==================== design 1
Design 1, clock wires, drivers and flops:
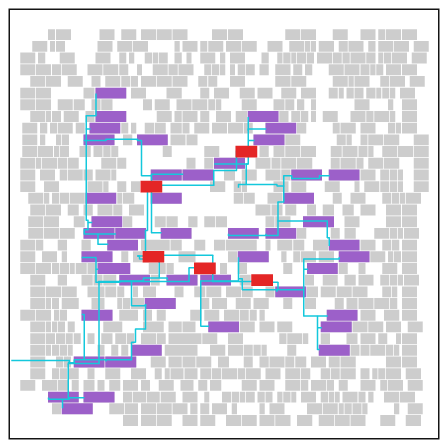

==> config.mk <==
export PLATFORM = sky130hd
export DESIGN_NAME = regfile_ctrl_flat
export DESIGN_NICKNAME = d
export VERILOG_FILES = /design/src/rtl/regfile_pkg.sv /design/src/rtl/regfile_ctrl_if.sv /design/src/rtl/wb_rr_arbiter.sv /design/src/rtl/regfile_ctrl.sv /design/src/flat_wrapper.sv
export SDC_FILE = /design/constraint.sdc
export NUM_CORES = 1
export LEC_CHECK = 0
export CORE_MARGIN = 2
export CORE_UTILIZATION = 38
export DETAILED_ROUTE_END_ITERATION = 10
export PLACE_DENSITY_LB_ADDON = 0.08
export RECOVER_POWER = 100
export SETUP_SLACK_MARGIN = 0.3
export SLEW_MARGIN = 0
export SYNTH_ARGS = -nofsm -noshare
export SYNTH_HDL_FRONTEND = slang
export SYNTH_SLANG_ARGS = --single-unit
==> constraint.sdc <==
create_clock -name clk -period 3.39 [get_ports clk]
set_input_delay 0.339 -clock clk [delete_from_list [all_inputs] [get_ports clk]]
set_output_delay 0.339 -clock clk [all_outputs]
set_load 0.01 [all_outputs]
==> src/rtl/regfile_pkg.sv <==
// Shared definitions for the register-file write-back path.
// Contents: data/address widths, controller state enum, write-back source IDs,
// and the read-port bypass helper used by regfile_ctrl.
package regfile_pkg;

   localparam int unsigned XLEN   = 32;
   localparam int unsigned NREG   = 32;
   localparam int unsigned REG_AW = 5;

   typedef logic [REG_AW-1:0] reg_addr_t;
   typedef logic [XLEN-1:0]   xdata_t;

   typedef enum logic {ST_INIT, ST_RUN} state_e;

   // Index into the two-bit request/grant vectors.
   localparam logic SRC_EX = 1'b0;
   localparam logic SRC_LD = 1'b1;

   // x0 reads as zero; a write presented this cycle wins over the stale SRAM word.
   function automatic xdata_t bypass(input reg_addr_t addr, input logic we,
                                     input reg_addr_t wa, input xdata_t wd,
                                     input xdata_t q);
      if (addr == '0) begin
         return '0;
      end else if (we && (wa == addr)) begin
         return wd;
      end else begin
         return q;
      end
   endfunction

endpackage

==> src/rtl/regfile_ctrl_if.sv <==
// Bus bundle between the write-back sources, the register-file SRAM and regfile_ctrl.
// Groups: ex/ld valid-ready write-back requests, registered SRAM write port,
// two read ports (address out, raw data in, bypassed data back) and init_done.
// slave = controller side, master = environment side.
interface regfile_ctrl_if;

   logic                      ex_valid;
   regfile_pkg::reg_addr_t    ex_rd;
   regfile_pkg::xdata_t       ex_data;
   logic                      ex_ready;

   logic                      ld_valid;
   regfile_pkg::reg_addr_t    ld_rd;
   regfile_pkg::xdata_t       ld_data;
   logic                      ld_ready;

   logic                      rf_we;
   regfile_pkg::reg_addr_t    rf_rd;
   regfile_pkg::xdata_t       rf_di;

   regfile_pkg::reg_addr_t    rs1_addr;
   regfile_pkg::reg_addr_t    rs2_addr;
   regfile_pkg::xdata_t       rf_qa;
   regfile_pkg::xdata_t       rf_qb;
   regfile_pkg::xdata_t       rs1_data;
   regfile_pkg::xdata_t       rs2_data;

   logic                      init_done;

   modport slave (
      input  ex_valid, ex_rd, ex_data, ld_valid, ld_rd, ld_data,
      input  rs1_addr, rs2_addr, rf_qa, rf_qb,
      output ex_ready, ld_ready, rf_we, rf_rd, rf_di, rs1_data, rs2_data, init_done
   );

   modport master (
      output ex_valid, ex_rd, ex_data, ld_valid, ld_rd, ld_data,
      output rs1_addr, rs2_addr, rf_qa, rf_qb,
      input  ex_ready, ld_ready, rf_we, rf_rd, rf_di, rs1_data, rs2_data, init_done
   );

endinterface

==> src/rtl/wb_rr_arbiter.sv <==
// Two-way round-robin arbiter for the register-file write port.
// Ports: clk, rst_n (sync, active-low), run_en (grants allowed), req[1:0]
// indexed by SRC_EX/SRC_LD, gnt[1:0] one-hot combinational grant.
// pri names the source that wins a tie; it moves to the loser after each grant.
module wb_rr_arbiter
   import regfile_pkg::*;
(
   input  logic       clk,
   input  logic       rst_n,
   input  logic       run_en,
   input  logic [1:0] req,
   output logic [1:0] gnt
);

   logic pri_q;

   always_comb begin
      gnt = '0;
      if (run_en) begin
         if (req[SRC_EX] && req[SRC_LD]) begin
            gnt[pri_q] = 1'b1;
         end else begin
            gnt = req;
         end
      end
   end

   always_ff @(posedge clk) begin
      if (!rst_n) begin
         pri_q <= SRC_LD;
      end else if (gnt[SRC_EX]) begin
         pri_q <= SRC_LD;
      end else if (gnt[SRC_LD]) begin
         pri_q <= SRC_EX;
      end
   end

endmodule

==> src/rtl/regfile_ctrl.sv <==
// Register-file write-back controller.
// Ports: clk, rst_n (sync, active-low), bus (regfile_ctrl_if.slave).
// After reset it writes zero to every register (the SRAM has no reset), then
// arbitrates the single write port between ex and ld, presenting each accepted
// write one cycle later on the registered rf_we/rf_rd/rf_di. Read ports are
// bypassed against the write in flight and x0 is forced to zero.
module regfile_ctrl
   import regfile_pkg::*;
(
   input  logic           clk,
   input  logic           rst_n,
   regfile_ctrl_if.slave  bus
);

   state_e    state_q;
   reg_addr_t cnt_q;
   logic      rf_we_q;
   reg_addr_t rf_rd_q;
   xdata_t    rf_di_q;
   logic      init_done_q;

   logic [1:0] gnt;
   reg_addr_t  win_rd;
   xdata_t     win_data;

   wb_rr_arbiter u_arb (
      .clk    (clk),
      .rst_n  (rst_n),
      .run_en (state_q == ST_RUN),
      .req    ({bus.ld_valid, bus.ex_valid}),
      .gnt    (gnt)
   );

   assign bus.ex_ready = gnt[SRC_EX];
   assign bus.ld_ready = gnt[SRC_LD];

   assign win_rd   = gnt[SRC_LD] ? bus.ld_rd   : bus.ex_rd;
   assign win_data = gnt[SRC_LD] ? bus.ld_data : bus.ex_data;

   always_ff @(posedge clk) begin
      if (!rst_n) begin
         state_q     <= ST_INIT;
         cnt_q       <= '0;
         rf_we_q     <= 1'b0;
         rf_rd_q     <= '0;
         rf_di_q     <= '0;
         init_done_q <= 1'b0;
      end else begin
         case (state_q)
            ST_INIT: begin
               rf_we_q <= 1'b1;
               rf_rd_q <= cnt_q;
               rf_di_q <= '0;
               // Counter parks at the last register; it never wraps.
               if (cnt_q == REG_AW'(NREG - 1)) begin
                  state_q     <= ST_RUN;
                  init_done_q <= 1'b1;
               end else begin
                  cnt_q <= cnt_q + reg_addr_t'(1);
               end
            end
            ST_RUN: begin
               if (|gnt) begin
                  // x0 writes are accepted but suppressed at the SRAM.
                  rf_we_q <= (win_rd != '0);
                  rf_rd_q <= win_rd;
                  rf_di_q <= win_data;
               end else begin
                  rf_we_q <= 1'b0;
               end
            end
            default: state_q <= ST_INIT;
         endcase
      end
   end

   assign bus.rf_we     = rf_we_q;
   assign bus.rf_rd     = rf_rd_q;
   assign bus.rf_di     = rf_di_q;
   assign bus.init_done = init_done_q;

   assign bus.rs1_data = bypass(bus.rs1_addr, rf_we_q, rf_rd_q, rf_di_q, bus.rf_qa);
   assign bus.rs2_data = bypass(bus.rs2_addr, rf_we_q, rf_rd_q, rf_di_q, bus.rf_qb);

endmodule

==> src/flat_wrapper.sv <==
// flat-port wrapper written by rule: the top's interface ports become plain ports
module regfile_ctrl_flat import regfile_pkg::*;
  (clk, rst_n, bus_ex_valid, bus_ex_rd, bus_ex_data, bus_ld_valid, bus_ld_rd, bus_ld_data, bus_rs1_addr, bus_rs2_addr, bus_rf_qa, bus_rf_qb, bus_ex_ready, bus_ld_ready, bus_rf_we, bus_rf_rd, bus_rf_di, bus_rs1_data, bus_rs2_data, bus_init_done);
  regfile_ctrl_if bus_i ();
  input  logic clk;
  input  logic rst_n;
  input wire logic [$bits(bus_i.ex_valid)-1:0] bus_ex_valid;
  input wire logic [$bits(bus_i.ex_rd)-1:0] bus_ex_rd;
  input wire logic [$bits(bus_i.ex_data)-1:0] bus_ex_data;
  input wire logic [$bits(bus_i.ld_valid)-1:0] bus_ld_valid;
  input wire logic [$bits(bus_i.ld_rd)-1:0] bus_ld_rd;
  input wire logic [$bits(bus_i.ld_data)-1:0] bus_ld_data;
  input wire logic [$bits(bus_i.rs1_addr)-1:0] bus_rs1_addr;
  input wire logic [$bits(bus_i.rs2_addr)-1:0] bus_rs2_addr;
  input wire logic [$bits(bus_i.rf_qa)-1:0] bus_rf_qa;
  input wire logic [$bits(bus_i.rf_qb)-1:0] bus_rf_qb;
  output wire logic [$bits(bus_i.ex_ready)-1:0] bus_ex_ready;
  output wire logic [$bits(bus_i.ld_ready)-1:0] bus_ld_ready;
  output wire logic [$bits(bus_i.rf_we)-1:0] bus_rf_we;
  output wire logic [$bits(bus_i.rf_rd)-1:0] bus_rf_rd;
  output wire logic [$bits(bus_i.rf_di)-1:0] bus_rf_di;
  output wire logic [$bits(bus_i.rs1_data)-1:0] bus_rs1_data;
  output wire logic [$bits(bus_i.rs2_data)-1:0] bus_rs2_data;
  output wire logic [$bits(bus_i.init_done)-1:0] bus_init_done;
  assign bus_i.ex_valid = bus_ex_valid;
  assign bus_i.ex_rd = bus_ex_rd;
  assign bus_i.ex_data = bus_ex_data;
  assign bus_i.ld_valid = bus_ld_valid;
  assign bus_i.ld_rd = bus_ld_rd;
  assign bus_i.ld_data = bus_ld_data;
  assign bus_i.rs1_addr = bus_rs1_addr;
  assign bus_i.rs2_addr = bus_rs2_addr;
  assign bus_i.rf_qa = bus_rf_qa;
  assign bus_i.rf_qb = bus_rf_qb;
  assign bus_ex_ready = bus_i.ex_ready;
  assign bus_ld_ready = bus_i.ld_ready;
  assign bus_rf_we = bus_i.rf_we;
  assign bus_rf_rd = bus_i.rf_rd;
  assign bus_rf_di = bus_i.rf_di;
  assign bus_rs1_data = bus_i.rs1_data;
  assign bus_rs2_data = bus_i.rs2_data;
  assign bus_init_done = bus_i.init_done;
  regfile_ctrl u_core (.clk(clk), .rst_n(rst_n), .bus(bus_i));
endmodule
==================== design 2
### config.mk
export PLATFORM = sky130hd
export DESIGN_NAME = decoder_scan
export DESIGN_NICKNAME = d
export VERILOG_FILES = /design/src/rtl/decoder_pkg.sv /design/src/rtl/dwell_counter.sv /design/src/rtl/decoder_scan.sv
export SDC_FILE = /design/constraint.sdc
export NUM_CORES = 1
export LEC_CHECK = 0
export ABC_AREA = 0
export CAP_MARGIN = 20
export CORE_MARGIN = 1.5
export CORE_UTILIZATION = 41
export CTS_CLUSTER_DIAMETER = 150
export CTS_CLUSTER_SIZE = 25
export DETAILED_ROUTE_END_ITERATION = 10
export PLACE_DENSITY = 0.83
export REMOVE_ABC_BUFFERS = 1
export SLEW_MARGIN = 10
export SYNTH_ARGS = -nofsm -noshare
export SYNTH_HDL_FRONTEND = slang
export SYNTH_SLANG_ARGS = --single-unit
### constraint.sdc
create_clock -name clk -period 2.3 [get_ports clk]
set_clock_uncertainty 0.2 [all_clocks]
set_input_delay 0.23 -clock clk [delete_from_list [all_inputs] [get_ports clk]]
set_output_delay 0.23 -clock clk [all_outputs]
set_load 0.01 [all_outputs]
### src/rtl/decoder_pkg.sv
// decoder_pkg: shared definitions for the decoder_scan block.
//   mode_e -- operating mode encoding (direct decode vs. auto-scan).
package decoder_pkg;

    typedef enum logic {
        MODE_DIRECT = 1'b0,
        MODE_SCAN   = 1'b1
    } mode_e;

endpackage

### src/rtl/dwell_counter.sv
// dwell_counter: per-step hold counter for the auto-scan sequencer.
//   clk, rst_n -- clock, async active-low reset
//   run        -- counting enabled; when low the count is cleared
//   dwell      -- extra cycles each step is held (sampled every cycle)
//   step       -- combinational pulse: current step has expired
//   cnt        -- current count
module dwell_counter #(
    parameter int DWELL_W = 4
) (
    input  logic               clk,
    input  logic               rst_n,
    input  logic               run,
    input  logic [DWELL_W-1:0] dwell,
    output logic               step,
    output logic [DWELL_W-1:0] cnt
);

    // >= rather than == so that lowering dwell below the running count
    // still ends the step on the very next edge.
    assign step = run && (cnt >= dwell);

    always_ff @(posedge clk or negedge rst_n) begin
        if (!rst_n) begin
            cnt <= '0;
        end else if (!run || step) begin
            cnt <= '0;
        end else begin
            cnt <= cnt + 1'b1;
        end
    end

endmodule

### src/rtl/decoder_scan.sv
// decoder_scan: N-to-2**N one-hot decoder with a direct-select mode and an
// auto-scan mode that walks every output, holding each for dwell+1 cycles.
//   clk, rst_n -- clock, async active-low reset
//   en         -- block enable; low forces all outputs inactive
//   mode       -- 0 direct decode of sel, 1 auto-scan
//   sel        -- index to decode in direct mode, qualified by sel_valid
//   dwell      -- extra hold cycles per scan step
//   out        -- one-hot lines (inverted when ACTIVE_LOW)
//   out_valid  -- out carries a decoded index
//   idx        -- registered index being decoded
//   wrap       -- one-cycle pulse when the scan wraps back to index 0
module decoder_scan
    import decoder_pkg::*;
#(
    parameter int N          = 3,
    parameter int DWELL_W    = 4,
    parameter int ACTIVE_LOW = 0
) (
    input  logic                clk,
    input  logic                rst_n,
    input  logic                en,
    input  logic                mode,
    input  logic [N-1:0]        sel,
    input  logic                sel_valid,
    input  logic [DWELL_W-1:0]  dwell,
    output logic [(2**N)-1:0]   out,
    output logic                out_valid,
    output logic [N-1:0]        idx,
    output logic                wrap
);

    localparam int LINES = 2**N;

    logic               active;
    logic               scanning;
    logic               step;
    logic               run;
    logic [DWELL_W-1:0] cnt;

    // Counter only advances while a scan is already in progress; any other
    // condition (disable, direct mode, scan entry) clears it.
    assign run = en && (mode == MODE_SCAN) && scanning;

    dwell_counter #(
        .DWELL_W (DWELL_W)
    ) u_dwell (
        .clk   (clk),
        .rst_n (rst_n),
        .run   (run),
        .dwell (dwell),
        .step  (step),
        .cnt   (cnt)
    );

    always_ff @(posedge clk or negedge rst_n) begin
        if (!rst_n) begin
            idx      <= '0;
            active   <= 1'b0;
            scanning <= 1'b0;
            wrap     <= 1'b0;
        end else if (!en) begin
            active   <= 1'b0;
            scanning <= 1'b0;
            wrap     <= 1'b0;
        end else if (mode == MODE_SCAN) begin
            active <= 1'b1;
            if (!scanning) begin
                idx      <= '0;
                scanning <= 1'b1;
                wrap     <= 1'b0;
            end else if (step) begin
                idx  <= idx + 1'b1;
                wrap <= &idx;
            end else begin
                wrap <= 1'b0;
            end
        end else begin
            scanning <= 1'b0;
            wrap     <= 1'b0;
            if (sel_valid) begin
                idx    <= sel;
                active <= 1'b1;
            end
        end
    end

    // Decoded from registered state so reset takes effect on out immediately.
    logic [LINES-1:0] dec;
    always_comb begin
        dec = '0;
        if (active) dec[idx] = 1'b1;
    end

    assign out       = (ACTIVE_LOW != 0) ? ~dec : dec;
    assign out_valid = active;

endmodule

==================== design 3
<file path="config.mk">
export PLATFORM = sky130hd
export DESIGN_NAME = load_unit_flat
export DESIGN_NICKNAME = d
export VERILOG_FILES = /design/src/rtl/load_unit_pkg.sv /design/src/rtl/load_unit_if.sv /design/src/rtl/load_unit_align.sv /design/src/rtl/load_unit.sv /design/src/flat_wrapper.sv
export SDC_FILE = /design/constraint.sdc
export NUM_CORES = 1
export LEC_CHECK = 0
export CAP_MARGIN = 20
export CORE_UTILIZATION = 40
export DETAILED_ROUTE_END_ITERATION = 12
export HOLD_SLACK_MARGIN = 0.08
export PLACE_DENSITY = 0.74
export SYNTH_ARGS = -nofsm -noshare
export SYNTH_HDL_FRONTEND = slang
export SYNTH_SLANG_ARGS = --single-unit
</file>
<file path="constraint.sdc">
create_clock -name clk -period 3.36 [get_ports clk]
set_input_delay 0.672 -clock clk [delete_from_list [all_inputs] [get_ports clk]]
set_output_delay 0.672 -clock clk [all_outputs]
set_load 0.01 [all_outputs]
</file>
<file path="src/rtl/load_unit_pkg.sv">
// Shared types and legality helpers for the RV32I load unit.
package LoadTypePackage;

    // RV32I load encodings (instr[14:12])
    typedef enum logic [2:0] {
        LB  = 3'b000,
        LH  = 3'b001,
        LW  = 3'b010,
        LBU = 3'b100,
        LHU = 3'b101
    } LoadFunct3;

    // Load unit control states
    typedef enum logic [1:0] {
        IDLE = 2'b00,
        REQ  = 2'b01,
        WAIT = 2'b10,
        RESP = 2'b11
    } LoadState;

    // True for the five funct3 encodings that name a real load
    function automatic logic is_legal_funct3(input logic [2:0] funct3);
        logic legal;
        case (funct3)
            LB, LH, LW, LBU, LHU: legal = 1'b1;
            default:              legal = 1'b0;
        endcase
        return legal;
    endfunction

    // Halfwords need an even address, words need a 4-byte aligned address
    function automatic logic is_misaligned(input logic [2:0] funct3, input logic [1:0] off);
        logic mis;
        case (funct3)
            LH, LHU: mis = off[0];
            LW:      mis = (off != 2'b00);
            default: mis = 1'b0;
        endcase
        return mis;
    endfunction

endpackage

</file>
<file path="src/rtl/load_unit_if.sv">
// Request, memory and response signals of the load unit bundled together.
// The slave modport is the load unit's view; master is its environment.
interface load_unit_if;

    logic        ld_valid;
    logic        ld_ready;
    logic [2:0]  ld_funct3;
    logic [31:0] ld_addr;

    logic        mem_req;
    logic [31:0] mem_addr;
    logic        mem_gnt;
    logic        mem_rvalid;
    logic [31:0] mem_rdata;

    logic        rsp_valid;
    logic        rsp_ready;
    logic [31:0] rsp_data;
    logic        rsp_misaligned;
    logic        rsp_fault;

    modport slave (
        input  ld_valid, ld_funct3, ld_addr,
        output ld_ready,
        output mem_req, mem_addr,
        input  mem_gnt, mem_rvalid, mem_rdata,
        output rsp_valid, rsp_data, rsp_misaligned, rsp_fault,
        input  rsp_ready
    );

    modport master (
        output ld_valid, ld_funct3, ld_addr,
        input  ld_ready,
        input  mem_req, mem_addr,
        output mem_gnt, mem_rvalid, mem_rdata,
        input  rsp_valid, rsp_data, rsp_misaligned, rsp_fault,
        output rsp_ready
    );

endinterface

</file>
<file path="src/rtl/load_unit_align.sv">
// Selects the addressed byte/halfword of a read word and extends it to 32 bits.
module load_align
    import LoadTypePackage::*;
(
    input  logic [31:0] mem_rdata,
    input  logic [2:0]  funct3,
    input  logic [1:0]  off,
    output logic [31:0] result
);

    logic [7:0]  byte_s;
    logic [15:0] half_s;

    // Lane select for byte and halfword accesses
    always_comb begin
        byte_s = 8'h00;
        case (off)
            2'b00:   byte_s = mem_rdata[7:0];
            2'b01:   byte_s = mem_rdata[15:8];
            2'b10:   byte_s = mem_rdata[23:16];
            2'b11:   byte_s = mem_rdata[31:24];
            default: byte_s = 8'h00;
        endcase
        half_s = off[1] ? mem_rdata[31:16] : mem_rdata[15:0];
    end

    // Sign or zero extension according to the load type
    always_comb begin
        result = 32'h0000_0000;
        case (funct3)
            LB:      result = {{24{byte_s[7]}}, byte_s};
            LBU:     result = {24'h00_0000, byte_s};
            LH:      result = {{16{half_s[15]}}, half_s};
            LHU:     result = {16'h0000, half_s};
            LW:      result = mem_rdata;
            default: result = 32'h0000_0000;
        endcase
    end

endmodule

</file>
<file path="src/rtl/load_unit.sv">
// RV32I load unit: one word-aligned memory read per load, result aligned and
// extended, returned over a valid/ready handshake. Illegal or misaligned loads
// are answered immediately; a memory that never answers yields a fault.
module load_unit
    import LoadTypePackage::*;
#(
    parameter int TIMEOUT_CYCLES = 16
)(
    input  logic        clk,
    input  logic        rst,
    load_unit_if.slave  bus
);

    localparam int CW = (TIMEOUT_CYCLES > 2) ? $clog2(TIMEOUT_CYCLES) : 1;
    localparam logic [CW-1:0] CNT_LAST = CW'(TIMEOUT_CYCLES - 1);

    LoadState     state_r;
    logic [2:0]   funct3_r;
    logic [1:0]   off_r;
    logic [CW-1:0] cnt_r;

    logic         ld_ready_r;
    logic         mem_req_r;
    logic [31:0]  mem_addr_r;
    logic         rsp_valid_r;
    logic [31:0]  rsp_data_r;
    logic         rsp_mis_r;
    logic         rsp_fault_r;

    logic         req_bad_s;
    logic [31:0]  align_data_s;

    // Incoming request needs no memory access when it is illegal or misaligned
    always_comb begin
        req_bad_s = !is_legal_funct3(bus.ld_funct3) ||
                    is_misaligned(bus.ld_funct3, bus.ld_addr[1:0]);
    end

    load_align u_align (
        .mem_rdata (bus.mem_rdata),
        .funct3    (funct3_r),
        .off       (off_r),
        .result    (align_data_s)
    );

    // Control FSM; every output is a register updated on state transitions
    always_ff @(posedge clk or posedge rst) begin
        if (rst) begin
            state_r     <= IDLE;
            funct3_r    <= 3'b000;
            off_r       <= 2'b00;
            cnt_r       <= '0;
            ld_ready_r  <= 1'b1;
            mem_req_r   <= 1'b0;
            mem_addr_r  <= 32'h0000_0000;
            rsp_valid_r <= 1'b0;
            rsp_data_r  <= 32'h0000_0000;
            rsp_mis_r   <= 1'b0;
            rsp_fault_r <= 1'b0;
        end else begin
            case (state_r)
                IDLE: begin
                    if (bus.ld_valid) begin
                        funct3_r   <= bus.ld_funct3;
                        off_r      <= bus.ld_addr[1:0];
                        mem_addr_r <= {bus.ld_addr[31:2], 2'b00};
                        ld_ready_r <= 1'b0;
                        if (req_bad_s) begin
                            state_r     <= RESP;
                            rsp_valid_r <= 1'b1;
                            rsp_mis_r   <= 1'b1;
                            rsp_data_r  <= 32'h0000_0000;
                        end else begin
                            state_r   <= REQ;
                            mem_req_r <= 1'b1;
                        end
                    end
                end
                REQ: begin
                    // rvalid is deliberately not looked at before the grant
                    if (bus.mem_gnt) begin
                        state_r   <= WAIT;
                        mem_req_r <= 1'b0;
                        cnt_r     <= '0;
                    end
                end
                WAIT: begin
                    cnt_r <= cnt_r + CW'(1);
                    // Data arriving on the last allowed cycle still beats the timeout
                    if (bus.mem_rvalid) begin
                        state_r     <= RESP;
                        rsp_valid_r <= 1'b1;
                        rsp_data_r  <= align_data_s;
                    end else if (cnt_r == CNT_LAST) begin
                        state_r     <= RESP;
                        rsp_valid_r <= 1'b1;
                        rsp_fault_r <= 1'b1;
                        rsp_data_r  <= 32'h0000_0000;
                    end
                end
                RESP: begin
                    if (bus.rsp_ready) begin
                        state_r     <= IDLE;
                        rsp_valid_r <= 1'b0;
                        rsp_mis_r   <= 1'b0;
                        rsp_fault_r <= 1'b0;
                        ld_ready_r  <= 1'b1;
                    end
                end
                default: begin
                    state_r     <= IDLE;
                    ld_ready_r  <= 1'b1;
                    mem_req_r   <= 1'b0;
                    rsp_valid_r <= 1'b0;
                    rsp_mis_r   <= 1'b0;
                    rsp_fault_r <= 1'b0;
                end
            endcase
        end
    end

    assign bus.ld_ready       = ld_ready_r;
    assign bus.mem_req        = mem_req_r;
    assign bus.mem_addr       = mem_addr_r;
    assign bus.rsp_valid      = rsp_valid_r;
    assign bus.rsp_data       = rsp_data_r;
    assign bus.rsp_misaligned = rsp_mis_r;
    assign bus.rsp_fault      = rsp_fault_r;

endmodule
</file>
<file path="src/flat_wrapper.sv">
// flat-port wrapper written by rule: the top's interface ports become plain ports
module load_unit_flat import LoadTypePackage::*;
#(
    parameter int TIMEOUT_CYCLES = 16
)
  (clk, rst, bus_ld_valid, bus_ld_funct3, bus_ld_addr, bus_ld_ready, bus_mem_req, bus_mem_addr, bus_mem_gnt, bus_mem_rvalid, bus_mem_rdata, bus_rsp_valid, bus_rsp_data, bus_rsp_misaligned, bus_rsp_fault, bus_rsp_ready);
  load_unit_if bus_i ();
  input  logic clk;
  input  logic rst;
  input wire logic [$bits(bus_i.ld_valid)-1:0] bus_ld_valid;
  input wire logic [$bits(bus_i.ld_funct3)-1:0] bus_ld_funct3;
  input wire logic [$bits(bus_i.ld_addr)-1:0] bus_ld_addr;
  output wire logic [$bits(bus_i.ld_ready)-1:0] bus_ld_ready;
  output wire logic [$bits(bus_i.mem_req)-1:0] bus_mem_req;
  output wire logic [$bits(bus_i.mem_addr)-1:0] bus_mem_addr;
  input wire logic [$bits(bus_i.mem_gnt)-1:0] bus_mem_gnt;
  input wire logic [$bits(bus_i.mem_rvalid)-1:0] bus_mem_rvalid;
  input wire logic [$bits(bus_i.mem_rdata)-1:0] bus_mem_rdata;
  output wire logic [$bits(bus_i.rsp_valid)-1:0] bus_rsp_valid;
  output wire logic [$bits(bus_i.rsp_data)-1:0] bus_rsp_data;
  output wire logic [$bits(bus_i.rsp_misaligned)-1:0] bus_rsp_misaligned;
  output wire logic [$bits(bus_i.rsp_fault)-1:0] bus_rsp_fault;
  input wire logic [$bits(bus_i.rsp_ready)-1:0] bus_rsp_ready;
  assign bus_i.ld_valid = bus_ld_valid;
  assign bus_i.ld_funct3 = bus_ld_funct3;
  assign bus_i.ld_addr = bus_ld_addr;
  assign bus_ld_ready = bus_i.ld_ready;
  assign bus_mem_req = bus_i.mem_req;
  assign bus_mem_addr = bus_i.mem_addr;
  assign bus_i.mem_gnt = bus_mem_gnt;
  assign bus_i.mem_rvalid = bus_mem_rvalid;
  assign bus_i.mem_rdata = bus_mem_rdata;
  assign bus_rsp_valid = bus_i.rsp_valid;
  assign bus_rsp_data = bus_i.rsp_data;
  assign bus_rsp_misaligned = bus_i.rsp_misaligned;
  assign bus_rsp_fault = bus_i.rsp_fault;
  assign bus_i.rsp_ready = bus_rsp_ready;
  load_unit #(.TIMEOUT_CYCLES(TIMEOUT_CYCLES)) u_core (.clk(clk), .rst(rst), .bus(bus_i));
endmodule
</file>
==================== design 4
[config.mk]
export PLATFORM = sky130hd
export DESIGN_NAME = fifo_wr_arbiter
export DESIGN_NICKNAME = d
export VERILOG_FILES = /design/src/rtl/fifo_wr_arbiter.sv
export SDC_FILE = /design/constraint.sdc
export NUM_CORES = 1
export LEC_CHECK = 0
export CAP_MARGIN = 20
export CORE_UTILIZATION = 36
export DETAILED_ROUTE_END_ITERATION = 8
export MAX_ROUTING_LAYER = met4
export PLACE_DENSITY_LB_ADDON = 0.2
export SLEW_MARGIN = 20
export SYNTH_ARGS = -nofsm -noshare
export SYNTH_HDL_FRONTEND = slang
export SYNTH_SLANG_ARGS = --single-unit
[constraint.sdc]
create_clock -name clk -period 5.1 [get_ports clk]
set_input_delay 0.765 -clock clk [delete_from_list [all_inputs] [get_ports clk]]
set_output_delay 0.765 -clock clk [all_outputs]
set_load 0.005 [all_outputs]
[src/rtl/fifo_wr_arbiter.sv]
// ---------------------------------------------------------------------------
// fifo_wr_arbiter
//
// Round-robin write arbiter placed directly in front of the write side of a
// synchronous FIFO. NUM_REQ producers each present beats with a valid/ready
// handshake. One producer at a time holds a grant for a burst of up to
// MAX_BURST beats. Beats are forwarded to the FIFO write port and are
// throttled by the FIFO full flag.
//
// Optional feature macro: FIFO_ARB_STATS_EN
//   defined   -> one saturating CNT_WIDTH transfer counter per producer,
//                readable through stat_sel / stat_cnt
//   undefined -> no counters, stat_cnt is tied to 0, stat_sel is ignored
//
// Ports
//   clk          in   rising-edge clock
//   rst          in   synchronous reset, active-high
//   req_valid    in   [NUM_REQ]             producer i has a beat
//   req_last     in   [NUM_REQ]             producer i's current beat ends its burst
//   req_data     in   [NUM_REQ*DATA_WIDTH]  producer i data in [i*DATA_WIDTH +: DATA_WIDTH]
//   req_ready    out  [NUM_REQ]             producer i beat accepted when valid & ready
//   fifo_full    in   FIFO full flag
//   fifo_wr_en   out  FIFO write strobe
//   fifo_wr_data out  [DATA_WIDTH]          FIFO write data (0 when not writing)
//   grant_id     out  [GW]                  index of the granted producer
//   busy         out  high while a grant is held
//   stat_sel     in   [GW]                  statistics counter select
//   stat_cnt     out  [CNT_WIDTH]           selected statistics counter
// ---------------------------------------------------------------------------
module fifo_wr_arbiter #(
    parameter  int NUM_REQ    = 4,
    parameter  int DATA_WIDTH = 8,
    parameter  int MAX_BURST  = 4,
    parameter  int CNT_WIDTH  = 16,
    localparam int GW         = (NUM_REQ > 1) ? $clog2(NUM_REQ) : 1
) (
    input  logic                          clk,
    input  logic                          rst,
    input  logic [NUM_REQ-1:0]            req_valid,
    input  logic [NUM_REQ-1:0]            req_last,
    input  logic [NUM_REQ*DATA_WIDTH-1:0] req_data,
    output logic [NUM_REQ-1:0]            req_ready,
    input  logic                          fifo_full,
    output logic                          fifo_wr_en,
    output logic [DATA_WIDTH-1:0]         fifo_wr_data,
    output logic [GW-1:0]                 grant_id,
    output logic                          busy,
    input  logic [GW-1:0]                 stat_sel,
    output logic [CNT_WIDTH-1:0]          stat_cnt
);

    localparam int BW = $clog2(MAX_BURST + 1);

    typedef enum logic {
        ST_IDLE  = 1'b0,
        ST_GRANT = 1'b1
    } state_t;

    state_t          state_q,    state_d;
    logic [GW-1:0]   rr_ptr_q,   rr_ptr_d;
    logic [GW-1:0]   grant_id_q, grant_id_d;
    logic [BW-1:0]   beat_cnt_q, beat_cnt_d;

    logic [DATA_WIDTH-1:0] data_arr [NUM_REQ];

    logic            pick_found;
    logic [GW-1:0]   pick_idx;
    logic            in_grant;
    logic            g_valid;
    logic            g_last;
    logic            xfer;
    logic            burst_done;
    logic            release_grant;
    logic [GW-1:0]   grant_next;

    // Split the flat producer data bus into one word per producer.
    for (genvar i = 0; i < NUM_REQ; i++) begin : g_unpack
        assign data_arr[i] = req_data[i*DATA_WIDTH +: DATA_WIDTH];
    end

    // Round-robin search: first valid producer at or above rr_ptr, wrapping.
    always_comb begin
        pick_found = 1'b0;
        pick_idx   = '0;
        for (int k = 0; k < NUM_REQ; k++) begin
            int            idx;
            logic [GW-1:0] cand;
            idx  = (int'(rr_ptr_q) + k) % NUM_REQ;
            cand = GW'(idx);
            if (!pick_found && req_valid[cand]) begin
                pick_found = 1'b1;
                pick_idx   = cand;
            end
        end
    end

    assign in_grant   = (state_q == ST_GRANT);
    assign g_valid    = req_valid[grant_id_q];
    assign g_last     = req_last[grant_id_q];
    assign xfer       = in_grant && g_valid && !fifo_full;
    assign burst_done = (beat_cnt_q == BW'(MAX_BURST - 1));

    // Release on a last beat, on the beat that fills the burst, or when the
    // granted producer has nothing to send while the FIFO could accept it.
    // A valid drop while the FIFO is full keeps the grant.
    assign release_grant = (xfer && (g_last || burst_done))
                         || (in_grant && !g_valid && !fifo_full);

    assign grant_next = (grant_id_q == GW'(NUM_REQ - 1)) ? '0 : grant_id_q + GW'(1);

    always_comb begin
        state_d    = state_q;
        rr_ptr_d   = rr_ptr_q;
        grant_id_d = grant_id_q;
        beat_cnt_d = beat_cnt_q;
        case (state_q)
            ST_IDLE: begin
                if (pick_found) begin
                    grant_id_d = pick_idx;
                    beat_cnt_d = '0;
                    state_d    = ST_GRANT;
                end
            end
            ST_GRANT: begin
                if (xfer) begin
                    beat_cnt_d = beat_cnt_q + BW'(1);
                end
                if (release_grant) begin
                    state_d  = ST_IDLE;
                    rr_ptr_d = grant_next;
                end
            end
            default: begin
                state_d = ST_IDLE;
            end
        endcase
    end

    always_ff @(posedge clk) begin
        if (rst) begin
            state_q    <= ST_IDLE;
            rr_ptr_q   <= '0;
            grant_id_q <= '0;
            beat_cnt_q <= '0;
        end else begin
            state_q    <= state_d;
            rr_ptr_q   <= rr_ptr_d;
            grant_id_q <= grant_id_d;
            beat_cnt_q <= beat_cnt_d;
        end
    end

    // Write-side outputs follow fifo_full combinationally so a full FIFO
    // never sees a write strobe.
    always_comb begin
        req_ready    = '0;
        fifo_wr_en   = 1'b0;
        fifo_wr_data = '0;
        if (in_grant) begin
            req_ready[grant_id_q] = !fifo_full;
            fifo_wr_en            = xfer;
            if (xfer) begin
                fifo_wr_data = data_arr[grant_id_q];
            end
        end
    end

    assign grant_id = grant_id_q;
    assign busy     = in_grant;

`ifdef FIFO_ARB_STATS_EN
    logic [CNT_WIDTH-1:0] cnt_q [NUM_REQ];
    logic [CNT_WIDTH-1:0] cnt_d [NUM_REQ];

    // Per-producer transfer counters, saturating at all-ones.
    always_comb begin
        for (int i = 0; i < NUM_REQ; i++) begin
            cnt_d[i] = cnt_q[i];
        end
        if (xfer && (cnt_q[grant_id_q] != '1)) begin
            cnt_d[grant_id_q] = cnt_q[grant_id_q] + CNT_WIDTH'(1);
        end
    end

    always_ff @(posedge clk) begin
        if (rst) begin
            for (int i = 0; i < NUM_REQ; i++) begin
                cnt_q[i] <= '0;
            end
        end else begin
            for (int i = 0; i < NUM_REQ; i++) begin
                cnt_q[i] <= cnt_d[i];
            end
        end
    end

    always_comb begin
        stat_cnt = '0;
        if (int'(stat_sel) < NUM_REQ) begin
            stat_cnt = cnt_q[stat_sel];
        end
    end
`else
    logic unused_stat_sel;
    assign unused_stat_sel = ^stat_sel;
    assign stat_cnt        = '0;
`endif

endmodule

Design 1, gate-type map:
The bar under the picture is 20 um long.
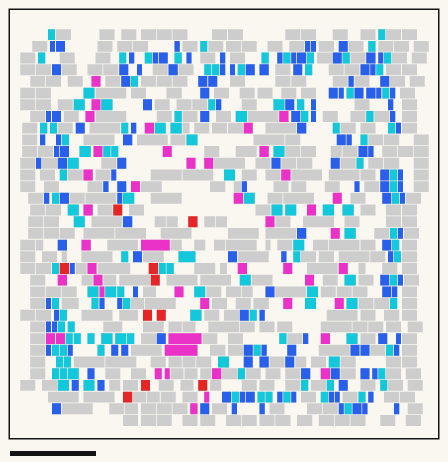
| family | color | cells | most used |
|---|---|---|---|
| nor cells | magenta | 45 | nor2b_1 |
| nand cells | blue | 148 | nand2_1 |
| and/or cells | red | 10 | and2_1 |
| aoi and oai cells | cyan | 125 | o21ai_0 |

Design 1, zoomed window:
The bar under the picture is 10 um long. Window x 37 to 62, y 17 to 42 um. Cells in gray, sequential cells in the stronger gray; small squares are vias.
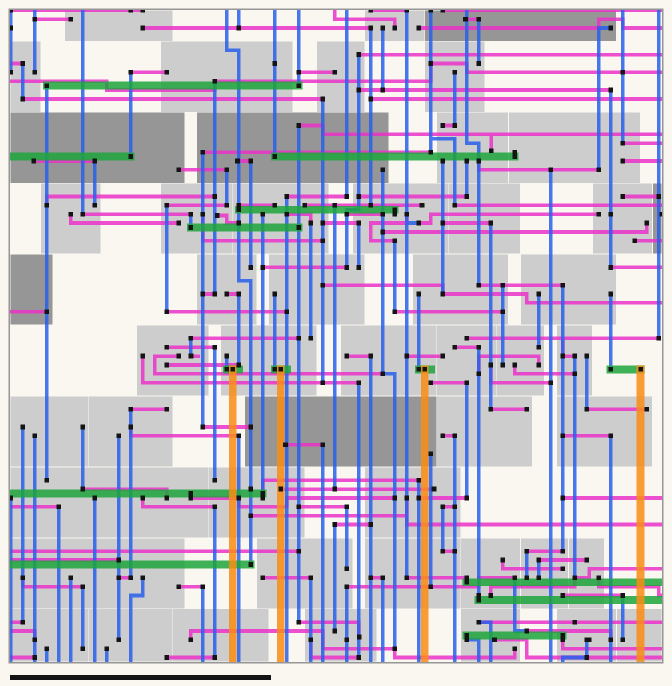
| layer | color |
|---|---|
| M1 | magenta |
| M3 | green |
| M4 | orange |
| M2 | blue |
most frequent: clkdlybuf4s50_1 (8), nand4_1 (5)
sequential cells in the window: 3
netlist names of flops here include: u_core.bus.rf_di (3)
cells with their middle in the window: 44

About 'clock wires, drivers and flops' of design 1:
[clock wires] cyan | length: 537 um
[clock-net drivers] red | count: 5
[flip-flops] purple | count: 46
routed clock nets: 6

==> results.toml, design 1 <==
# physical design summary
[timing]
setup_ws_ns = 0.371
skew_ns = 0.00396
drv_slew = 34
whs_ns = 0.494

[outcome]
violations = "capacitance limit, slew limit"
outcome = "finished with violations"

[routing]
wl_met3_mm = 1.34
wl_per_cell_um = 19.0

[finish]
utilization = 0.700

[job]
maxCapViolCount = 1

[synthesis]
yosysTopAreaCell = "dfxtp_1"
ys.flops = 46

[global_route]
grtUsageTotal = 0.301
grt_util_met2 = 0.535

[pwr]
power.switching_uw = 384

[cts]
post_cts_resized = 0
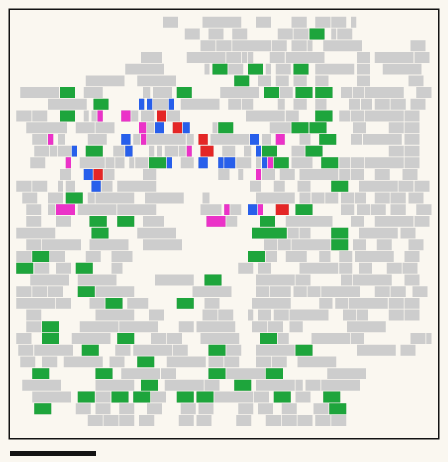
Design 3: gate-type map
The bar under the picture is 20 um long.
| family | color | cells | most used |
|---|---|---|---|
| mux cells | green | 64 | mux2_2 |
| nor cells | magenta | 14 | nor2_1 |
| nand cells | blue | 18 | nand2_1 |
| and/or cells | red | 6 | and3_1 |

==> results.toml, design 3 <==
# physical design summary
[synthesis]
adder_share = 0.0165
syn_avg_cell_area_um2 = 12.3
syn_inst = 308
yosys_area_um2 = 3800
logic_family = "multiplexers"
mux_area_frac = 0.188
xor_area_frac = 0

[routing]
dr_wl_met2_mm = 4.83
ant_nets = 0
wl_met3_um = 794
wl_per_cell_um = 17.9

[finish]
buffers = 147
inv_count = 16
antenna_cells = 0
lay_top_count = "clkdlybuf4s50_1"

[pwr]
irDropWorstVdd_mv = 0.435
powerClk_uw = 723
power_frac_comb = 0.506
total_power_uw = 4800
p_int_uw = 3030
power.switching_uw = 1780
top_power_group = "combinational logic"

[critical_path]
cp-end-kind = "flip-flop"
crit_start = "bus_ld_funct3[0]"
reg2reg_slack_ns = 1.00
cp_slowest_cell = "nor4_2"
reg2reg_depth = 6

[timing]
rsz0062_at_grt = "false"
slew_headroom = 0.398
setup_ws_ns = 0.924

[hold_path]
hp-start = "u_core.bus.rsp_data[29]"
min_to = "u_core.bus.rsp_data[29]"

[floorplan]
core_area_um2 = 9200
die_h_um = 99.4

[placement]
dpl.hpwl_mm = 7.43
place_ws_ns = 0.561

[job]
tool_warnings = 29

[global_route]
grt_start_max_net_pins = 37
grt_util_met2 = 0.331
grtUsageMet3 = 0.0450

[outcome]
outcome = "complete, no violations"
Design 2, clock wires, drivers and flops:
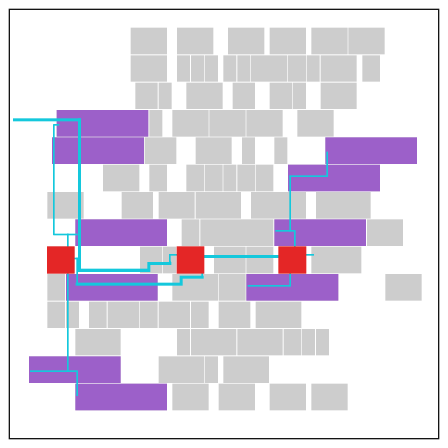
[flip-flops] purple | count: 10
[clock wires] cyan | length: 119 um
[clock-net drivers] red | count: 3
routed clock nets: 4

Design 2, wire density map:
9 x 9 tiles, from black (low) to pale yellow (high), scaled to the fullest tile. Values are wire area over tile area, all layers added.
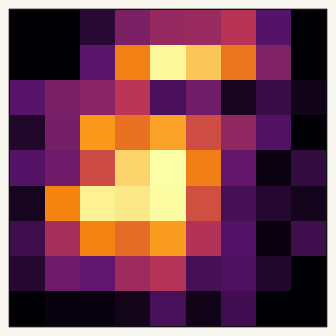
mean over tiles: 0.11
densest ninth of the die: center
tiles over half the peak: 25%
nearly empty tiles: 14%
fullest tile: 0.33
emptiest ninth of the die: south-east

==> results.toml, design 2 <==
# physical design summary
[outcome]
outcome = "complete, no violations"

[cts]
htreeDepth = 1
hold_buffers = 0
post_cts_buffers = 0

[timing]
whs_ns = 0.0858
rsz0062_at_grt = "false"

[critical_path]
required_ns = 1.87
crit_path_max_fanout = 6
critPathBufInv = 1

[finish]
final_area_um2 = 937
regArea_um2 = 250
nFillCells = 113

[pwr]
comb_cell_power_uw = 131
clkPwrFrac = 0.307

[global_route]
grt_start_max_net_pins = 11

[floorplan]
fp.dieArea_um2 = 1810
fp_util = 0.430
Design 4, placed standard cells:
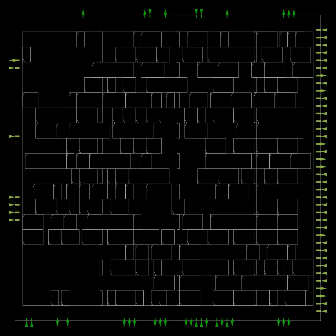
# Taps: 30
Seq cells: 8
fraction of area in registers: 0.104
fin cells: 193

==> results.toml, design 4 <==
# physical design summary
[finish]
inv_count = 8
buffers = 58
layout_top_cells = "clkdlybuf4s50_1, conb_1, mux4_2, and3_1"
nClkBuffers = 3

[pwr]
sequentialPowerShare = 0.320
total_power_uw = 273
seq-power_uw = 87.3
power_frac_comb = 0.496

[synthesis]
syn_inst = 109
top_cell = "buf_4"
top_area_frac = 0.203
synthTopCellsByCount = "buf_4, and3_1, mux4_2"
yosys.cell_types.count = 32
xor_area_frac = 0
simple_gate_share = 0.208

[timing]
max_slew.worst_pin.slew_ns = 0.910
period_needed_ns = 3.42
setup_viol = 0
drv_slew = 0
skew_ns = 0.00127
finalHoldViolCount = 0

[routing]
wl_per_cell_um = 13.0
wl_met3_um = 399
via_per_inst = 5.02
dr.pass1.iters = 4

[cts]
clock_sinks = 8
root_buffer = "clkbuf_4"
htreeDepth = 1

[critical_path]
crit_end = "fifo_wr_data[2]"
crit_chain = "clkdlybuf4s50_1, nor2b_1, and3_1, clkdlybuf4s50_1"
cp_slowest_cell = "nor2b_1"
required_ns = 4.34
max_stage_delay_ns = 0.70
reg2reg_depth = 3

[global_route]
grt_pass1_vias = 871
busiest_layer = "met2"
grt_pass1_wl_mm = 3.55

[floorplan]
io_pins = 77

[hold_path]
holdPathStages = 2
hp-start = "beat_cnt_q[2]"

[outcome]
outcome = "complete, no violations"

[job]
maxCapViolCount = 0

[placement]
place_ws_ns = 1.67
place_area_um2 = 1510

==================== design 5
Design 5, zoomed window:
The bar under the picture is 10 um long. Window x 46 to 71, y 40 to 65 um. Cells in gray, sequential cells in the stronger gray; small squares are vias.
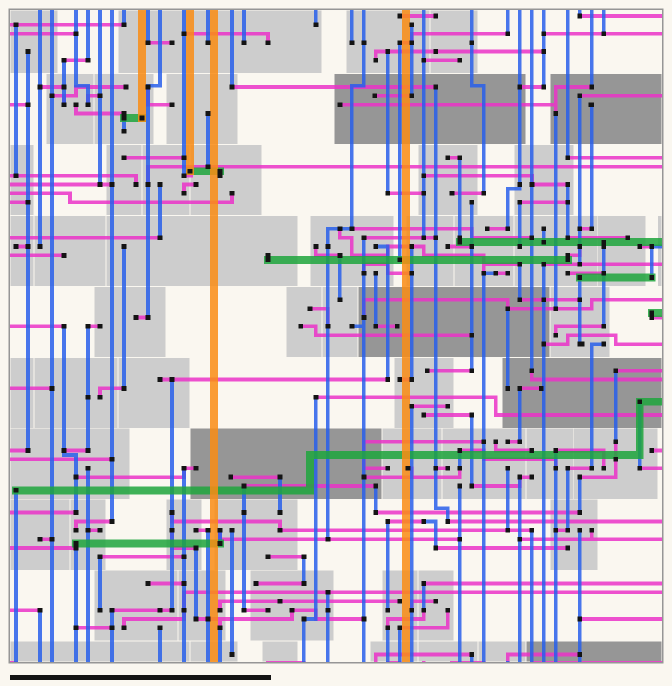

`src/rtl/stepper_axis_ctrl_if.sv`:
```
// rtl/stepper_axis_ctrl_if.sv - command, limit-switch and driver signals of one stepper channel
// Optional position counter signals are present when STEPPER_POSITION_EN is defined.
interface stepper_axis_ctrl_if;
  logic        cmd_start;
  logic [31:0] cmd_steps;
  logic [31:0] cmd_period;
  logic        cmd_abort;
  logic        endstop_min;
  logic        endstop_max;
  logic        step_out;
  logic        dir_out;
  logic        enable_n_out;
  logic        busy;
  logic        done;
  logic        hit_endstop;
  logic [31:0] steps_left;
`ifdef STEPPER_POSITION_EN
  logic        pos_clear;
  logic [31:0] position;
`endif

  modport master (
    output cmd_start,
    output cmd_steps,
    output cmd_period,
    output cmd_abort,
    output endstop_min,
    output endstop_max,
`ifdef STEPPER_POSITION_EN
    output pos_clear,
    input  position,
`endif
    input  step_out,
    input  dir_out,
    input  enable_n_out,
    input  busy,
    input  done,
    input  hit_endstop,
    input  steps_left
  );

  modport slave (
    input  cmd_start,
    input  cmd_steps,
    input  cmd_period,
    input  cmd_abort,
    input  endstop_min,
    input  endstop_max,
`ifdef STEPPER_POSITION_EN
    input  pos_clear,
    output position,
`endif
    output step_out,
    output dir_out,
    output enable_n_out,
    output busy,
    output done,
    output hit_endstop,
    output steps_left
  );
endinterface

```
`src/rtl/stepper_axis_ctrl.sv`:
```
// rtl/stepper_axis_ctrl.sv - single-axis step/direction sequencer with endstops and abort
// Define STEPPER_POSITION_EN to add the signed position counter and pos_clear input.
module stepper_axis_ctrl #(
  parameter int unsigned PULSE_W    = 100,
  parameter int unsigned DIR_SETUP  = 50,
  parameter int unsigned MIN_PERIOD = 200
) (
  input  logic                 clk,
  input  logic                 reset,
  stepper_axis_ctrl_if.slave   bus
);

  typedef enum logic [2:0] {
    S_IDLE,
    S_SETUP,
    S_HIGH,
    S_LOW,
    S_DONE
  } state_e;

  localparam logic [31:0] PULSE_LAST = 32'(PULSE_W - 1);
  localparam logic [31:0] PULSE_LEN  = 32'(PULSE_W);
  localparam logic [31:0] SETUP_LAST = 32'(DIR_SETUP);
  localparam logic [31:0] MIN_P      = 32'(MIN_PERIOD);

  state_e      state_q, state_d;
  logic [31:0] cnt_q, cnt_d;
  logic [31:0] steps_q, steps_d;
  logic [31:0] period_q, period_d;
  logic        dir_q, dir_d;
  logic        hit_q, hit_d;
  logic        step_q, step_d;
  logic        busy_q, busy_d;
  logic        done_q, done_d;
  logic        en_n_q, en_n_d;
  logic [1:0]  es_min_sync_q, es_max_sync_q;
`ifdef STEPPER_POSITION_EN
  logic [31:0] pos_q, pos_d;
`endif

  logic [31:0] steps_abs;
  logic [31:0] period_eff;
  logic [31:0] low_last;
  logic        es_block;
  logic        go_high;

  // Two's complement negate also maps 0x80000000 onto itself, which is the wanted magnitude.
  assign steps_abs  = bus.cmd_steps[31] ? (~bus.cmd_steps + 32'd1) : bus.cmd_steps;
  assign period_eff = (bus.cmd_period < MIN_P) ? MIN_P : bus.cmd_period;
  assign low_last   = period_q - PULSE_LEN - 32'd1;
  assign es_block   = dir_q ? es_max_sync_q[1] : es_min_sync_q[1];

  always_comb begin
    state_d  = state_q;
    cnt_d    = cnt_q;
    steps_d  = steps_q;
    period_d = period_q;
    dir_d    = dir_q;
    hit_d    = hit_q;
    go_high  = 1'b0;
`ifdef STEPPER_POSITION_EN
    pos_d    = pos_q;
    if (bus.pos_clear && !busy_q) begin
      pos_d = 32'd0;
    end
`endif

    case (state_q)
      S_IDLE: begin
        if (bus.cmd_start && !bus.cmd_abort) begin
          steps_d  = steps_abs;
          dir_d    = ~bus.cmd_steps[31];
          period_d = period_eff;
          hit_d    = 1'b0;
          cnt_d    = 32'd0;
          state_d  = (steps_abs == 32'd0) ? S_DONE : S_SETUP;
        end
      end
      S_SETUP: begin
        if (bus.cmd_abort) begin
          state_d = S_DONE;
        end else if (cnt_q == SETUP_LAST) begin
          go_high = 1'b1;
        end else begin
          cnt_d = cnt_q + 32'd1;
        end
      end
      S_HIGH: begin
        // Abort is deliberately not looked at here so the driver never sees a runt pulse.
        if (cnt_q == PULSE_LAST) begin
          state_d = S_LOW;
          cnt_d   = 32'd0;
          steps_d = steps_q - 32'd1;
`ifdef STEPPER_POSITION_EN
          pos_d   = dir_q ? (pos_q + 32'd1) : (pos_q - 32'd1);
`endif
        end else begin
          cnt_d = cnt_q + 32'd1;
        end
      end
      S_LOW: begin
        if (cnt_q == low_last) begin
          if (steps_q == 32'd0 || bus.cmd_abort) begin
            state_d = S_DONE;
          end else begin
            go_high = 1'b1;
          end
        end else begin
          cnt_d = cnt_q + 32'd1;
        end
      end
      S_DONE: begin
        state_d = S_IDLE;
      end
      default: begin
        state_d = S_IDLE;
      end
    endcase

    // Shared gate in front of every rising edge: abort or the leading endstop end the move.
    if (go_high) begin
      if (bus.cmd_abort) begin
        state_d = S_DONE;
      end else if (es_block) begin
        hit_d   = 1'b1;
        state_d = S_DONE;
      end else begin
        state_d = S_HIGH;
        cnt_d   = 32'd0;
      end
    end

    step_d = (state_d == S_HIGH);
    busy_d = (state_d == S_SETUP) || (state_d == S_HIGH) || (state_d == S_LOW);
    en_n_d = !busy_d;
    done_d = (state_d == S_DONE);
  end

  always_ff @(posedge clk) begin
    if (reset) begin
      state_q       <= S_IDLE;
      cnt_q         <= 32'd0;
      steps_q       <= 32'd0;
      period_q      <= MIN_P;
      dir_q         <= 1'b1;
      hit_q         <= 1'b0;
      step_q        <= 1'b0;
      busy_q        <= 1'b0;
      done_q        <= 1'b0;
      en_n_q        <= 1'b1;
      es_min_sync_q <= 2'b00;
      es_max_sync_q <= 2'b00;
`ifdef STEPPER_POSITION_EN
      pos_q         <= 32'd0;
`endif
    end else begin
      state_q       <= state_d;
      cnt_q         <= cnt_d;
      steps_q       <= steps_d;
      period_q      <= period_d;
      dir_q         <= dir_d;
      hit_q         <= hit_d;
      step_q        <= step_d;
      busy_q        <= busy_d;
      done_q        <= done_d;
      en_n_q        <= en_n_d;
      es_min_sync_q <= {es_min_sync_q[0], bus.endstop_min};
      es_max_sync_q <= {es_max_sync_q[0], bus.endstop_max};
`ifdef STEPPER_POSITION_EN
      pos_q         <= pos_d;
`endif
    end
  end

  assign bus.step_out     = step_q;
  assign bus.dir_out      = dir_q;
  assign bus.enable_n_out = en_n_q;
  assign bus.busy         = busy_q;
  assign bus.done         = done_q;
  assign bus.hit_endstop  = hit_q;
  assign bus.steps_left   = steps_q;
`ifdef STEPPER_POSITION_EN
  assign bus.position     = pos_q;
`endif

endmodule

```
`src/flat_wrapper.sv`:
```
// flat-port wrapper written by rule: the top's interface ports become plain ports
module stepper_axis_ctrl_flat 
#(
  parameter int unsigned PULSE_W    = 100,
  parameter int unsigned DIR_SETUP  = 50,
  parameter int unsigned MIN_PERIOD = 200
)
  (clk, reset, bus_cmd_start, bus_cmd_steps, bus_cmd_period, bus_cmd_abort, bus_endstop_min, bus_endstop_max, bus_step_out, bus_dir_out, bus_enable_n_out, bus_busy, bus_done, bus_hit_endstop, bus_steps_left);
  stepper_axis_ctrl_if bus_i ();
  input  logic clk;
  input  logic reset;
  input wire logic [$bits(bus_i.cmd_start)-1:0] bus_cmd_start;
  input wire logic [$bits(bus_i.cmd_steps)-1:0] bus_cmd_steps;
  input wire logic [$bits(bus_i.cmd_period)-1:0] bus_cmd_period;
  input wire logic [$bits(bus_i.cmd_abort)-1:0] bus_cmd_abort;
  input wire logic [$bits(bus_i.endstop_min)-1:0] bus_endstop_min;
  input wire logic [$bits(bus_i.endstop_max)-1:0] bus_endstop_max;
  output wire logic [$bits(bus_i.step_out)-1:0] bus_step_out;
  output wire logic [$bits(bus_i.dir_out)-1:0] bus_dir_out;
  output wire logic [$bits(bus_i.enable_n_out)-1:0] bus_enable_n_out;
  output wire logic [$bits(bus_i.busy)-1:0] bus_busy;
  output wire logic [$bits(bus_i.done)-1:0] bus_done;
  output wire logic [$bits(bus_i.hit_endstop)-1:0] bus_hit_endstop;
  output wire logic [$bits(bus_i.steps_left)-1:0] bus_steps_left;
  assign bus_i.cmd_start = bus_cmd_start;
  assign bus_i.cmd_steps = bus_cmd_steps;
  assign bus_i.cmd_period = bus_cmd_period;
  assign bus_i.cmd_abort = bus_cmd_abort;
  assign bus_i.endstop_min = bus_endstop_min;
  assign bus_i.endstop_max = bus_endstop_max;
  assign bus_step_out = bus_i.step_out;
  assign bus_dir_out = bus_i.dir_out;
  assign bus_enable_n_out = bus_i.enable_n_out;
  assign bus_busy = bus_i.busy;
  assign bus_done = bus_i.done;
  assign bus_hit_endstop = bus_i.hit_endstop;
  assign bus_steps_left = bus_i.steps_left;
  stepper_axis_ctrl #(.PULSE_W(PULSE_W), .DIR_SETUP(DIR_SETUP), .MIN_PERIOD(MIN_PERIOD)) u_core (.clk(clk), .reset(reset), .bus(bus_i));
endmodule
```
`config.mk`:
```
export PLATFORM = sky130hd
export DESIGN_NAME = stepper_axis_ctrl_flat
export DESIGN_NICKNAME = d
export VERILOG_FILES = /design/src/rtl/stepper_axis_ctrl_if.sv /design/src/rtl/stepper_axis_ctrl.sv /design/src/flat_wrapper.sv
export SDC_FILE = /design/constraint.sdc
export NUM_CORES = 1
export LEC_CHECK = 0
export CAP_MARGIN = 25
export CELL_PAD_IN_SITES_DETAIL_PLACEMENT = 0
export CELL_PAD_IN_SITES_GLOBAL_PLACEMENT = 1
export CORE_ASPECT_RATIO = 1.5
export CORE_MARGIN = 1.5
export CORE_UTILIZATION = 41
export DETAILED_ROUTE_END_ITERATION = 7
export MAX_ROUTING_LAYER = met4
export PLACE_DENSITY = 0.85
export SETUP_SLACK_MARGIN = 0.02
export SYNTH_ARGS = -nofsm -noshare
export SYNTH_HDL_FRONTEND = slang
export SYNTH_SLANG_ARGS = --single-unit
```
`constraint.sdc`:
```
create_clock -name clk -period 3.85 [get_ports clk]
set_input_delay 0.5775 -clock clk [delete_from_list [all_inputs] [get_ports clk]]
set_output_delay 0.5775 -clock clk [all_outputs]
set_load 0.05 [all_outputs]
```
==================== design 6
File: src/rtl/cordic_pkg.sv
// Shared constants, state encoding and arctangent table
// for the iterative CORDIC engine.
package cordic_pkg;

  localparam int W_DEF  = 24;
  localparam int FRAC   = 8;
  // Extra low-order bits carried through the micro-rotations
  // so shift truncation does not swamp the 8-bit fraction.
  localparam int FG     = 8;

  localparam int DEG90  = 23040;
  localparam int DEG180 = 46080;
  localparam int DEG270 = 69120;
  localparam int DEG360 = 92160;

  localparam int K_Q16  = 39797;

  typedef enum logic [2:0] {
    S_IDLE,
    S_FOLD,
    S_ITER,
    S_SCALE,
    S_DONE
  } state_t;

  // atan(2^-i) in 1/256 degree
  function automatic logic [13:0] atan_lut(
    input logic [3:0] idx
  );
    case (idx)
      4'd0:    atan_lut = 14'd11520;
      4'd1:    atan_lut = 14'd6801;
      4'd2:    atan_lut = 14'd3593;
      4'd3:    atan_lut = 14'd1824;
      4'd4:    atan_lut = 14'd916;
      4'd5:    atan_lut = 14'd458;
      4'd6:    atan_lut = 14'd229;
      4'd7:    atan_lut = 14'd115;
      4'd8:    atan_lut = 14'd57;
      4'd9:    atan_lut = 14'd29;
      4'd10:   atan_lut = 14'd14;
      4'd11:   atan_lut = 14'd7;
      4'd12:   atan_lut = 14'd4;
      4'd13:   atan_lut = 14'd2;
      4'd14:   atan_lut = 14'd1;
      default: atan_lut = 14'd0;
    endcase
  endfunction

endpackage

File: src/rtl/cordic_quadrant_fold.sv
// Operand folding: quadrant / range reduction for rotation,
// half-plane mirroring for vectoring.
module cordic_quadrant_fold
  import cordic_pkg::*;
#(
  parameter int W  = 24,
  parameter int GW = 2,
  parameter int IW = W + GW + FG
) (
  input  logic                 vec,
  input  logic signed [W-1:0]  x_in,
  input  logic signed [W-1:0]  y_in,
  input  logic signed [W-1:0]  z_in,
  output logic signed [IW-1:0] x0,
  output logic signed [IW-1:0] y0,
  output logic signed [IW-1:0] z0,
  output logic signed [IW-1:0] z_off,
  output logic [1:0]           q,
  output logic                 range_err,
  output logic                 zero_vec
);

  localparam logic signed [W-1:0] D90  = W'(DEG90);
  localparam logic signed [W-1:0] D180 = W'(DEG180);
  localparam logic signed [W-1:0] D270 = W'(DEG270);
  localparam logic signed [W-1:0] D360 = W'(DEG360);

  localparam logic signed [IW-1:0] OFF180 = IW'(DEG180);

  logic signed [IW-1:0] xe;
  logic signed [IW-1:0] ye;
  logic signed [W-1:0]  r;

  // headroom on top, fractional guard below
  assign xe = {{GW{x_in[W-1]}}, x_in, {FG{1'b0}}};
  assign ye = {{GW{y_in[W-1]}}, y_in, {FG{1'b0}}};

  // fold the operands into the CORDIC convergence range
  always_comb begin
    x0        = xe;
    y0        = ye;
    z0        = '0;
    z_off     = '0;
    q         = 2'd0;
    range_err = 1'b0;
    zero_vec  = 1'b0;
    r         = '0;
    if (vec) begin
      zero_vec = (x_in == '0) && (y_in == '0);
      if (x_in[W-1]) begin
        x0    = -xe;
        y0    = -ye;
        z_off = y_in[W-1] ? -OFF180 : OFF180;
      end
    end else begin
      if (z_in[W-1] || z_in >= D360) begin
        range_err = 1'b1;
      end else if (z_in >= D270) begin
        q = 2'd3;
        r = z_in - D270;
      end else if (z_in >= D180) begin
        q = 2'd2;
        r = z_in - D180;
      end else if (z_in >= D90) begin
        q = 2'd1;
        r = z_in - D90;
      end else begin
        r = z_in;
      end
      z0 = {{(IW-W){r[W-1]}}, r};
    end
  end

endmodule

File: src/rtl/cordic_iter.sv
// Iterative CORDIC engine: rotation (cos/sin) and
// vectoring (magnitude/atan2), one operation in flight.
module cordic_iter
  import cordic_pkg::*;
#(
  parameter int W    = W_DEF,
  parameter int ITER = 14,
  parameter int GW   = 2
) (
  input  logic         clk,
  input  logic         rst,
  input  logic         in_valid,
  output logic         in_ready,
  input  logic [W-1:0] x_in,
  input  logic [W-1:0] y_in,
  input  logic [W-1:0] z_in,
  input  logic [3:0]   sel_in,
  output logic         out_valid,
  input  logic         out_ready,
  output logic [W-1:0] res_a,
  output logic [W-1:0] res_b,
  output logic [W-1:0] res_z,
  output logic [3:0]   sel_out,
  output logic         err_drop,
  output logic         err_range
);

  localparam int IW = W + GW + FG;
  localparam int CW = $clog2(ITER) + 1;
  localparam int PW = IW + 18;

  localparam logic signed [17:0] KS = 18'(K_Q16);

  state_t state;

  logic signed [W-1:0]  xa;
  logic signed [W-1:0]  ya;
  logic signed [W-1:0]  za;
  logic [3:0]           sel_r;
  logic                 vec_r;

  logic signed [IW-1:0] xr;
  logic signed [IW-1:0] yr;
  logic signed [IW-1:0] zr;
  logic signed [IW-1:0] zoff_r;
  logic [1:0]           q_r;
  logic                 zero_r;
  logic [CW-1:0]        i_r;

  logic signed [IW-1:0] fx;
  logic signed [IW-1:0] fy;
  logic signed [IW-1:0] fz;
  logic signed [IW-1:0] foff;
  logic [1:0]           fq;
  logic                 frange;
  logic                 fzero;

  logic signed [IW-1:0] xs;
  logic signed [IW-1:0] ys;
  logic signed [IW-1:0] at;
  logic signed [IW-1:0] x_n;
  logic signed [IW-1:0] y_n;
  logic signed [IW-1:0] z_n;
  logic                 d_pos;

  logic signed [PW-1:0] xw;
  logic signed [PW-1:0] yw;
  logic signed [PW-1:0] px;
  logic signed [PW-1:0] py;
  logic signed [W-1:0]  c;
  logic signed [W-1:0]  s;
  logic signed [W-1:0]  ra;
  logic signed [W-1:0]  rb;
  logic signed [W-1:0]  rz;

  assign in_ready = (state == S_IDLE);

  cordic_quadrant_fold #(
    .W  (W),
    .GW (GW),
    .IW (IW)
  ) u_fold (
    .vec       (vec_r),
    .x_in      (xa),
    .y_in      (ya),
    .z_in      (za),
    .x0        (fx),
    .y0        (fy),
    .z0        (fz),
    .z_off     (foff),
    .q         (fq),
    .range_err (frange),
    .zero_vec  (fzero)
  );

  // one micro-rotation step
  always_comb begin
    d_pos = vec_r ? yr[IW-1] : ~zr[IW-1];
    xs    = xr >>> i_r;
    ys    = yr >>> i_r;
    at    = {{(IW-14){1'b0}}, atan_lut(i_r[3:0])};
    if (d_pos) begin
      x_n = xr - ys;
      y_n = yr + xs;
      z_n = zr - at;
    end else begin
      x_n = xr + ys;
      y_n = yr - xs;
      z_n = zr + at;
    end
  end

  // gain compensation, quadrant fixup, result select
  always_comb begin
    xw = PW'(xr);
    yw = PW'(yr);
    px = xw * PW'(KS);
    py = yw * PW'(KS);
    c  = W'(px >>> (16 + FG));
    s  = W'(py >>> (16 + FG));
    ra = c;
    rb = s;
    rz = za;
    if (vec_r) begin
      rb = '0;
      rz = zero_r ? '0 : W'(zr + zoff_r);
    end else begin
      unique case (q_r)
        2'd0: begin ra = c;  rb = s;  end
        2'd1: begin ra = -s; rb = c;  end
        2'd2: begin ra = -c; rb = -s; end
        2'd3: begin ra = s;  rb = -c; end
      endcase
    end
  end

  // sequencing FSM with registered datapath and outputs
  always_ff @(posedge clk) begin
    if (rst) begin
      state     <= S_IDLE;
      out_valid <= 1'b0;
      err_drop  <= 1'b0;
      err_range <= 1'b0;
      res_a     <= '0;
      res_b     <= '0;
      res_z     <= '0;
      sel_out   <= '0;
      xa        <= '0;
      ya        <= '0;
      za        <= '0;
      sel_r     <= '0;
      vec_r     <= 1'b0;
      xr        <= '0;
      yr        <= '0;
      zr        <= '0;
      zoff_r    <= '0;
      q_r       <= '0;
      zero_r    <= 1'b0;
      i_r       <= '0;
    end else begin
      if (in_valid && state != S_IDLE)
        err_drop <= 1'b1;
      unique case (state)
        S_IDLE: begin
          if (in_valid) begin
            xa    <= x_in;
            ya    <= y_in;
            za    <= z_in;
            sel_r <= sel_in;
            vec_r <= sel_in[3];
            state <= S_FOLD;
          end
        end
        S_FOLD: begin
          xr     <= fx;
          yr     <= fy;
          zr     <= fz;
          zoff_r <= foff;
          q_r    <= fq;
          zero_r <= fzero;
          i_r    <= '0;
          if (frange)
            err_range <= 1'b1;
          state  <= S_ITER;
        end
        S_ITER: begin
          xr  <= x_n;
          yr  <= y_n;
          zr  <= z_n;
          i_r <= i_r + 1'b1;
          if (i_r == CW'(ITER - 1))
            state <= S_SCALE;
        end
        S_SCALE: begin
          res_a     <= ra;
          res_b     <= rb;
          res_z     <= rz;
          sel_out   <= sel_r;
          out_valid <= 1'b1;
          state     <= S_DONE;
        end
        S_DONE: begin
          if (out_ready) begin
            out_valid <= 1'b0;
            state     <= S_IDLE;
          end
        end
        default: state <= S_IDLE;
      endcase
    end
  end

endmodule

File: config.mk
export PLATFORM = sky130hd
export DESIGN_NAME = cordic_iter
export DESIGN_NICKNAME = d
export VERILOG_FILES = /design/src/rtl/cordic_pkg.sv /design/src/rtl/cordic_quadrant_fold.sv /design/src/rtl/cordic_iter.sv
export SDC_FILE = /design/constraint.sdc
export NUM_CORES = 2
export LEC_CHECK = 0
export ABC_AREA = 1
export CAP_MARGIN = 20
export CORE_MARGIN = 2
export CORE_UTILIZATION = 40
export DETAILED_ROUTE_END_ITERATION = 8
export GPL_ROUTABILITY_DRIVEN = 0
export HOLD_SLACK_MARGIN = 0.15
export SETUP_SLACK_MARGIN = 0.5
export SYNTH_ARGS = -nofsm -noshare
export SYNTH_HDL_FRONTEND = slang
export SYNTH_SLANG_ARGS = --single-unit
File: constraint.sdc
create_clock -name clk -period 10.2 [get_ports clk]
set_input_delay 3.06 -clock clk [delete_from_list [all_inputs] [get_ports clk]]
set_output_delay 3.06 -clock clk [all_outputs]
set_load 0.01 [all_outputs]

==> screenshots <==
Placed standard cells.
image #1
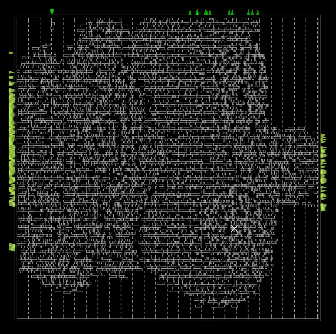
image #2
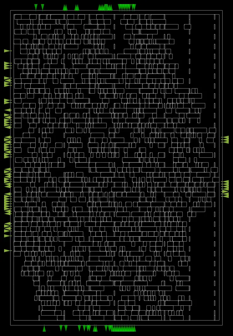
- most cells: image #1
Image #2 comes from design 5.
Image #1 comes from design 6.

Design 6, wire density map:
37 x 37 tiles, from black (low) to pale yellow (high), scaled to the fullest tile. Values are wire area over tile area, all layers added.
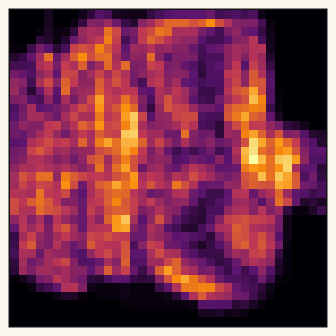
densest ninth of the die: west
fullest tile: 0.69
tiles over half the peak: 23%
mean over tiles: 0.22

Design 6, clock wires, drivers and flops:
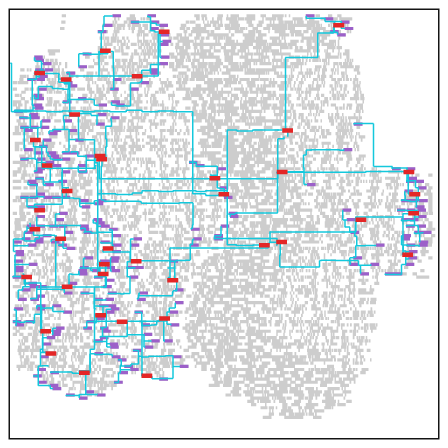
[flip-flops] purple | count: 285
[clock wires] cyan | length: 6020 um
[clock-net drivers] red | count: 40
flops lie: spread over the die

==> results.toml, design 6 <==
# physical design summary
[outcome]
outcome = "finished with violations"
violations = "DRC"

[global_route]
grt_pass1_wl_mm = 278
grt_pass1_vias = 49400
busiest_layer = "met2"

[critical_path]
startpoint_type = "flip-flop"
crit_path_max_fanout = 12
cpMostUsedCell = "inv_1"
cp_top_family = "adder cells"
crit_end = "res_b[4]"

[timing]
rsz0062_at_grt = "false"
setup_ws_ns = 2.96
whs_ns = 0.450
fmax_mhz = 138

[job]
tool_warnings = 89
maxCapViolCount = 0

[cts]
post_cts_resized = 0
worst_skew_pair.late_latency_ns = 0.65

[floorplan]
core_area_um2 = 129000
fp_util = 0.403
rows = 132

[routing]
post-route-drc-count = 5
dr_wl_met2_mm = 79.9
drt-total-wl_mm = 180

[finish]
drive_above_1_share = 0.0273
logic_area_um2 = 39500
comb_cells = 5721

[synthesis]
ys.flop_type = "dfxtp_1"
xor_area_frac = 0.0404
adder_share = 0.330
yosysTopAreaCell = "fa_1"
Design 5, wire density map:
23 x 35 tiles, from black (low) to pale yellow (high), scaled to the fullest tile. Values are wire area over tile area, all layers added.
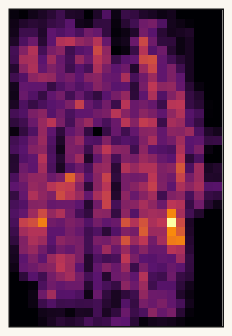
nearly empty tiles: 13%
tiles over half the peak: 4.1%
mean over tiles: 0.20
emptiest ninth of the die: north-east

## Picture notes: 'zoomed window' of design 5
| layer | color |
|---|---|
| M2 | blue |
| M4 | orange |
| M3 | green |
| M1 | magenta |
netlist names of flops here include: u_core.cnt_q (5)
sequential cells in the window: 5
cells with their middle in the window: 46
most frequent: buf_4 (7), a311oi_1 (6)

==> results.toml, design 5 <==
# physical design summary
[timing]
setup_ws_ns = 0.175
timing.final.crit_share = 0.954
finalHoldViolCount = 0
slew_headroom = 0.495

[critical_path]
critPathBufInv = 2
crit_cells = 12
worstReg2RegStart = "u_core.period_q[13]"
crit_start = "bus_cmd_steps[17]"
cp-end-kind = "flip-flop"
reg2reg_depth = 11
reg2reg_to = "u_core.cnt_q[3]"
critPathArrivalTime_ns = 3.89

[cts]
cts.path.max_buffers = 2
post_cts_buffers = 0

[floorplan]
fp_util = 0.417
die_w_um = 117
io_pins = 108
nWellTaps = 256

[routing]
dr.pass1.iters = 5

[job]
maxCapViolCount = 0

[global_route]
grt_use_met1 = 0.289
busiest_layer = "met2"
grtUsageTotal = 0.266

[synthesis]
top_area_frac = 0.274
yosys_area_um2 = 7960
adder_share = 0.0110

[finish]
buffers = 202
utilization = 0.526
regArea_um2 = 2180

[outcome]
outcome = "complete, no violations"

==================== design 7
$ cat config.mk
export PLATFORM = sky130hd
export DESIGN_NAME = reg_file
export DESIGN_NICKNAME = d
export VERILOG_FILES = /design/src/rtl/reg_file.sv
export SDC_FILE = /design/constraint.sdc
export NUM_CORES = 2
export LEC_CHECK = 0
export CORE_MARGIN = 1.5
export CORE_UTILIZATION = 68
export CTS_CLUSTER_SIZE = 8
export DETAILED_ROUTE_END_ITERATION = 8
export PLACE_DENSITY = 0.86
export SKIP_CTS_REPAIR_TIMING = 1
export SKIP_LAST_GASP = 1
export SYNTH_ARGS = -nofsm -noshare
export SYNTH_HDL_FRONTEND = slang
export SYNTH_SLANG_ARGS = --single-unit
$ cat constraint.sdc
create_clock -name CLK -period 4.1 [get_ports CLK]
set_input_delay 0.615 -clock CLK [delete_from_list [all_inputs] [get_ports CLK]]
set_output_delay 0.615 -clock CLK [all_outputs]
set_load 0.05 [all_outputs]
$ cat src/rtl/reg_file.sv
// Two-read, one-write register file with x0 hardwired to zero and asynchronous clear.
// Optional write-through forwarding is enabled by defining REG_FILE_BYPASS_EN.
module reg_file #(
    parameter int DATA_WIDTH = 32,
    parameter int ADDR_WIDTH = 5
) (
    input  logic                  CLK,
    input  logic                  RST_N,
    input  logic [ADDR_WIDTH-1:0] R1,
    input  logic [ADDR_WIDTH-1:0] R2,
    input  logic [ADDR_WIDTH-1:0] RD,
    input  logic [DATA_WIDTH-1:0] RD_DATA,
    input  logic                  reg_write_enable,
    output logic [DATA_WIDTH-1:0] R1_data,
    output logic [DATA_WIDTH-1:0] R2_data
);

    localparam int DEPTH = 2 ** ADDR_WIDTH;

    logic [DATA_WIDTH-1:0] regs [DEPTH];

    genvar gi;
    generate
        for (gi = 0; gi < DEPTH; gi++) begin : g_reg
            if (gi == 0) begin : g_zero
                assign regs[gi] = '0;
            end else begin : g_store
                logic [DATA_WIDTH-1:0] reg_q;
                logic [DATA_WIDTH-1:0] reg_d;

                always_comb begin
                    reg_d = reg_q;
                    if (reg_write_enable && (RD == ADDR_WIDTH'(gi))) begin
                        reg_d = RD_DATA;
                    end
                end

                always_ff @(posedge CLK or negedge RST_N) begin
                    if (!RST_N) begin
                        reg_q <= '0;
                    end else begin
                        reg_q <= reg_d;
                    end
                end

                assign regs[gi] = reg_q;
            end
        end
    endgenerate

    always_comb begin
        R1_data = regs[R1];
        R2_data = regs[R2];
`ifdef REG_FILE_BYPASS_EN
        // Forward the in-flight write; never for x0 and never while held in reset.
        if (RST_N && reg_write_enable && (RD != '0)) begin
            if (RD == R1) begin
                R1_data = RD_DATA;
            end
            if (RD == R2) begin
                R2_data = RD_DATA;
            end
        end
`endif
    end

endmodule

==================== design 8
`src/rtl/phase_scheduler_if.sv`:
```
// Handshake/status bundle between the phase scheduler and its controller.
// master: the controlling side (drives start/stop/ped_req).
// slave : the scheduler itself.
interface phase_scheduler_if #(
  parameter int SEC_W = 8
);
  logic             start;
  logic             stop;
  logic             ped_req;
  logic             ped_ack;
  logic [2:0]       state_reg;
  logic [2:0]       state_next;
  logic [SEC_W-1:0] sec_cnt;
  logic             tick;
  logic [2:0]       lights;

  modport master (
    output start, stop, ped_req,
    input  ped_ack, state_reg, state_next, sec_cnt, tick, lights
  );

  modport slave (
    input  start, stop, ped_req,
    output ped_ack, state_reg, state_next, sec_cnt, tick, lights
  );
endinterface

```
`src/rtl/phase_scheduler.sv`:
```
// phase_scheduler: light-phase sequencer (IDLE/RED/RED_YELLOW/GREEN/YELLOW).
// Divides clk into a 1 s tick and holds each phase for its length in seconds.
// Optional pedestrian early-GREEN-cut feature: define PHASE_SCHED_PED_REQ_EN.
module phase_scheduler #(
  parameter int TICKS_PER_SEC = 50_000_000,
  parameter int T_RED         = 10,
  parameter int T_RY          = 2,
  parameter int T_GREEN       = 10,
  parameter int T_YELLOW      = 3,
  parameter int T_PED_MIN     = 4,
  parameter int SEC_W         = 8
) (
  input logic              clk,
  input logic              rst,
  phase_scheduler_if.slave bus
);

  typedef enum logic [2:0] {
    IDLE       = 3'd0,
    RED        = 3'd1,
    RED_YELLOW = 3'd2,
    GREEN      = 3'd3,
    YELLOW     = 3'd4
  } phase_t;

  localparam int               PW         = (TICKS_PER_SEC > 1) ? $clog2(TICKS_PER_SEC) : 1;
  localparam logic [PW-1:0]    PRESC_LAST = PW'(TICKS_PER_SEC - 1);
  localparam logic [SEC_W-1:0] SEC_MAX    = '1;

  phase_t           state_reg;
  phase_t           state_next;
  logic [PW-1:0]    presc_reg;
  logic [SEC_W-1:0] sec_cnt_reg;
  logic [2:0]       lights_reg;
  logic [2:0]       lights_next;
  logic [SEC_W-1:0] phase_last;
  logic             tick;
  logic             phase_end;
  logic             ped_cut;
  logic             ped_min_reached;
  logic             phase_change;

  // Last whole-second index of the current phase (T_x - 1)
  always_comb begin
    phase_last = '0;
    case (state_reg)
      RED:        phase_last = SEC_W'(T_RED - 1);
      RED_YELLOW: phase_last = SEC_W'(T_RY - 1);
      GREEN:      phase_last = SEC_W'(T_GREEN - 1);
      YELLOW:     phase_last = SEC_W'(T_YELLOW - 1);
      default:    phase_last = '0;
    endcase
  end

  // The prescaler never leaves 0 in IDLE, so tick is naturally quiet there
  assign tick            = (state_reg != IDLE) && (presc_reg == PRESC_LAST);
  assign ped_min_reached = (sec_cnt_reg >= SEC_W'(T_PED_MIN - 1));
  assign phase_end       = tick && ((sec_cnt_reg == phase_last) || ped_cut);
  assign phase_change    = (state_next != state_reg);

`ifdef PHASE_SCHED_PED_REQ_EN
  logic pending_reg;
  logic ped_ack_reg;
  logic ped_accept;

  assign ped_accept = bus.ped_req && (state_reg != IDLE) && !pending_reg;
  assign ped_cut    = (state_reg == GREEN) && pending_reg && ped_min_reached;

  // Latch one pedestrian request per cycle of phases; cleared on stop and RED entry
  always_ff @(posedge clk or posedge rst) begin
    if (rst) begin
      pending_reg <= 1'b0;
      ped_ack_reg <= 1'b0;
    end else if (bus.stop || (state_next == RED && state_reg != RED)) begin
      pending_reg <= 1'b0;
      ped_ack_reg <= 1'b0;
    end else begin
      ped_ack_reg <= ped_accept;
      if (ped_accept) begin
        pending_reg <= 1'b1;
      end
    end
  end

  assign bus.ped_ack = ped_ack_reg;
`else
  logic unused_ped;

  assign ped_cut     = 1'b0;
  assign unused_ped  = bus.ped_req ^ ped_min_reached;
  assign bus.ped_ack = 1'b0;
`endif

  // Next-phase decode: stop first, then start from IDLE, then phase end
  always_comb begin
    state_next = state_reg;
    if (bus.stop) begin
      state_next = IDLE;
    end else begin
      case (state_reg)
        IDLE:       if (bus.start) state_next = RED;
        RED:        if (phase_end) state_next = RED_YELLOW;
        RED_YELLOW: if (phase_end) state_next = GREEN;
        GREEN:      if (phase_end) state_next = YELLOW;
        YELLOW:     if (phase_end) state_next = RED;
        default:    state_next = IDLE;
      endcase
    end
  end

  // Lamp decode from the upcoming phase so lamps switch with state_reg
  always_comb begin
    lights_next = 3'b000;
    case (state_next)
      RED:        lights_next = 3'b100;
      RED_YELLOW: lights_next = 3'b110;
      GREEN:      lights_next = 3'b001;
      YELLOW:     lights_next = 3'b010;
      default:    lights_next = 3'b000;
    endcase
  end

  // Phase register and registered lamps
  always_ff @(posedge clk or posedge rst) begin
    if (rst) begin
      state_reg  <= IDLE;
      lights_reg <= 3'b000;
    end else begin
      state_reg  <= state_next;
      lights_reg <= lights_next;
    end
  end

  // Prescaler and seconds counter; any phase change restarts both at 0
  always_ff @(posedge clk or posedge rst) begin
    if (rst) begin
      presc_reg   <= '0;
      sec_cnt_reg <= '0;
    end else if (phase_change) begin
      presc_reg   <= '0;
      sec_cnt_reg <= '0;
    end else if (state_reg != IDLE) begin
      presc_reg <= tick ? '0 : presc_reg + 1'b1;
      if (tick && sec_cnt_reg != SEC_MAX) begin
        sec_cnt_reg <= sec_cnt_reg + 1'b1;
      end
    end
  end

  assign bus.state_reg  = state_reg;
  assign bus.state_next = state_next;
  assign bus.sec_cnt    = sec_cnt_reg;
  assign bus.tick       = tick;
  assign bus.lights     = lights_reg;

endmodule

```
`src/flat_wrapper.sv`:
```
// flat-port wrapper written by rule: the top's interface ports become plain ports
module phase_scheduler_flat 
#(
  parameter int TICKS_PER_SEC = 50_000_000,
  parameter int T_RED         = 10,
  parameter int T_RY          = 2,
  parameter int T_GREEN       = 10,
  parameter int T_YELLOW      = 3,
  parameter int T_PED_MIN     = 4,
  parameter int SEC_W         = 8
)
  (clk, rst, bus_start, bus_stop, bus_ped_req, bus_ped_ack, bus_state_reg, bus_state_next, bus_sec_cnt, bus_tick, bus_lights);
  phase_scheduler_if #(.SEC_W(SEC_W)) bus_i ();
  input logic clk;
  input logic rst;
  input wire logic [$bits(bus_i.start)-1:0] bus_start;
  input wire logic [$bits(bus_i.stop)-1:0] bus_stop;
  input wire logic [$bits(bus_i.ped_req)-1:0] bus_ped_req;
  output wire logic [$bits(bus_i.ped_ack)-1:0] bus_ped_ack;
  output wire logic [$bits(bus_i.state_reg)-1:0] bus_state_reg;
  output wire logic [$bits(bus_i.state_next)-1:0] bus_state_next;
  output wire logic [$bits(bus_i.sec_cnt)-1:0] bus_sec_cnt;
  output wire logic [$bits(bus_i.tick)-1:0] bus_tick;
  output wire logic [$bits(bus_i.lights)-1:0] bus_lights;
  assign bus_i.start = bus_start;
  assign bus_i.stop = bus_stop;
  assign bus_i.ped_req = bus_ped_req;
  assign bus_ped_ack = bus_i.ped_ack;
  assign bus_state_reg = bus_i.state_reg;
  assign bus_state_next = bus_i.state_next;
  assign bus_sec_cnt = bus_i.sec_cnt;
  assign bus_tick = bus_i.tick;
  assign bus_lights = bus_i.lights;
  phase_scheduler #(.TICKS_PER_SEC(TICKS_PER_SEC), .T_RED(T_RED), .T_RY(T_RY), .T_GREEN(T_GREEN), .T_YELLOW(T_YELLOW), .T_PED_MIN(T_PED_MIN), .SEC_W(SEC_W)) u_core (.clk(clk), .rst(rst), .bus(bus_i));
endmodule
```
`config.mk`:
```
export PLATFORM = sky130hd
export DESIGN_NAME = phase_scheduler_flat
export DESIGN_NICKNAME = d
export VERILOG_FILES = /design/src/rtl/phase_scheduler_if.sv /design/src/rtl/phase_scheduler.sv /design/src/flat_wrapper.sv
export SDC_FILE = /design/constraint.sdc
export NUM_CORES = 1
export LEC_CHECK = 0
export CORE_ASPECT_RATIO = 0.9
export CORE_UTILIZATION = 41
export CTS_BUF_LIST = sky130_fd_sc_hd__clkbuf_16
export CTS_CLUSTER_SIZE = 40
export DETAILED_ROUTE_END_ITERATION = 10
export SLEW_MARGIN = 20
export SYNTH_ARGS = -nofsm -noshare
export SYNTH_HDL_FRONTEND = slang
export SYNTH_SLANG_ARGS = --single-unit
```
`constraint.sdc`:
```
create_clock -name clk -period 2.65 [get_ports clk]
set_clock_uncertainty 0.15 [all_clocks]
set_input_delay 0.265 -clock clk [delete_from_list [all_inputs] [get_ports clk]]
set_output_delay 0.265 -clock clk [all_outputs]
set_load 0.01 [all_outputs]
```
==================== design 9
<file path="config.mk">
export PLATFORM = sky130hd
export DESIGN_NAME = bf_round_sequencer_flat
export DESIGN_NICKNAME = d
export VERILOG_FILES = /design/src/rtl/bf_round_sequencer_pkg.sv /design/src/rtl/bf_round_sequencer_if.sv /design/src/rtl/bf_round_sequencer.sv /design/src/flat_wrapper.sv
export SDC_FILE = /design/constraint.sdc
export NUM_CORES = 1
export LEC_CHECK = 0
export CORE_AREA = 5 5 199 201
export CTS_BUF_LIST = sky130_fd_sc_hd__clkbuf_2 sky130_fd_sc_hd__clkbuf_4 sky130_fd_sc_hd__clkbuf_8
export CTS_CLUSTER_SIZE = 14
export DETAILED_ROUTE_END_ITERATION = 16
export DIE_AREA = 0 0 204 206
export GPL_TIMING_DRIVEN = 0
export HOLD_SLACK_MARGIN = 0.06
export PLACE_DENSITY = 0.62
export SETUP_SLACK_MARGIN = 0.2
export SLEW_MARGIN = 20
export SYNTH_ARGS = -nofsm -noshare
export SYNTH_HDL_FRONTEND = slang
export SYNTH_SLANG_ARGS = --single-unit
</file>
<file path="constraint.sdc">
create_clock -name clk -period 5 [get_ports clk]
set_clock_uncertainty 0.1 [all_clocks]
set_input_delay 0.75 -clock clk [delete_from_list [all_inputs] [get_ports clk]]
set_output_delay 0.75 -clock clk [all_outputs]
set_load 0.05 [all_outputs]
</file>
<file path="src/rtl/bf_round_sequencer_pkg.sv">
// Shared types and helpers for the Bellman-Ford round sequencer.
// Provides the FSM state enum, step constants and the run-length helper.
package bf_pkg;

    typedef enum logic [2:0] {
        S_IDLE,
        S_LOAD,
        S_RUN,
        S_ROLL,
        S_DRAIN,
        S_HOLD
    } bf_seq_state_t;

    localparam int BF_STEPS  = 4;
    localparam int BF_STEP_W = 2;

    // Cycles spent in LOAD+RUN+ROLL for one complete run.
    function automatic int bf_run_cycles(input int n, input int iter);
        return BF_STEPS * iter * (n + 1);
    endfunction

endpackage

</file>
<file path="src/rtl/bf_round_sequencer_if.sv">
// Result hand-off bundle: valid/ready handshake plus the captured distances.
// master drives out_valid/result_flat and samples out_ready; slave is the sink.
interface bf_round_sequencer_if #(
    parameter int N = 8,
    parameter int W = 32
);
    logic           out_valid;
    logic           out_ready;
    logic [N*W-1:0] result_flat;

    modport master (
        output out_valid,
        output result_flat,
        input  out_ready
    );

    modport slave (
        input  out_valid,
        input  result_flat,
        output out_ready
    );
endinterface

</file>
<file path="src/rtl/bf_round_sequencer.sv">
// Sequencer driving the Bellman-Ford array: load, 4 steps x ITER rounds of
// N phases, drain, capture d_flat and hand it off over res (valid/ready).
// Ports: clk, rst_global_n, start, abort, d_flat in; strobes, counters, busy out.
module bf_round_sequencer
    import bf_pkg::*;
#(
    parameter int N     = 8,
    parameter int W     = 32,
    parameter int ITER  = N - 1,
    parameter int DRAIN = 2
) (
    input  logic                 clk,
    input  logic                 rst_global_n,
    input  logic                 start,
    input  logic                 abort,
    input  logic [N*W-1:0]       d_flat,
    output logic                 read_enable_global,
    output logic                 rollover_phase_counter,
    output logic                 phase_counter,
    output logic [BF_STEP_W-1:0] step_counter,
    output logic                 busy,
    bf_round_sequencer_if.master res
);

    localparam int PW = (N > 1) ? $clog2(N) : 1;
    localparam int IW = (ITER > 0) ? $clog2(ITER + 1) : 1;
    localparam int DW = $clog2(DRAIN + 1);

    localparam logic [PW-1:0]        P_LAST = PW'(N - 1);
    localparam logic [IW-1:0]        I_LAST = IW'(ITER - 1);
    localparam logic [DW-1:0]        D_LAST = DW'(DRAIN - 1);
    localparam logic [BF_STEP_W-1:0] S_LAST = BF_STEP_W'(BF_STEPS - 1);

    bf_seq_state_t  state;
    logic [PW-1:0]  p;
    logic [IW-1:0]  iter;
    logic [DW-1:0]  dcnt;
    logic           out_valid;
    logic [N*W-1:0] result_flat;

    // Final phase of the final step of the final iteration.
    logic last_round;
    assign last_round = (iter == I_LAST) && (step_counter == S_LAST);

    assign res.out_valid   = out_valid;
    assign res.result_flat = result_flat;

    always_ff @(posedge clk or negedge rst_global_n) begin
        if (!rst_global_n) begin
            state                  <= S_IDLE;
            p                      <= '0;
            iter                   <= '0;
            dcnt                   <= '0;
            read_enable_global     <= 1'b0;
            rollover_phase_counter <= 1'b0;
            phase_counter          <= 1'b0;
            step_counter           <= '0;
            busy                   <= 1'b0;
            out_valid              <= 1'b0;
            result_flat            <= '0;
        end else if (state != S_IDLE && abort) begin
            // Cancel wins over everything; the last result is kept.
            state                  <= S_IDLE;
            p                      <= '0;
            iter                   <= '0;
            dcnt                   <= '0;
            read_enable_global     <= 1'b0;
            rollover_phase_counter <= 1'b0;
            phase_counter          <= 1'b0;
            step_counter           <= '0;
            busy                   <= 1'b0;
            out_valid              <= 1'b0;
        end else begin
            unique case (state)
                S_IDLE: begin
                    if (start) begin
                        state              <= S_LOAD;
                        read_enable_global <= 1'b1;
                        busy               <= 1'b1;
                        p                  <= '0;
                        iter               <= '0;
                        dcnt               <= '0;
                        step_counter       <= '0;
                        phase_counter      <= 1'b0;
                    end
                end
                S_LOAD: begin
                    read_enable_global <= 1'b0;
                    p                  <= '0;
                    phase_counter      <= 1'b0;
                    state              <= S_RUN;
                end
                S_RUN: begin
                    if (p == P_LAST) begin
                        p             <= '0;
                        phase_counter <= 1'b0;
                        if (last_round) begin
                            dcnt  <= '0;
                            state <= S_DRAIN;
                        end else begin
                            rollover_phase_counter <= 1'b1;
                            state                  <= S_ROLL;
                        end
                    end else begin
                        // N is even, so toggling tracks p[0].
                        p             <= p + 1'b1;
                        phase_counter <= ~phase_counter;
                    end
                end
                S_ROLL: begin
                    rollover_phase_counter <= 1'b0;
                    step_counter           <= step_counter + 1'b1;
                    if (step_counter == S_LAST) begin
                        iter <= iter + 1'b1;
                    end
                    p             <= '0;
                    phase_counter <= 1'b0;
                    state         <= S_RUN;
                end
                S_DRAIN: begin
                    if (dcnt == D_LAST) begin
                        result_flat <= d_flat;
                        out_valid   <= 1'b1;
                        state       <= S_HOLD;
                    end else begin
                        dcnt <= dcnt + 1'b1;
                    end
                end
                S_HOLD: begin
                    if (res.out_ready) begin
                        out_valid    <= 1'b0;
                        busy         <= 1'b0;
                        step_counter <= '0;
                        iter         <= '0;
                        state        <= S_IDLE;
                    end
                end
                default: begin
                    state <= S_IDLE;
                end
            endcase
        end
    end

endmodule

</file>
<file path="src/flat_wrapper.sv">
// flat-port wrapper written by rule: the top's interface ports become plain ports
module bf_round_sequencer_flat import bf_pkg::*;
#(
    parameter int N     = 8,
    parameter int W     = 32,
    parameter int ITER  = N - 1,
    parameter int DRAIN = 2
)
  (clk, rst_global_n, start, abort, d_flat, read_enable_global, rollover_phase_counter, phase_counter, step_counter, busy, res_out_valid, res_result_flat, res_out_ready);
  bf_round_sequencer_if #(.N(N), .W(W)) res_i ();
  input  logic clk;
  input  logic rst_global_n;
  input  logic start;
  input  logic abort;
  input  logic [N*W-1:0] d_flat;
  output logic read_enable_global;
  output logic rollover_phase_counter;
  output logic phase_counter;
  output logic [BF_STEP_W-1:0] step_counter;
  output logic busy;
  output wire logic [$bits(res_i.out_valid)-1:0] res_out_valid;
  output wire logic [$bits(res_i.result_flat)-1:0] res_result_flat;
  input wire logic [$bits(res_i.out_ready)-1:0] res_out_ready;
  assign res_out_valid = res_i.out_valid;
  assign res_result_flat = res_i.result_flat;
  assign res_i.out_ready = res_out_ready;
  bf_round_sequencer #(.N(N), .W(W), .ITER(ITER), .DRAIN(DRAIN)) u_core (.clk(clk), .rst_global_n(rst_global_n), .start(start), .abort(abort), .d_flat(d_flat), .read_enable_global(read_enable_global), .rollover_phase_counter(rollover_phase_counter), .phase_counter(phase_counter), .step_counter(step_counter), .busy(busy), .res(res_i));
endmodule
</file>
Design 8, zoomed window:
The bar under the picture is 10 um long. Window x 29 to 54, y 10 to 35 um. Cells in gray, sequential cells in the stronger gray; small squares are vias.
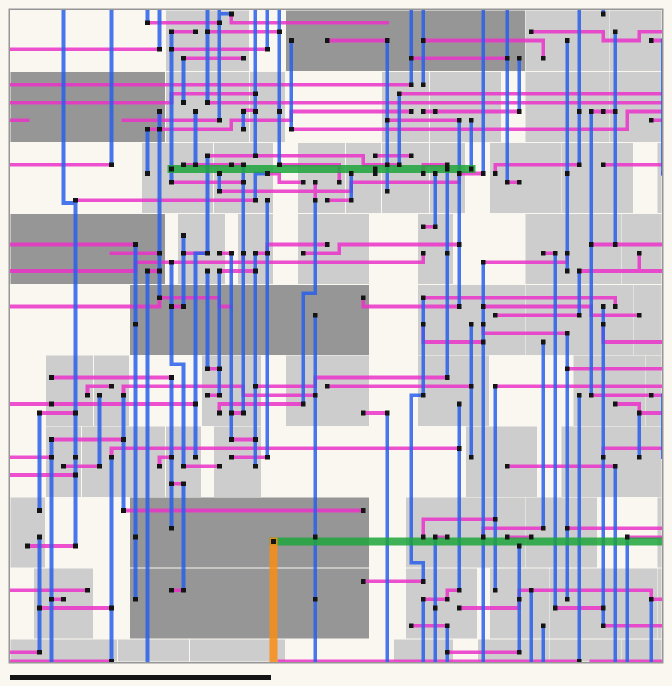
| layer | color |
|---|---|
| M1 | magenta |
| M2 | blue |
| M3 | green |
| M4 | orange |
sequential cells in the window: 6
netlist names of flops here include: u_core.bus.sec_cnt (3), u_core.presc_reg (3)
most frequent: buf_4 (11), dfrtp_1 (6)
cells with their middle in the window: 49

==> results.toml, design 8 <==
# physical design summary
[finish]
lay_top_count = "buf_4"
final_cells = 414
largest_reg_flops = 26
comb_area_frac = 0.400
seq_cells = 40
comb_cells = 212

[placement]
gp_congestion = 0.788
place_ws_ns = -0.193

[critical_path]
max_stage_delay_ns = 0.41
reg2reg_to = "u_core.bus.sec_cnt[4]"
worstReg2RegStart = "u_core.bus.state_reg[0]"
worstSetupPathType = "flip-flop to output pin"

[global_route]
grt_pass1_wl_mm = 10.1
grt_use_met1 = 0.304
antenna_found_initial = 0

[timing]
setup_ws_ns = -0.0560
slew_headroom = 0.663
setup_viol = 2

[floorplan]
die_w_um = 82.3
core_area_um2 = 5410
rows = 25

[synthesis]
adder_share = 0.0105
syn_inst = 272
synth_nets = 279
ys.flop_type = "dfrtp_1"

[routing]
ant_nets = 0
drt-initial-drc-count = 121

[hold_path]
min_path_type = "input pin to asynchronous set/reset pin"

[pwr]
powerClk_uw = 706

[cts]
clock_sinks = 40
clkTransAtPathRegs_ns = 0.06

[outcome]
violations = "setup timing"
outcome = "finished with violations"
Design 9, gate-type map:
The bar under the picture is 50 um long.
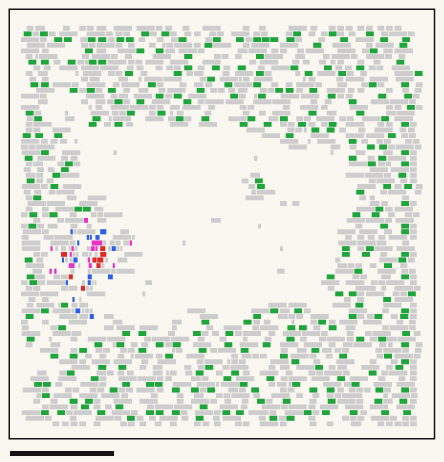
| family | color | cells | where |
|---|---|---|---|
| mux cells | green | 259 | spread over the die |
| and/or cells | red | 8 | west |
| nor cells | magenta | 14 | west |
| nand cells | blue | 16 | west |

==> results.toml, design 9 <==
# physical design summary
[synthesis]
postSynthSeqShare = 0.654
ys.flop_type = "dfrtp_1"
syn_inst = 647
edf_count = 0
yosysWarnings = 0

[cts]
root_buffer = "clkbuf_8"

[global_route]
grt_util_met2 = 0.286

[pwr]
powerClk_uw = 2160

[critical_path]
critPathArrivalTime_ns = 1.85
crit_chain = "clkdlybuf4s50_1"
reg2reg_to = "u_core.res.result_flat[9]"
cp_slowest_cell = "clkdlybuf4s50_1"
reg2reg_slack_ns = 2.78

[timing]
period_needed_ns = 2.70
timing.final.crit_share = 0.541

[hold_path]
holdPathStages = 1

[outcome]
outcome = "complete, no violations"

[finish]
nFillCells = 3379
seq_cells = 274
area_delta_synth_final_pct = 66.9
Design 7, placed standard cells:
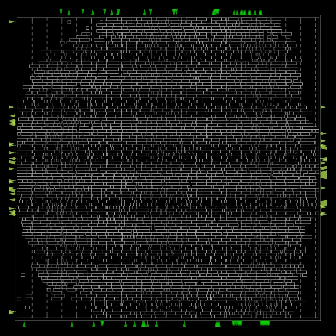
fraction of area in registers: 0.417
Final Util: 0.768
fin cells: 4701
row count: 102
Fillers: 4148

==> results.toml, design 7 <==
# physical design summary
[outcome]
outcome = "complete, no violations"

[floorplan]
io_pins = 114

[global_route]
busiest_layer = "met2"
grtUsageMet3 = 0.156

[critical_path]
cpMostUsedCell = "buf_4"
crit_path_max_fanout = 28
required_ns = 3.48
cp_slowest_cell = "o31ai_1"

[pwr]
total_power_uw = 30500
powerClk_uw = 10500
comb_cell_power_uw = 6710
top_power_group = "sequential cells"
p_int_uw = 21800
seq-power_uw = 13300

[routing]
top_layer = "met5"
drt-initial-drc-count = 4505
via_per_inst = 7.81
drt-total-wl_mm = 168
vias = 36700

[placement]
gp_congestion = 0.909
dp_cells = 4539

[synthesis]
top_cell = "mux2_2"
postSynthSeqShare = 0.467
ys.flop_type = "dfrtp_1"
synthTopCellsByCount = "mux2_2, dfrtp_1, mux4_2"
edf_count = 0
top_area_frac = 0.467

[finish]
nets = 3694

[cts]
cts_tree = "built"
numCtsBuffers = 142

[timing]
period_needed_ns = 3.85
setup_viol = 0

[job]
tool_warnings = 38

==================== design 10
Design 10, clock wires, drivers and flops:
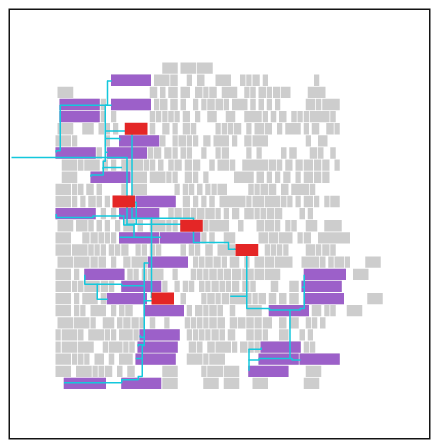

File: src/rtl/pic_pkg.sv
// rtl/pic_pkg.sv - shared state, OCW2 codes and level helpers for the PIC acknowledge sequencer
package pic_pkg;

  typedef enum logic [2:0] {
    IDLE,
    REQ,
    ACK1,
    GAP,
    ACK2
  } pic_state_e;

  localparam int OCW2_EOI_BIT = 0;
  localparam int OCW2_SL_BIT  = 1;
  localparam int OCW2_R_BIT   = 2;

  localparam logic [2:0] CMD_NS_EOI  = 3'b001;
  localparam logic [2:0] CMD_SP_EOI  = 3'b011;
  localparam logic [2:0] CMD_ROT_NS  = 3'b101;
  localparam logic [2:0] CMD_ROT_SP  = 3'b111;
  localparam logic [2:0] CMD_SET_PRI = 3'b110;

  localparam logic [7:0] HLIS_RESET     = 8'h80;
  localparam logic [2:0] SPURIOUS_LEVEL = 3'd7;

  function automatic logic [2:0] onehot_to_index(input logic [7:0] onehot);
    logic [2:0] idx;
    idx = 3'd0;
    for (int i = 0; i < 8; i++) begin
      if (onehot[i]) idx = i[2:0];
    end
    return idx;
  endfunction

  function automatic logic [7:0] index_to_onehot(input logic [2:0] idx);
    return 8'h01 << idx;
  endfunction

endpackage

File: src/rtl/pic_inta_edge.sv
// rtl/pic_inta_edge.sv - registers inta_n and reports its falling and rising edges
module pic_inta_edge (
  input  logic clk,
  input  logic reset_n,
  input  logic inta_n,
  output logic fall,
  output logic rise
);

  logic inta_q;

  always_ff @(posedge clk or negedge reset_n) begin
    if (!reset_n) inta_q <= 1'b1;
    else          inta_q <= inta_n;
  end

  assign fall = inta_q & ~inta_n;
  assign rise = ~inta_q & inta_n;

endmodule

File: src/rtl/pic_ack_sequencer.sv
// rtl/pic_ack_sequencer.sv - INT/INTA handshake, ISR, vector drive and OCW2 EOI/rotation
// Optional auto-EOI on the final INTA rise is enabled by defining PIC_AUTO_EOI_EN.
module pic_ack_sequencer
  import pic_pkg::*;
#(
  parameter int INTA_PULSES = 2
) (
  input  logic       clk,
  input  logic       reset_n,
  input  logic [7:0] interrupt,
  input  logic       inta_n,
  input  logic [4:0] vector_base,
  input  logic       eoi_valid,
  input  logic [2:0] eoi_cmd,
  input  logic [2:0] eoi_level,
  input  logic       aeoi,
  output logic       int_out,
  output logic [7:0] in_service_register,
  output logic [7:0] highest_level_in_service,
  output logic [7:0] clear_irr,
  output logic [7:0] data_out,
  output logic       data_oe
);

  localparam bit SINGLE = (INTA_PULSES == 1);

  logic       inta_fall;
  logic       inta_rise;
  logic       aeoi_active;

  pic_state_e state, state_n;
  logic [2:0] level, level_n;
  logic       spurious, spurious_n;
  logic [7:0] isr, isr_n;
  logic [7:0] hlis, hlis_n;
  logic [7:0] isr_set, eoi_clr, aeoi_clr;
  logic [2:0] hlis_idx, cand, ns_level;
  logic       ns_found;

  pic_inta_edge u_inta_edge (
    .clk     (clk),
    .reset_n (reset_n),
    .inta_n  (inta_n),
    .fall    (inta_fall),
    .rise    (inta_rise)
  );

`ifdef PIC_AUTO_EOI_EN
  assign aeoi_active = aeoi;
`else
  logic unused_aeoi;
  assign unused_aeoi = aeoi;
  assign aeoi_active = 1'b0;
`endif

  // Highest-priority in-service level, scanning from the level after the rotation point.
  always_comb begin
    hlis_idx = onehot_to_index(hlis);
    cand     = 3'd0;
    ns_found = 1'b0;
    ns_level = 3'd0;
    for (int k = 1; k <= 8; k++) begin
      cand = hlis_idx + k[2:0];
      if (!ns_found && isr[cand]) begin
        ns_found = 1'b1;
        ns_level = cand;
      end
    end
  end

  always_comb begin
    eoi_clr = '0;
    hlis_n  = hlis;
    if (eoi_valid) begin
      case (eoi_cmd)
        CMD_NS_EOI: if (ns_found) eoi_clr = index_to_onehot(ns_level);
        CMD_SP_EOI: eoi_clr = index_to_onehot(eoi_level);
        CMD_ROT_NS: begin
          if (ns_found) begin
            eoi_clr = index_to_onehot(ns_level);
            hlis_n  = index_to_onehot(ns_level);
          end
        end
        CMD_ROT_SP: begin
          eoi_clr = index_to_onehot(eoi_level);
          hlis_n  = index_to_onehot(eoi_level);
        end
        CMD_SET_PRI: hlis_n = index_to_onehot(eoi_level);
        default: ;
      endcase
    end
  end

  always_comb begin
    state_n    = state;
    level_n    = level;
    spurious_n = spurious;
    isr_set    = '0;
    aeoi_clr   = '0;
    case (state)
      IDLE: if (interrupt != '0) state_n = REQ;
      REQ: begin
        if (inta_fall) begin
          state_n = SINGLE ? ACK2 : ACK1;
          if (interrupt == '0) begin
            level_n    = SPURIOUS_LEVEL;
            spurious_n = 1'b1;
          end else begin
            level_n    = onehot_to_index(interrupt);
            spurious_n = 1'b0;
            isr_set    = index_to_onehot(level_n);
          end
        end else if (interrupt == '0) begin
          state_n = IDLE;
        end
      end
      ACK1: if (inta_rise) state_n = GAP;
      GAP:  if (inta_fall) state_n = ACK2;
      ACK2: begin
        if (inta_rise) begin
          state_n = IDLE;
          if (aeoi_active && !spurious) aeoi_clr = index_to_onehot(level);
        end
      end
      default: state_n = IDLE;
    endcase
  end

  // A new ISR bit overrides an EOI clear of the same bit in the same cycle.
  assign isr_n = (isr & ~eoi_clr & ~aeoi_clr) | isr_set;

  always_ff @(posedge clk or negedge reset_n) begin
    if (!reset_n) begin
      state     <= IDLE;
      level     <= 3'd0;
      spurious  <= 1'b0;
      isr       <= '0;
      hlis      <= HLIS_RESET;
      clear_irr <= '0;
    end else begin
      state     <= state_n;
      level     <= level_n;
      spurious  <= spurious_n;
      isr       <= isr_n;
      hlis      <= hlis_n;
      clear_irr <= isr_set;
    end
  end

  assign int_out                  = (state == REQ);
  assign data_oe                  = (state == ACK2);
  assign data_out                 = data_oe ? {vector_base, level} : 8'h00;
  assign in_service_register      = isr;
  assign highest_level_in_service = hlis;

endmodule

File: config.mk
export PLATFORM = sky130hd
export DESIGN_NAME = pic_ack_sequencer
export DESIGN_NICKNAME = d
export VERILOG_FILES = /design/src/rtl/pic_pkg.sv /design/src/rtl/pic_inta_edge.sv /design/src/rtl/pic_ack_sequencer.sv
export SDC_FILE = /design/constraint.sdc
export NUM_CORES = 1
export LEC_CHECK = 0
export ABC_AREA = 1
export CORE_AREA = 10 10 84 86
export DETAILED_ROUTE_END_ITERATION = 10
export DIE_AREA = 0 0 94 96
export PLACE_DENSITY = 0.89
export SYNTH_ARGS = -nofsm -noshare
export SYNTH_HDL_FRONTEND = slang
export SYNTH_SLANG_ARGS = --single-unit
File: constraint.sdc
create_clock -name clk -period 3.6 [get_ports clk]
set_input_delay 0.54 -clock clk [delete_from_list [all_inputs] [get_ports clk]]
set_output_delay 0.54 -clock clk [all_outputs]
set_load 0.02 [all_outputs]
==================== design 11
===== src/rtl/lfsr_26_descrambler.sv =====
// Self-synchronising descrambler for the x^26 + x^25 + x^21 + x^1 key stream.
// Acquires key history from training bits, verifies it, then free-runs.
module lfsr_26_descrambler #(
   parameter int unsigned VERIFY_LEN = 32,
   parameter int unsigned LOSS_LIMIT = 4
) (
   input  logic       clock,
   input  logic       reset_n,
   input  logic       din,
   input  logic       train,
   output logic       dout,
   output logic       dout_valid,
   output logic       locked,
   output logic [1:0] state,
   output logic [7:0] err_count
);

   localparam int unsigned MW = (VERIFY_LEN > 1) ? $clog2(VERIFY_LEN + 1) : 1;
   localparam int unsigned LW = (LOSS_LIMIT > 1) ? $clog2(LOSS_LIMIT + 1) : 1;

   typedef enum logic [1:0] {
      HUNT   = 2'b00,
      VERIFY = 2'b01,
      LOCKED = 2'b10
   } state_t;

   state_t        state_q, state_d;
   logic [25:0]   h_q, h_d;
   logic [4:0]    fill_q, fill_d;
   logic [MW-1:0] match_q, match_d;
   logic [LW-1:0] loss_q, loss_d;
   logic [7:0]    err_q, err_d;
   logic          dout_q, dout_d;
   logic          valid_q, valid_d;
   logic          locked_q, locked_d;
   logic          key_in;
   logic          pred;

   // h_q[0] is the newest key bit k[n-1], h_q[25] the oldest k[n-26]
   assign key_in = ~din;
   assign pred   = h_q[25] ^ h_q[24] ^ h_q[20] ^ h_q[0];

   always_comb begin
      state_d = state_q;
      h_d     = h_q;
      fill_d  = fill_q;
      match_d = match_q;
      loss_d  = loss_q;
      err_d   = err_q;
      dout_d  = 1'b0;
      valid_d = 1'b0;
      unique case (state_q)
         HUNT: begin
            match_d = '0;
            loss_d  = '0;
            if (train) begin
               h_d = {h_q[24:0], key_in};
               if (fill_q == 5'd25) begin
                  fill_d  = '0;
                  state_d = VERIFY;
               end else begin
                  fill_d = fill_q + 5'd1;
               end
            end else begin
               fill_d = '0;
            end
         end
         VERIFY: begin
            if (train) begin
               h_d = {h_q[24:0], key_in};
               if (key_in == pred) begin
                  if (match_q == MW'(VERIFY_LEN - 1)) begin
                     match_d = '0;
                     state_d = LOCKED;
                  end else begin
                     match_d = match_q + MW'(1);
                  end
               end else begin
                  match_d = '0;
                  fill_d  = '0;
                  state_d = HUNT;
               end
            end else begin
               match_d = '0;
               fill_d  = '0;
               state_d = HUNT;
            end
         end
         LOCKED: begin
            h_d     = {h_q[24:0], pred};
            dout_d  = ~(din ^ pred);
            valid_d = 1'b1;
            if (train) begin
               if (key_in != pred) begin
                  if (err_q != 8'hFF) err_d = err_q + 8'd1;
                  // The edge that declares loss already presents dout as invalid
                  if (loss_q == LW'(LOSS_LIMIT - 1)) begin
                     loss_d  = '0;
                     fill_d  = '0;
                     state_d = HUNT;
                     dout_d  = 1'b0;
                     valid_d = 1'b0;
                  end else begin
                     loss_d = loss_q + LW'(1);
                  end
               end else begin
                  loss_d = '0;
               end
            end
         end
         default: begin
            state_d = HUNT;
            fill_d  = '0;
            match_d = '0;
            loss_d  = '0;
         end
      endcase
      locked_d = (state_d == LOCKED);
   end

   always_ff @(posedge clock or negedge reset_n) begin
      if (!reset_n) begin
         state_q  <= HUNT;
         h_q      <= '0;
         fill_q   <= '0;
         match_q  <= '0;
         loss_q   <= '0;
         err_q    <= '0;
         dout_q   <= 1'b0;
         valid_q  <= 1'b0;
         locked_q <= 1'b0;
      end else begin
         state_q  <= state_d;
         h_q      <= h_d;
         fill_q   <= fill_d;
         match_q  <= match_d;
         loss_q   <= loss_d;
         err_q    <= err_d;
         dout_q   <= dout_d;
         valid_q  <= valid_d;
         locked_q <= locked_d;
      end
   end

   assign dout       = dout_q;
   assign dout_valid = valid_q;
   assign locked     = locked_q;
   assign state      = state_q;
   assign err_count  = err_q;

endmodule


===== config.mk =====
export PLATFORM = sky130hd
export DESIGN_NAME = lfsr_26_descrambler
export DESIGN_NICKNAME = d
export VERILOG_FILES = /design/src/rtl/lfsr_26_descrambler.sv
export SDC_FILE = /design/constraint.sdc
export NUM_CORES = 1
export LEC_CHECK = 0
export CORE_UTILIZATION = 49
export DETAILED_ROUTE_END_ITERATION = 12
export HOLD_SLACK_MARGIN = 0.08
export PLACE_DENSITY = 0.7
export SETUP_SLACK_MARGIN = 0.3
export SLEW_MARGIN = 20
export SYNTH_ARGS = -nofsm -noshare
export SYNTH_HDL_FRONTEND = slang
export SYNTH_SLANG_ARGS = --single-unit
export TNS_END_PERCENT = 1

===== constraint.sdc =====
create_clock -name clock -period 2.7 [get_ports clock]
set_input_delay 0.405 -clock clock [delete_from_list [all_inputs] [get_ports clock]]
set_output_delay 0.405 -clock clock [all_outputs]
set_load 0.01 [all_outputs]

Design 10, zoomed window:
The bar under the picture is 10 um long. Window x 34 to 59, y 16 to 41 um. Cells in gray, sequential cells in the stronger gray; small squares are vias.
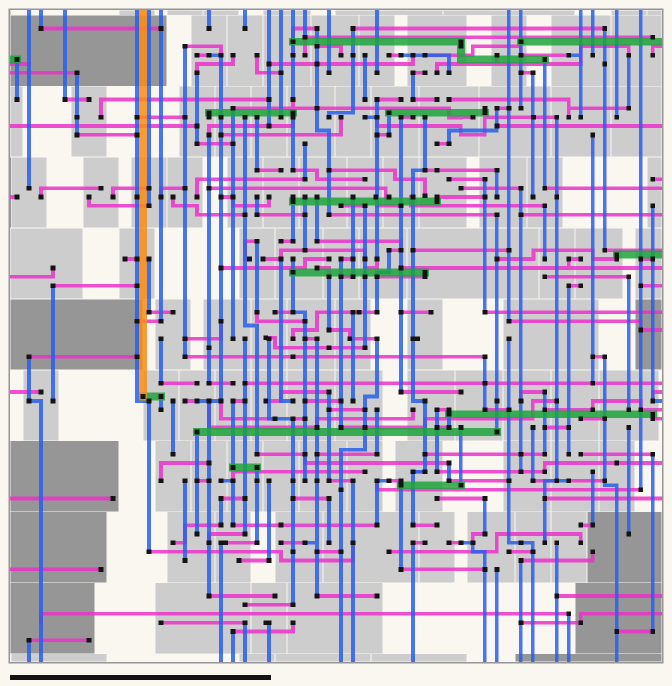
| layer | color |
|---|---|
| M4 | orange |
| M1 | magenta |
| M3 | green |
| M2 | blue |
sequential cells in the window: 2
most frequent: nand2_1 (30), nor3_1 (8), inv_1 (7)
cells with their middle in the window: 84
netlist names of flops here include: in_service_register (2)

## Picture notes: 'clock wires, drivers and flops' of design 10
[clock-net drivers] red | count: 5
[flip-flops] purple | count: 31
[clock wires] cyan | length: 381 um
routed clock nets: 6

==> results.toml, design 10 <==
# physical design summary
[timing]
rsz0062_at_grt = "true"
setup_tns_ns = 0
skew_ns = 0.00717
whs_ns = 0.501
max_slew.worst_pin.slew_ns = 0.464

[finish]
clock_cell_area_share = 0.0295
buffer_area_frac = 0.170
drive_above_1_share = 0.128
area_delta_synth_final_pct = 27.1
regArea_um2 = 778
logic_area_um2 = 1660

[global_route]
grtUsageMet3 = 0.0708

[floorplan]
fp_util = 0.512

[synthesis]
yosys_area_um2 = 2770
logic_family = "simple AND/OR/NAND/NOR gates"
ys.flop_type = "dfrtp_1"
synthTopCellsByCount = "nand2_1, inv_1, nand3_1"
top_cell = "nand2_1"
async_reset_ff_frac = 1.00

[critical_path]
cpMostUsedCell = "nand2_1"
cp_top_family = "simple AND/OR/NAND/NOR gates"
reg2reg_depth = 21

[job]
maxCapViolCount = 0

[cts]
post_cts_buffers = 0

[placement]
portBuffers = 56

[routing]
wl_met1_mm = 3.17

[outcome]
outcome = "complete, no violations"
Design 11, zoomed window:
The bar under the picture is 10 um long. Window x 23 to 48, y 9 to 34 um. Cells in gray, sequential cells in the stronger gray; small squares are vias.
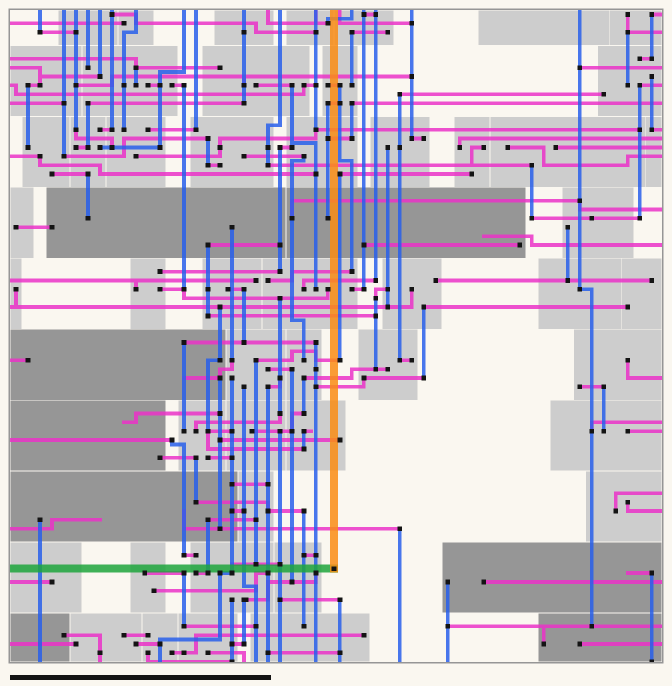
| layer | color |
|---|---|
| M1 | magenta |
| M2 | blue |
| M4 | orange |
| M3 | green |
netlist names of flops here include: err_count (2), loss_q (2), state (2)
sequential cells in the window: 7
most frequent: dfrtp_1 (7), nand2_1 (5)
cells with their middle in the window: 44

Design 11, gate-type map:
The bar under the picture is 20 um long.
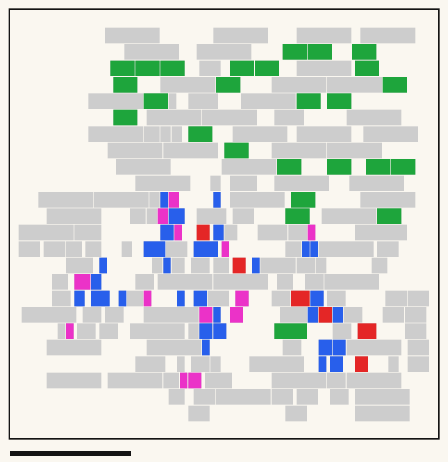
| family | color | cells | most used |
|---|---|---|---|
| mux cells | green | 26 | mux2_2 |
| and/or cells | red | 6 | and3_1 |
| nor cells | magenta | 13 | nor2_1 |
| nand cells | blue | 29 | nand2_1 |

==> results.toml, design 11 <==
# physical design summary
[critical_path]
cpMostUsedCell = "xor2_1"

[timing]
max_slew.worst_pin.slew_ns = 0.485
whs_ns = 0.503

[finish]
largest_reg_flops = 26
comb_cells = 120
comb_area_frac = 0.362
final_area_um2 = 2640

[synthesis]
xor_area_frac = 0.0587
syn_avg_cell_area_um2 = 12.8
simple_gate_share = 0.114
adder_share = 0.0269
netlist_area_um2 = 2320
yosysTopAreaCell = "dfrtp_1"

[routing]
top_layer = "met4"
wl_met1_mm = 1.82
dr.pass1.iters = 6
drt-total-wl_mm = 3.83

[global_route]
grt_start_max_net_pins = 39
grtUsageTotal = 0.168

[floorplan]
nWellTaps = 52

[cts]
htreeDepth = 2
clock_sinks = 53
cts.path.max_buffers = 2

[hold_path]
min_to = "loss_q[2]"

[placement]
dpl.hpwl_mm = 2.71

[outcome]
outcome = "complete, no violations"

==> gallery <==
Wire density map.
Plate I
19 x 19 tiles, from black (low) to pale yellow (high), scaled to the fullest tile. Values are wire area over tile area, all layers added.
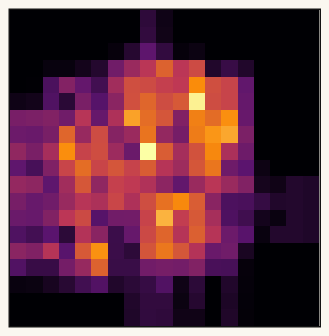
Plate II
14 x 14 tiles, from black (low) to pale yellow (high), scaled to the fullest tile. Values are wire area over tile area, all layers added.
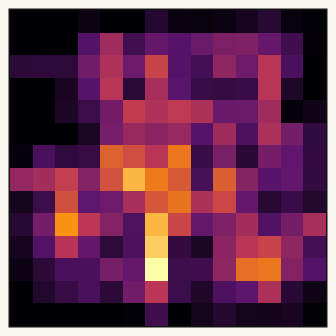
Design 11 is Plate II.
Design 10 is Plate I.


==================== design 12
Design 12, clock wires, drivers and flops:
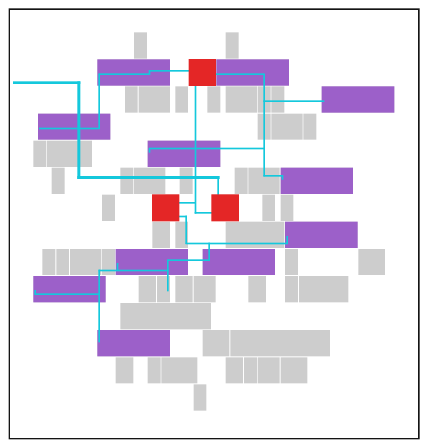
Design 12, zoomed window:
The bar under the picture is 10 um long. Window x 8 to 33, y 0 to 25 um. Cells in gray, sequential cells in the stronger gray; small squares are vias.
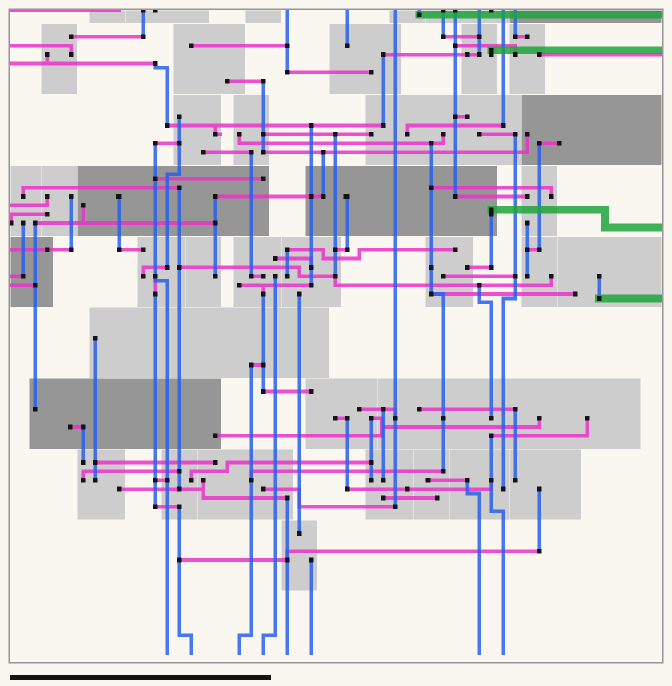
**src/rtl/ff_share_arbiter.sv**
```systemverilog
// Two-requester round-robin arbiter feeding one shared registered stage.
// The registered word carries its source index and drains through a valid/ready port.
module ff_share_arbiter #(
    parameter int WIDTH = 8,
    parameter int BURST = 1
) (
    input  logic             CLK,
    input  logic             RESET,
    input  logic [1:0]       req_valid,
    input  logic [WIDTH-1:0] req_data0,
    input  logic [WIDTH-1:0] req_data1,
    output logic [1:0]       req_ready,
    output logic             out_valid,
    output logic [WIDTH-1:0] out_data,
    output logic             out_src,
    input  logic             out_ready
);

    localparam int CW = $clog2(BURST + 1);
    localparam logic [CW-1:0] BURST_C = CW'(BURST);

    logic             out_valid_q, out_valid_d;
    logic [WIDTH-1:0] out_data_q, out_data_d;
    logic             out_src_q, out_src_d;
    logic             prio_q, prio_d;
    logic [CW-1:0]    cnt_q, cnt_d;

    logic             load;
    logic [1:0]       grant;
    logic             accept;
    logic             acc_src;
    logic [CW-1:0]    cnt_inc;

    // The register can take a new word when empty or being drained this cycle.
    assign load = ~out_valid_q | out_ready;

    always_comb begin
        grant = 2'b00;
        unique case (req_valid)
            2'b01:   grant = 2'b01;
            2'b10:   grant = 2'b10;
            2'b11:   grant = prio_q ? 2'b10 : 2'b01;
            default: grant = 2'b00;
        endcase
    end

    assign req_ready = (load & ~RESET) ? grant : 2'b00;
    assign accept    = |req_ready;
    assign acc_src   = req_ready[1];
    assign cnt_inc   = (acc_src == prio_q) ? (cnt_q + CW'(1)) : CW'(1);

    always_comb begin
        out_valid_d = out_valid_q;
        out_data_d  = out_data_q;
        out_src_d   = out_src_q;
        prio_d      = prio_q;
        cnt_d       = cnt_q;
        if (accept) begin
            out_valid_d = 1'b1;
            out_data_d  = acc_src ? req_data1 : req_data0;
            out_src_d   = acc_src;
            // A completed burst hands priority to the other requester.
            if (cnt_inc == BURST_C) begin
                prio_d = ~acc_src;
                cnt_d  = '0;
            end else begin
                prio_d = acc_src;
                cnt_d  = cnt_inc;
            end
        end else if (out_ready) begin
            out_valid_d = 1'b0;
        end
    end

    always_ff @(posedge CLK) begin
        if (RESET) begin
            out_valid_q <= 1'b0;
            out_data_q  <= '0;
            out_src_q   <= 1'b0;
            prio_q      <= 1'b0;
            cnt_q       <= '0;
        end else begin
            out_valid_q <= out_valid_d;
            out_data_q  <= out_data_d;
            out_src_q   <= out_src_d;
            prio_q      <= prio_d;
            cnt_q       <= cnt_d;
        end
    end

    assign out_valid = out_valid_q;
    assign out_data  = out_data_q;
    assign out_src   = out_src_q;

    a_lat0: assert property (@(posedge CLK) disable iff (RESET)
        (req_valid[0] & req_ready[0]) |=>
            (out_valid && out_data == $past(req_data0) && out_src == 1'b0));

    a_lat1: assert property (@(posedge CLK) disable iff (RESET)
        (req_valid[1] & req_ready[1]) |=>
            (out_valid && out_data == $past(req_data1) && out_src == 1'b1));

    a_stable: assert property (@(posedge CLK) disable iff (RESET)
        (out_valid & ~out_ready) |=>
            ($stable(out_data) && $stable(out_src) && out_valid));

    a_onehot: assert property (@(posedge CLK) req_ready != 2'b11);

    a_cnt: assert property (@(posedge CLK) disable iff (RESET) cnt_q < BURST_C);

endmodule

```
**config.mk**
```make
export PLATFORM = sky130hd
export DESIGN_NAME = ff_share_arbiter
export DESIGN_NICKNAME = d
export VERILOG_FILES = /design/src/rtl/ff_share_arbiter.sv
export SDC_FILE = /design/constraint.sdc
export NUM_CORES = 1
export LEC_CHECK = 0
export CORE_AREA = 2 2 39 41
export DETAILED_ROUTE_END_ITERATION = 10
export DIE_AREA = 0 0 41 43
export DONT_BUFFER_PORTS = 1
export PLACE_DENSITY = 0.57
export SYNTH_ARGS = -nofsm -noshare
export SYNTH_HDL_FRONTEND = slang
export SYNTH_SLANG_ARGS = --single-unit
```
**constraint.sdc**
```tcl
create_clock -name CLK -period 3.65 [get_ports CLK]
set_input_delay 0.5475 -clock CLK [delete_from_list [all_inputs] [get_ports CLK]]
set_output_delay 0.5475 -clock CLK [all_outputs]
set_load 0.1 [all_outputs]
```
==> results.toml <==
# physical design summary
[global_route]
antenna_found_initial = 0

[timing]
rsz0062_at_grt = "false"
slew_headroom = 0.343
setup_ws_ns = 1.50

[placement]
gp_congestion = 0.807

[critical_path]
crit_start = "out_valid"
reg2reg_depth = 6

[routing]
drt-total-wl_mm = 1.15
via_per_inst = 5.40
top_layer = "met4"

[synthesis]
synth_stat.cells = 61
yosys_area_um2 = 515
mux_area_frac = 0

[pwr]
p_leak_uw = 0.000215
total_power_uw = 326

[floorplan]
rows = 14

[hold_path]
hp-start = "RESET"

[outcome]
outcome = "complete, no violations"
## Picture notes: 'clock wires, drivers and flops' of design 12
[clock-net drivers] red | count: 3
[flip-flops] purple | count: 11
[clock wires] cyan | length: 156 um
routed clock nets: 4

## Picture notes: 'zoomed window' of design 12
| layer | color |
|---|---|
| M1 | magenta |
| M2 | blue |
| M3 | green |
most frequent: nor2_1 (6), dfxtp_1 (4), nand2_1 (3)
sequential cells in the window: 4
cells with their middle in the window: 32



==> screenshots <==
Wire density map.
(a)
20 x 20 tiles, from black (low) to pale yellow (high), scaled to the fullest tile. Values are wire area over tile area, all layers added.
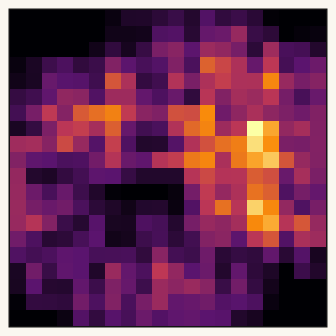
(b)
8 x 9 tiles, from black (low) to pale yellow (high), scaled to the fullest tile. Values are wire area over tile area, all layers added.
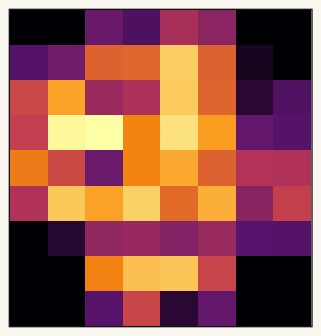
(c)
20 x 20 tiles, from black (low) to pale yellow (high), scaled to the fullest tile. Values are wire area over tile area, all layers added.
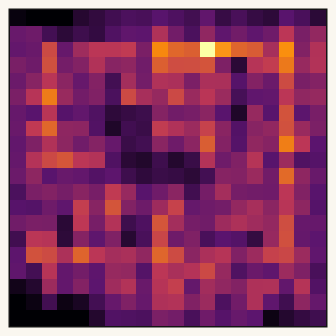
(d)
11 x 11 tiles, from black (low) to pale yellow (high), scaled to the fullest tile. Values are wire area over tile area, all layers added.
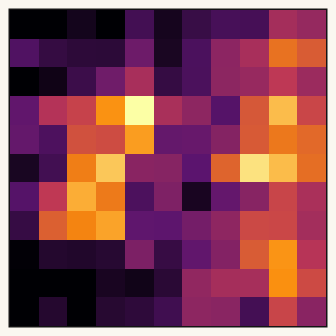
(e)
16 x 15 tiles, from black (low) to pale yellow (high), scaled to the fullest tile. Values are wire area over tile area, all layers added.
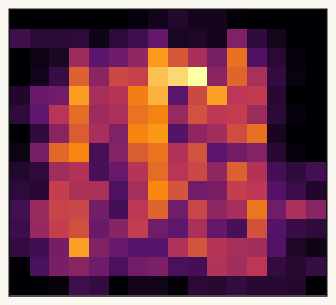
(f)
20 x 21 tiles, from black (low) to pale yellow (high), scaled to the fullest tile. Values are wire area over tile area, all layers added.
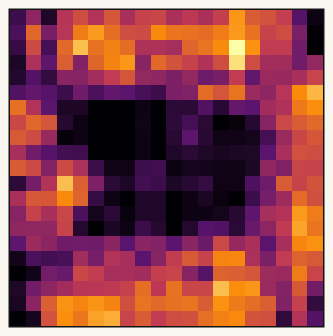
| picture | from |
|---|---|
| (f) | design 9 |
| (e) | design 8 |
| (a) | design 3 |
| (d) | design 4 |
| (b) | design 12 |
| (c) | design 1 |

Key to (b):
emptiest ninth of the die: south-west
densest ninth of the die: center
mean over tiles: 0.11
fullest tile: 0.26
tiles over half the peak: 42%


==> screenshots <==
Placed standard cells.
panel A
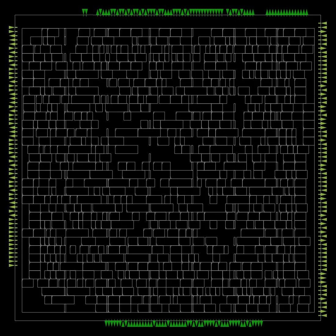
panel B
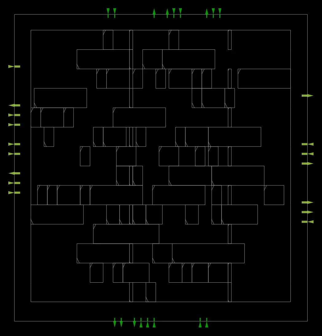
panel C
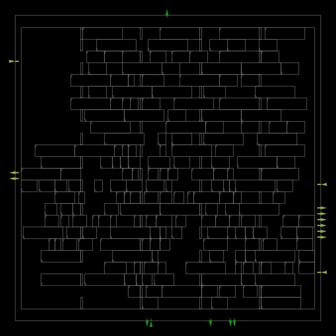
panel D
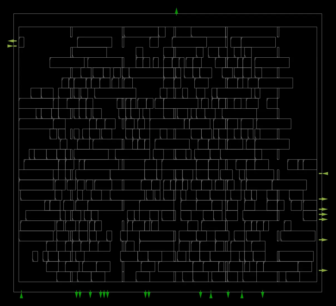
panel E
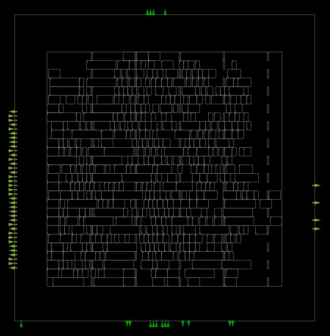
panel F
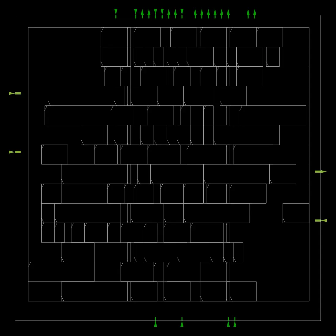
Panel B comes from design 12.
Panel D comes from design 8.
Panel E comes from design 10.
Panel C comes from design 11.
Panel F comes from design 2.
Panel A comes from design 1.

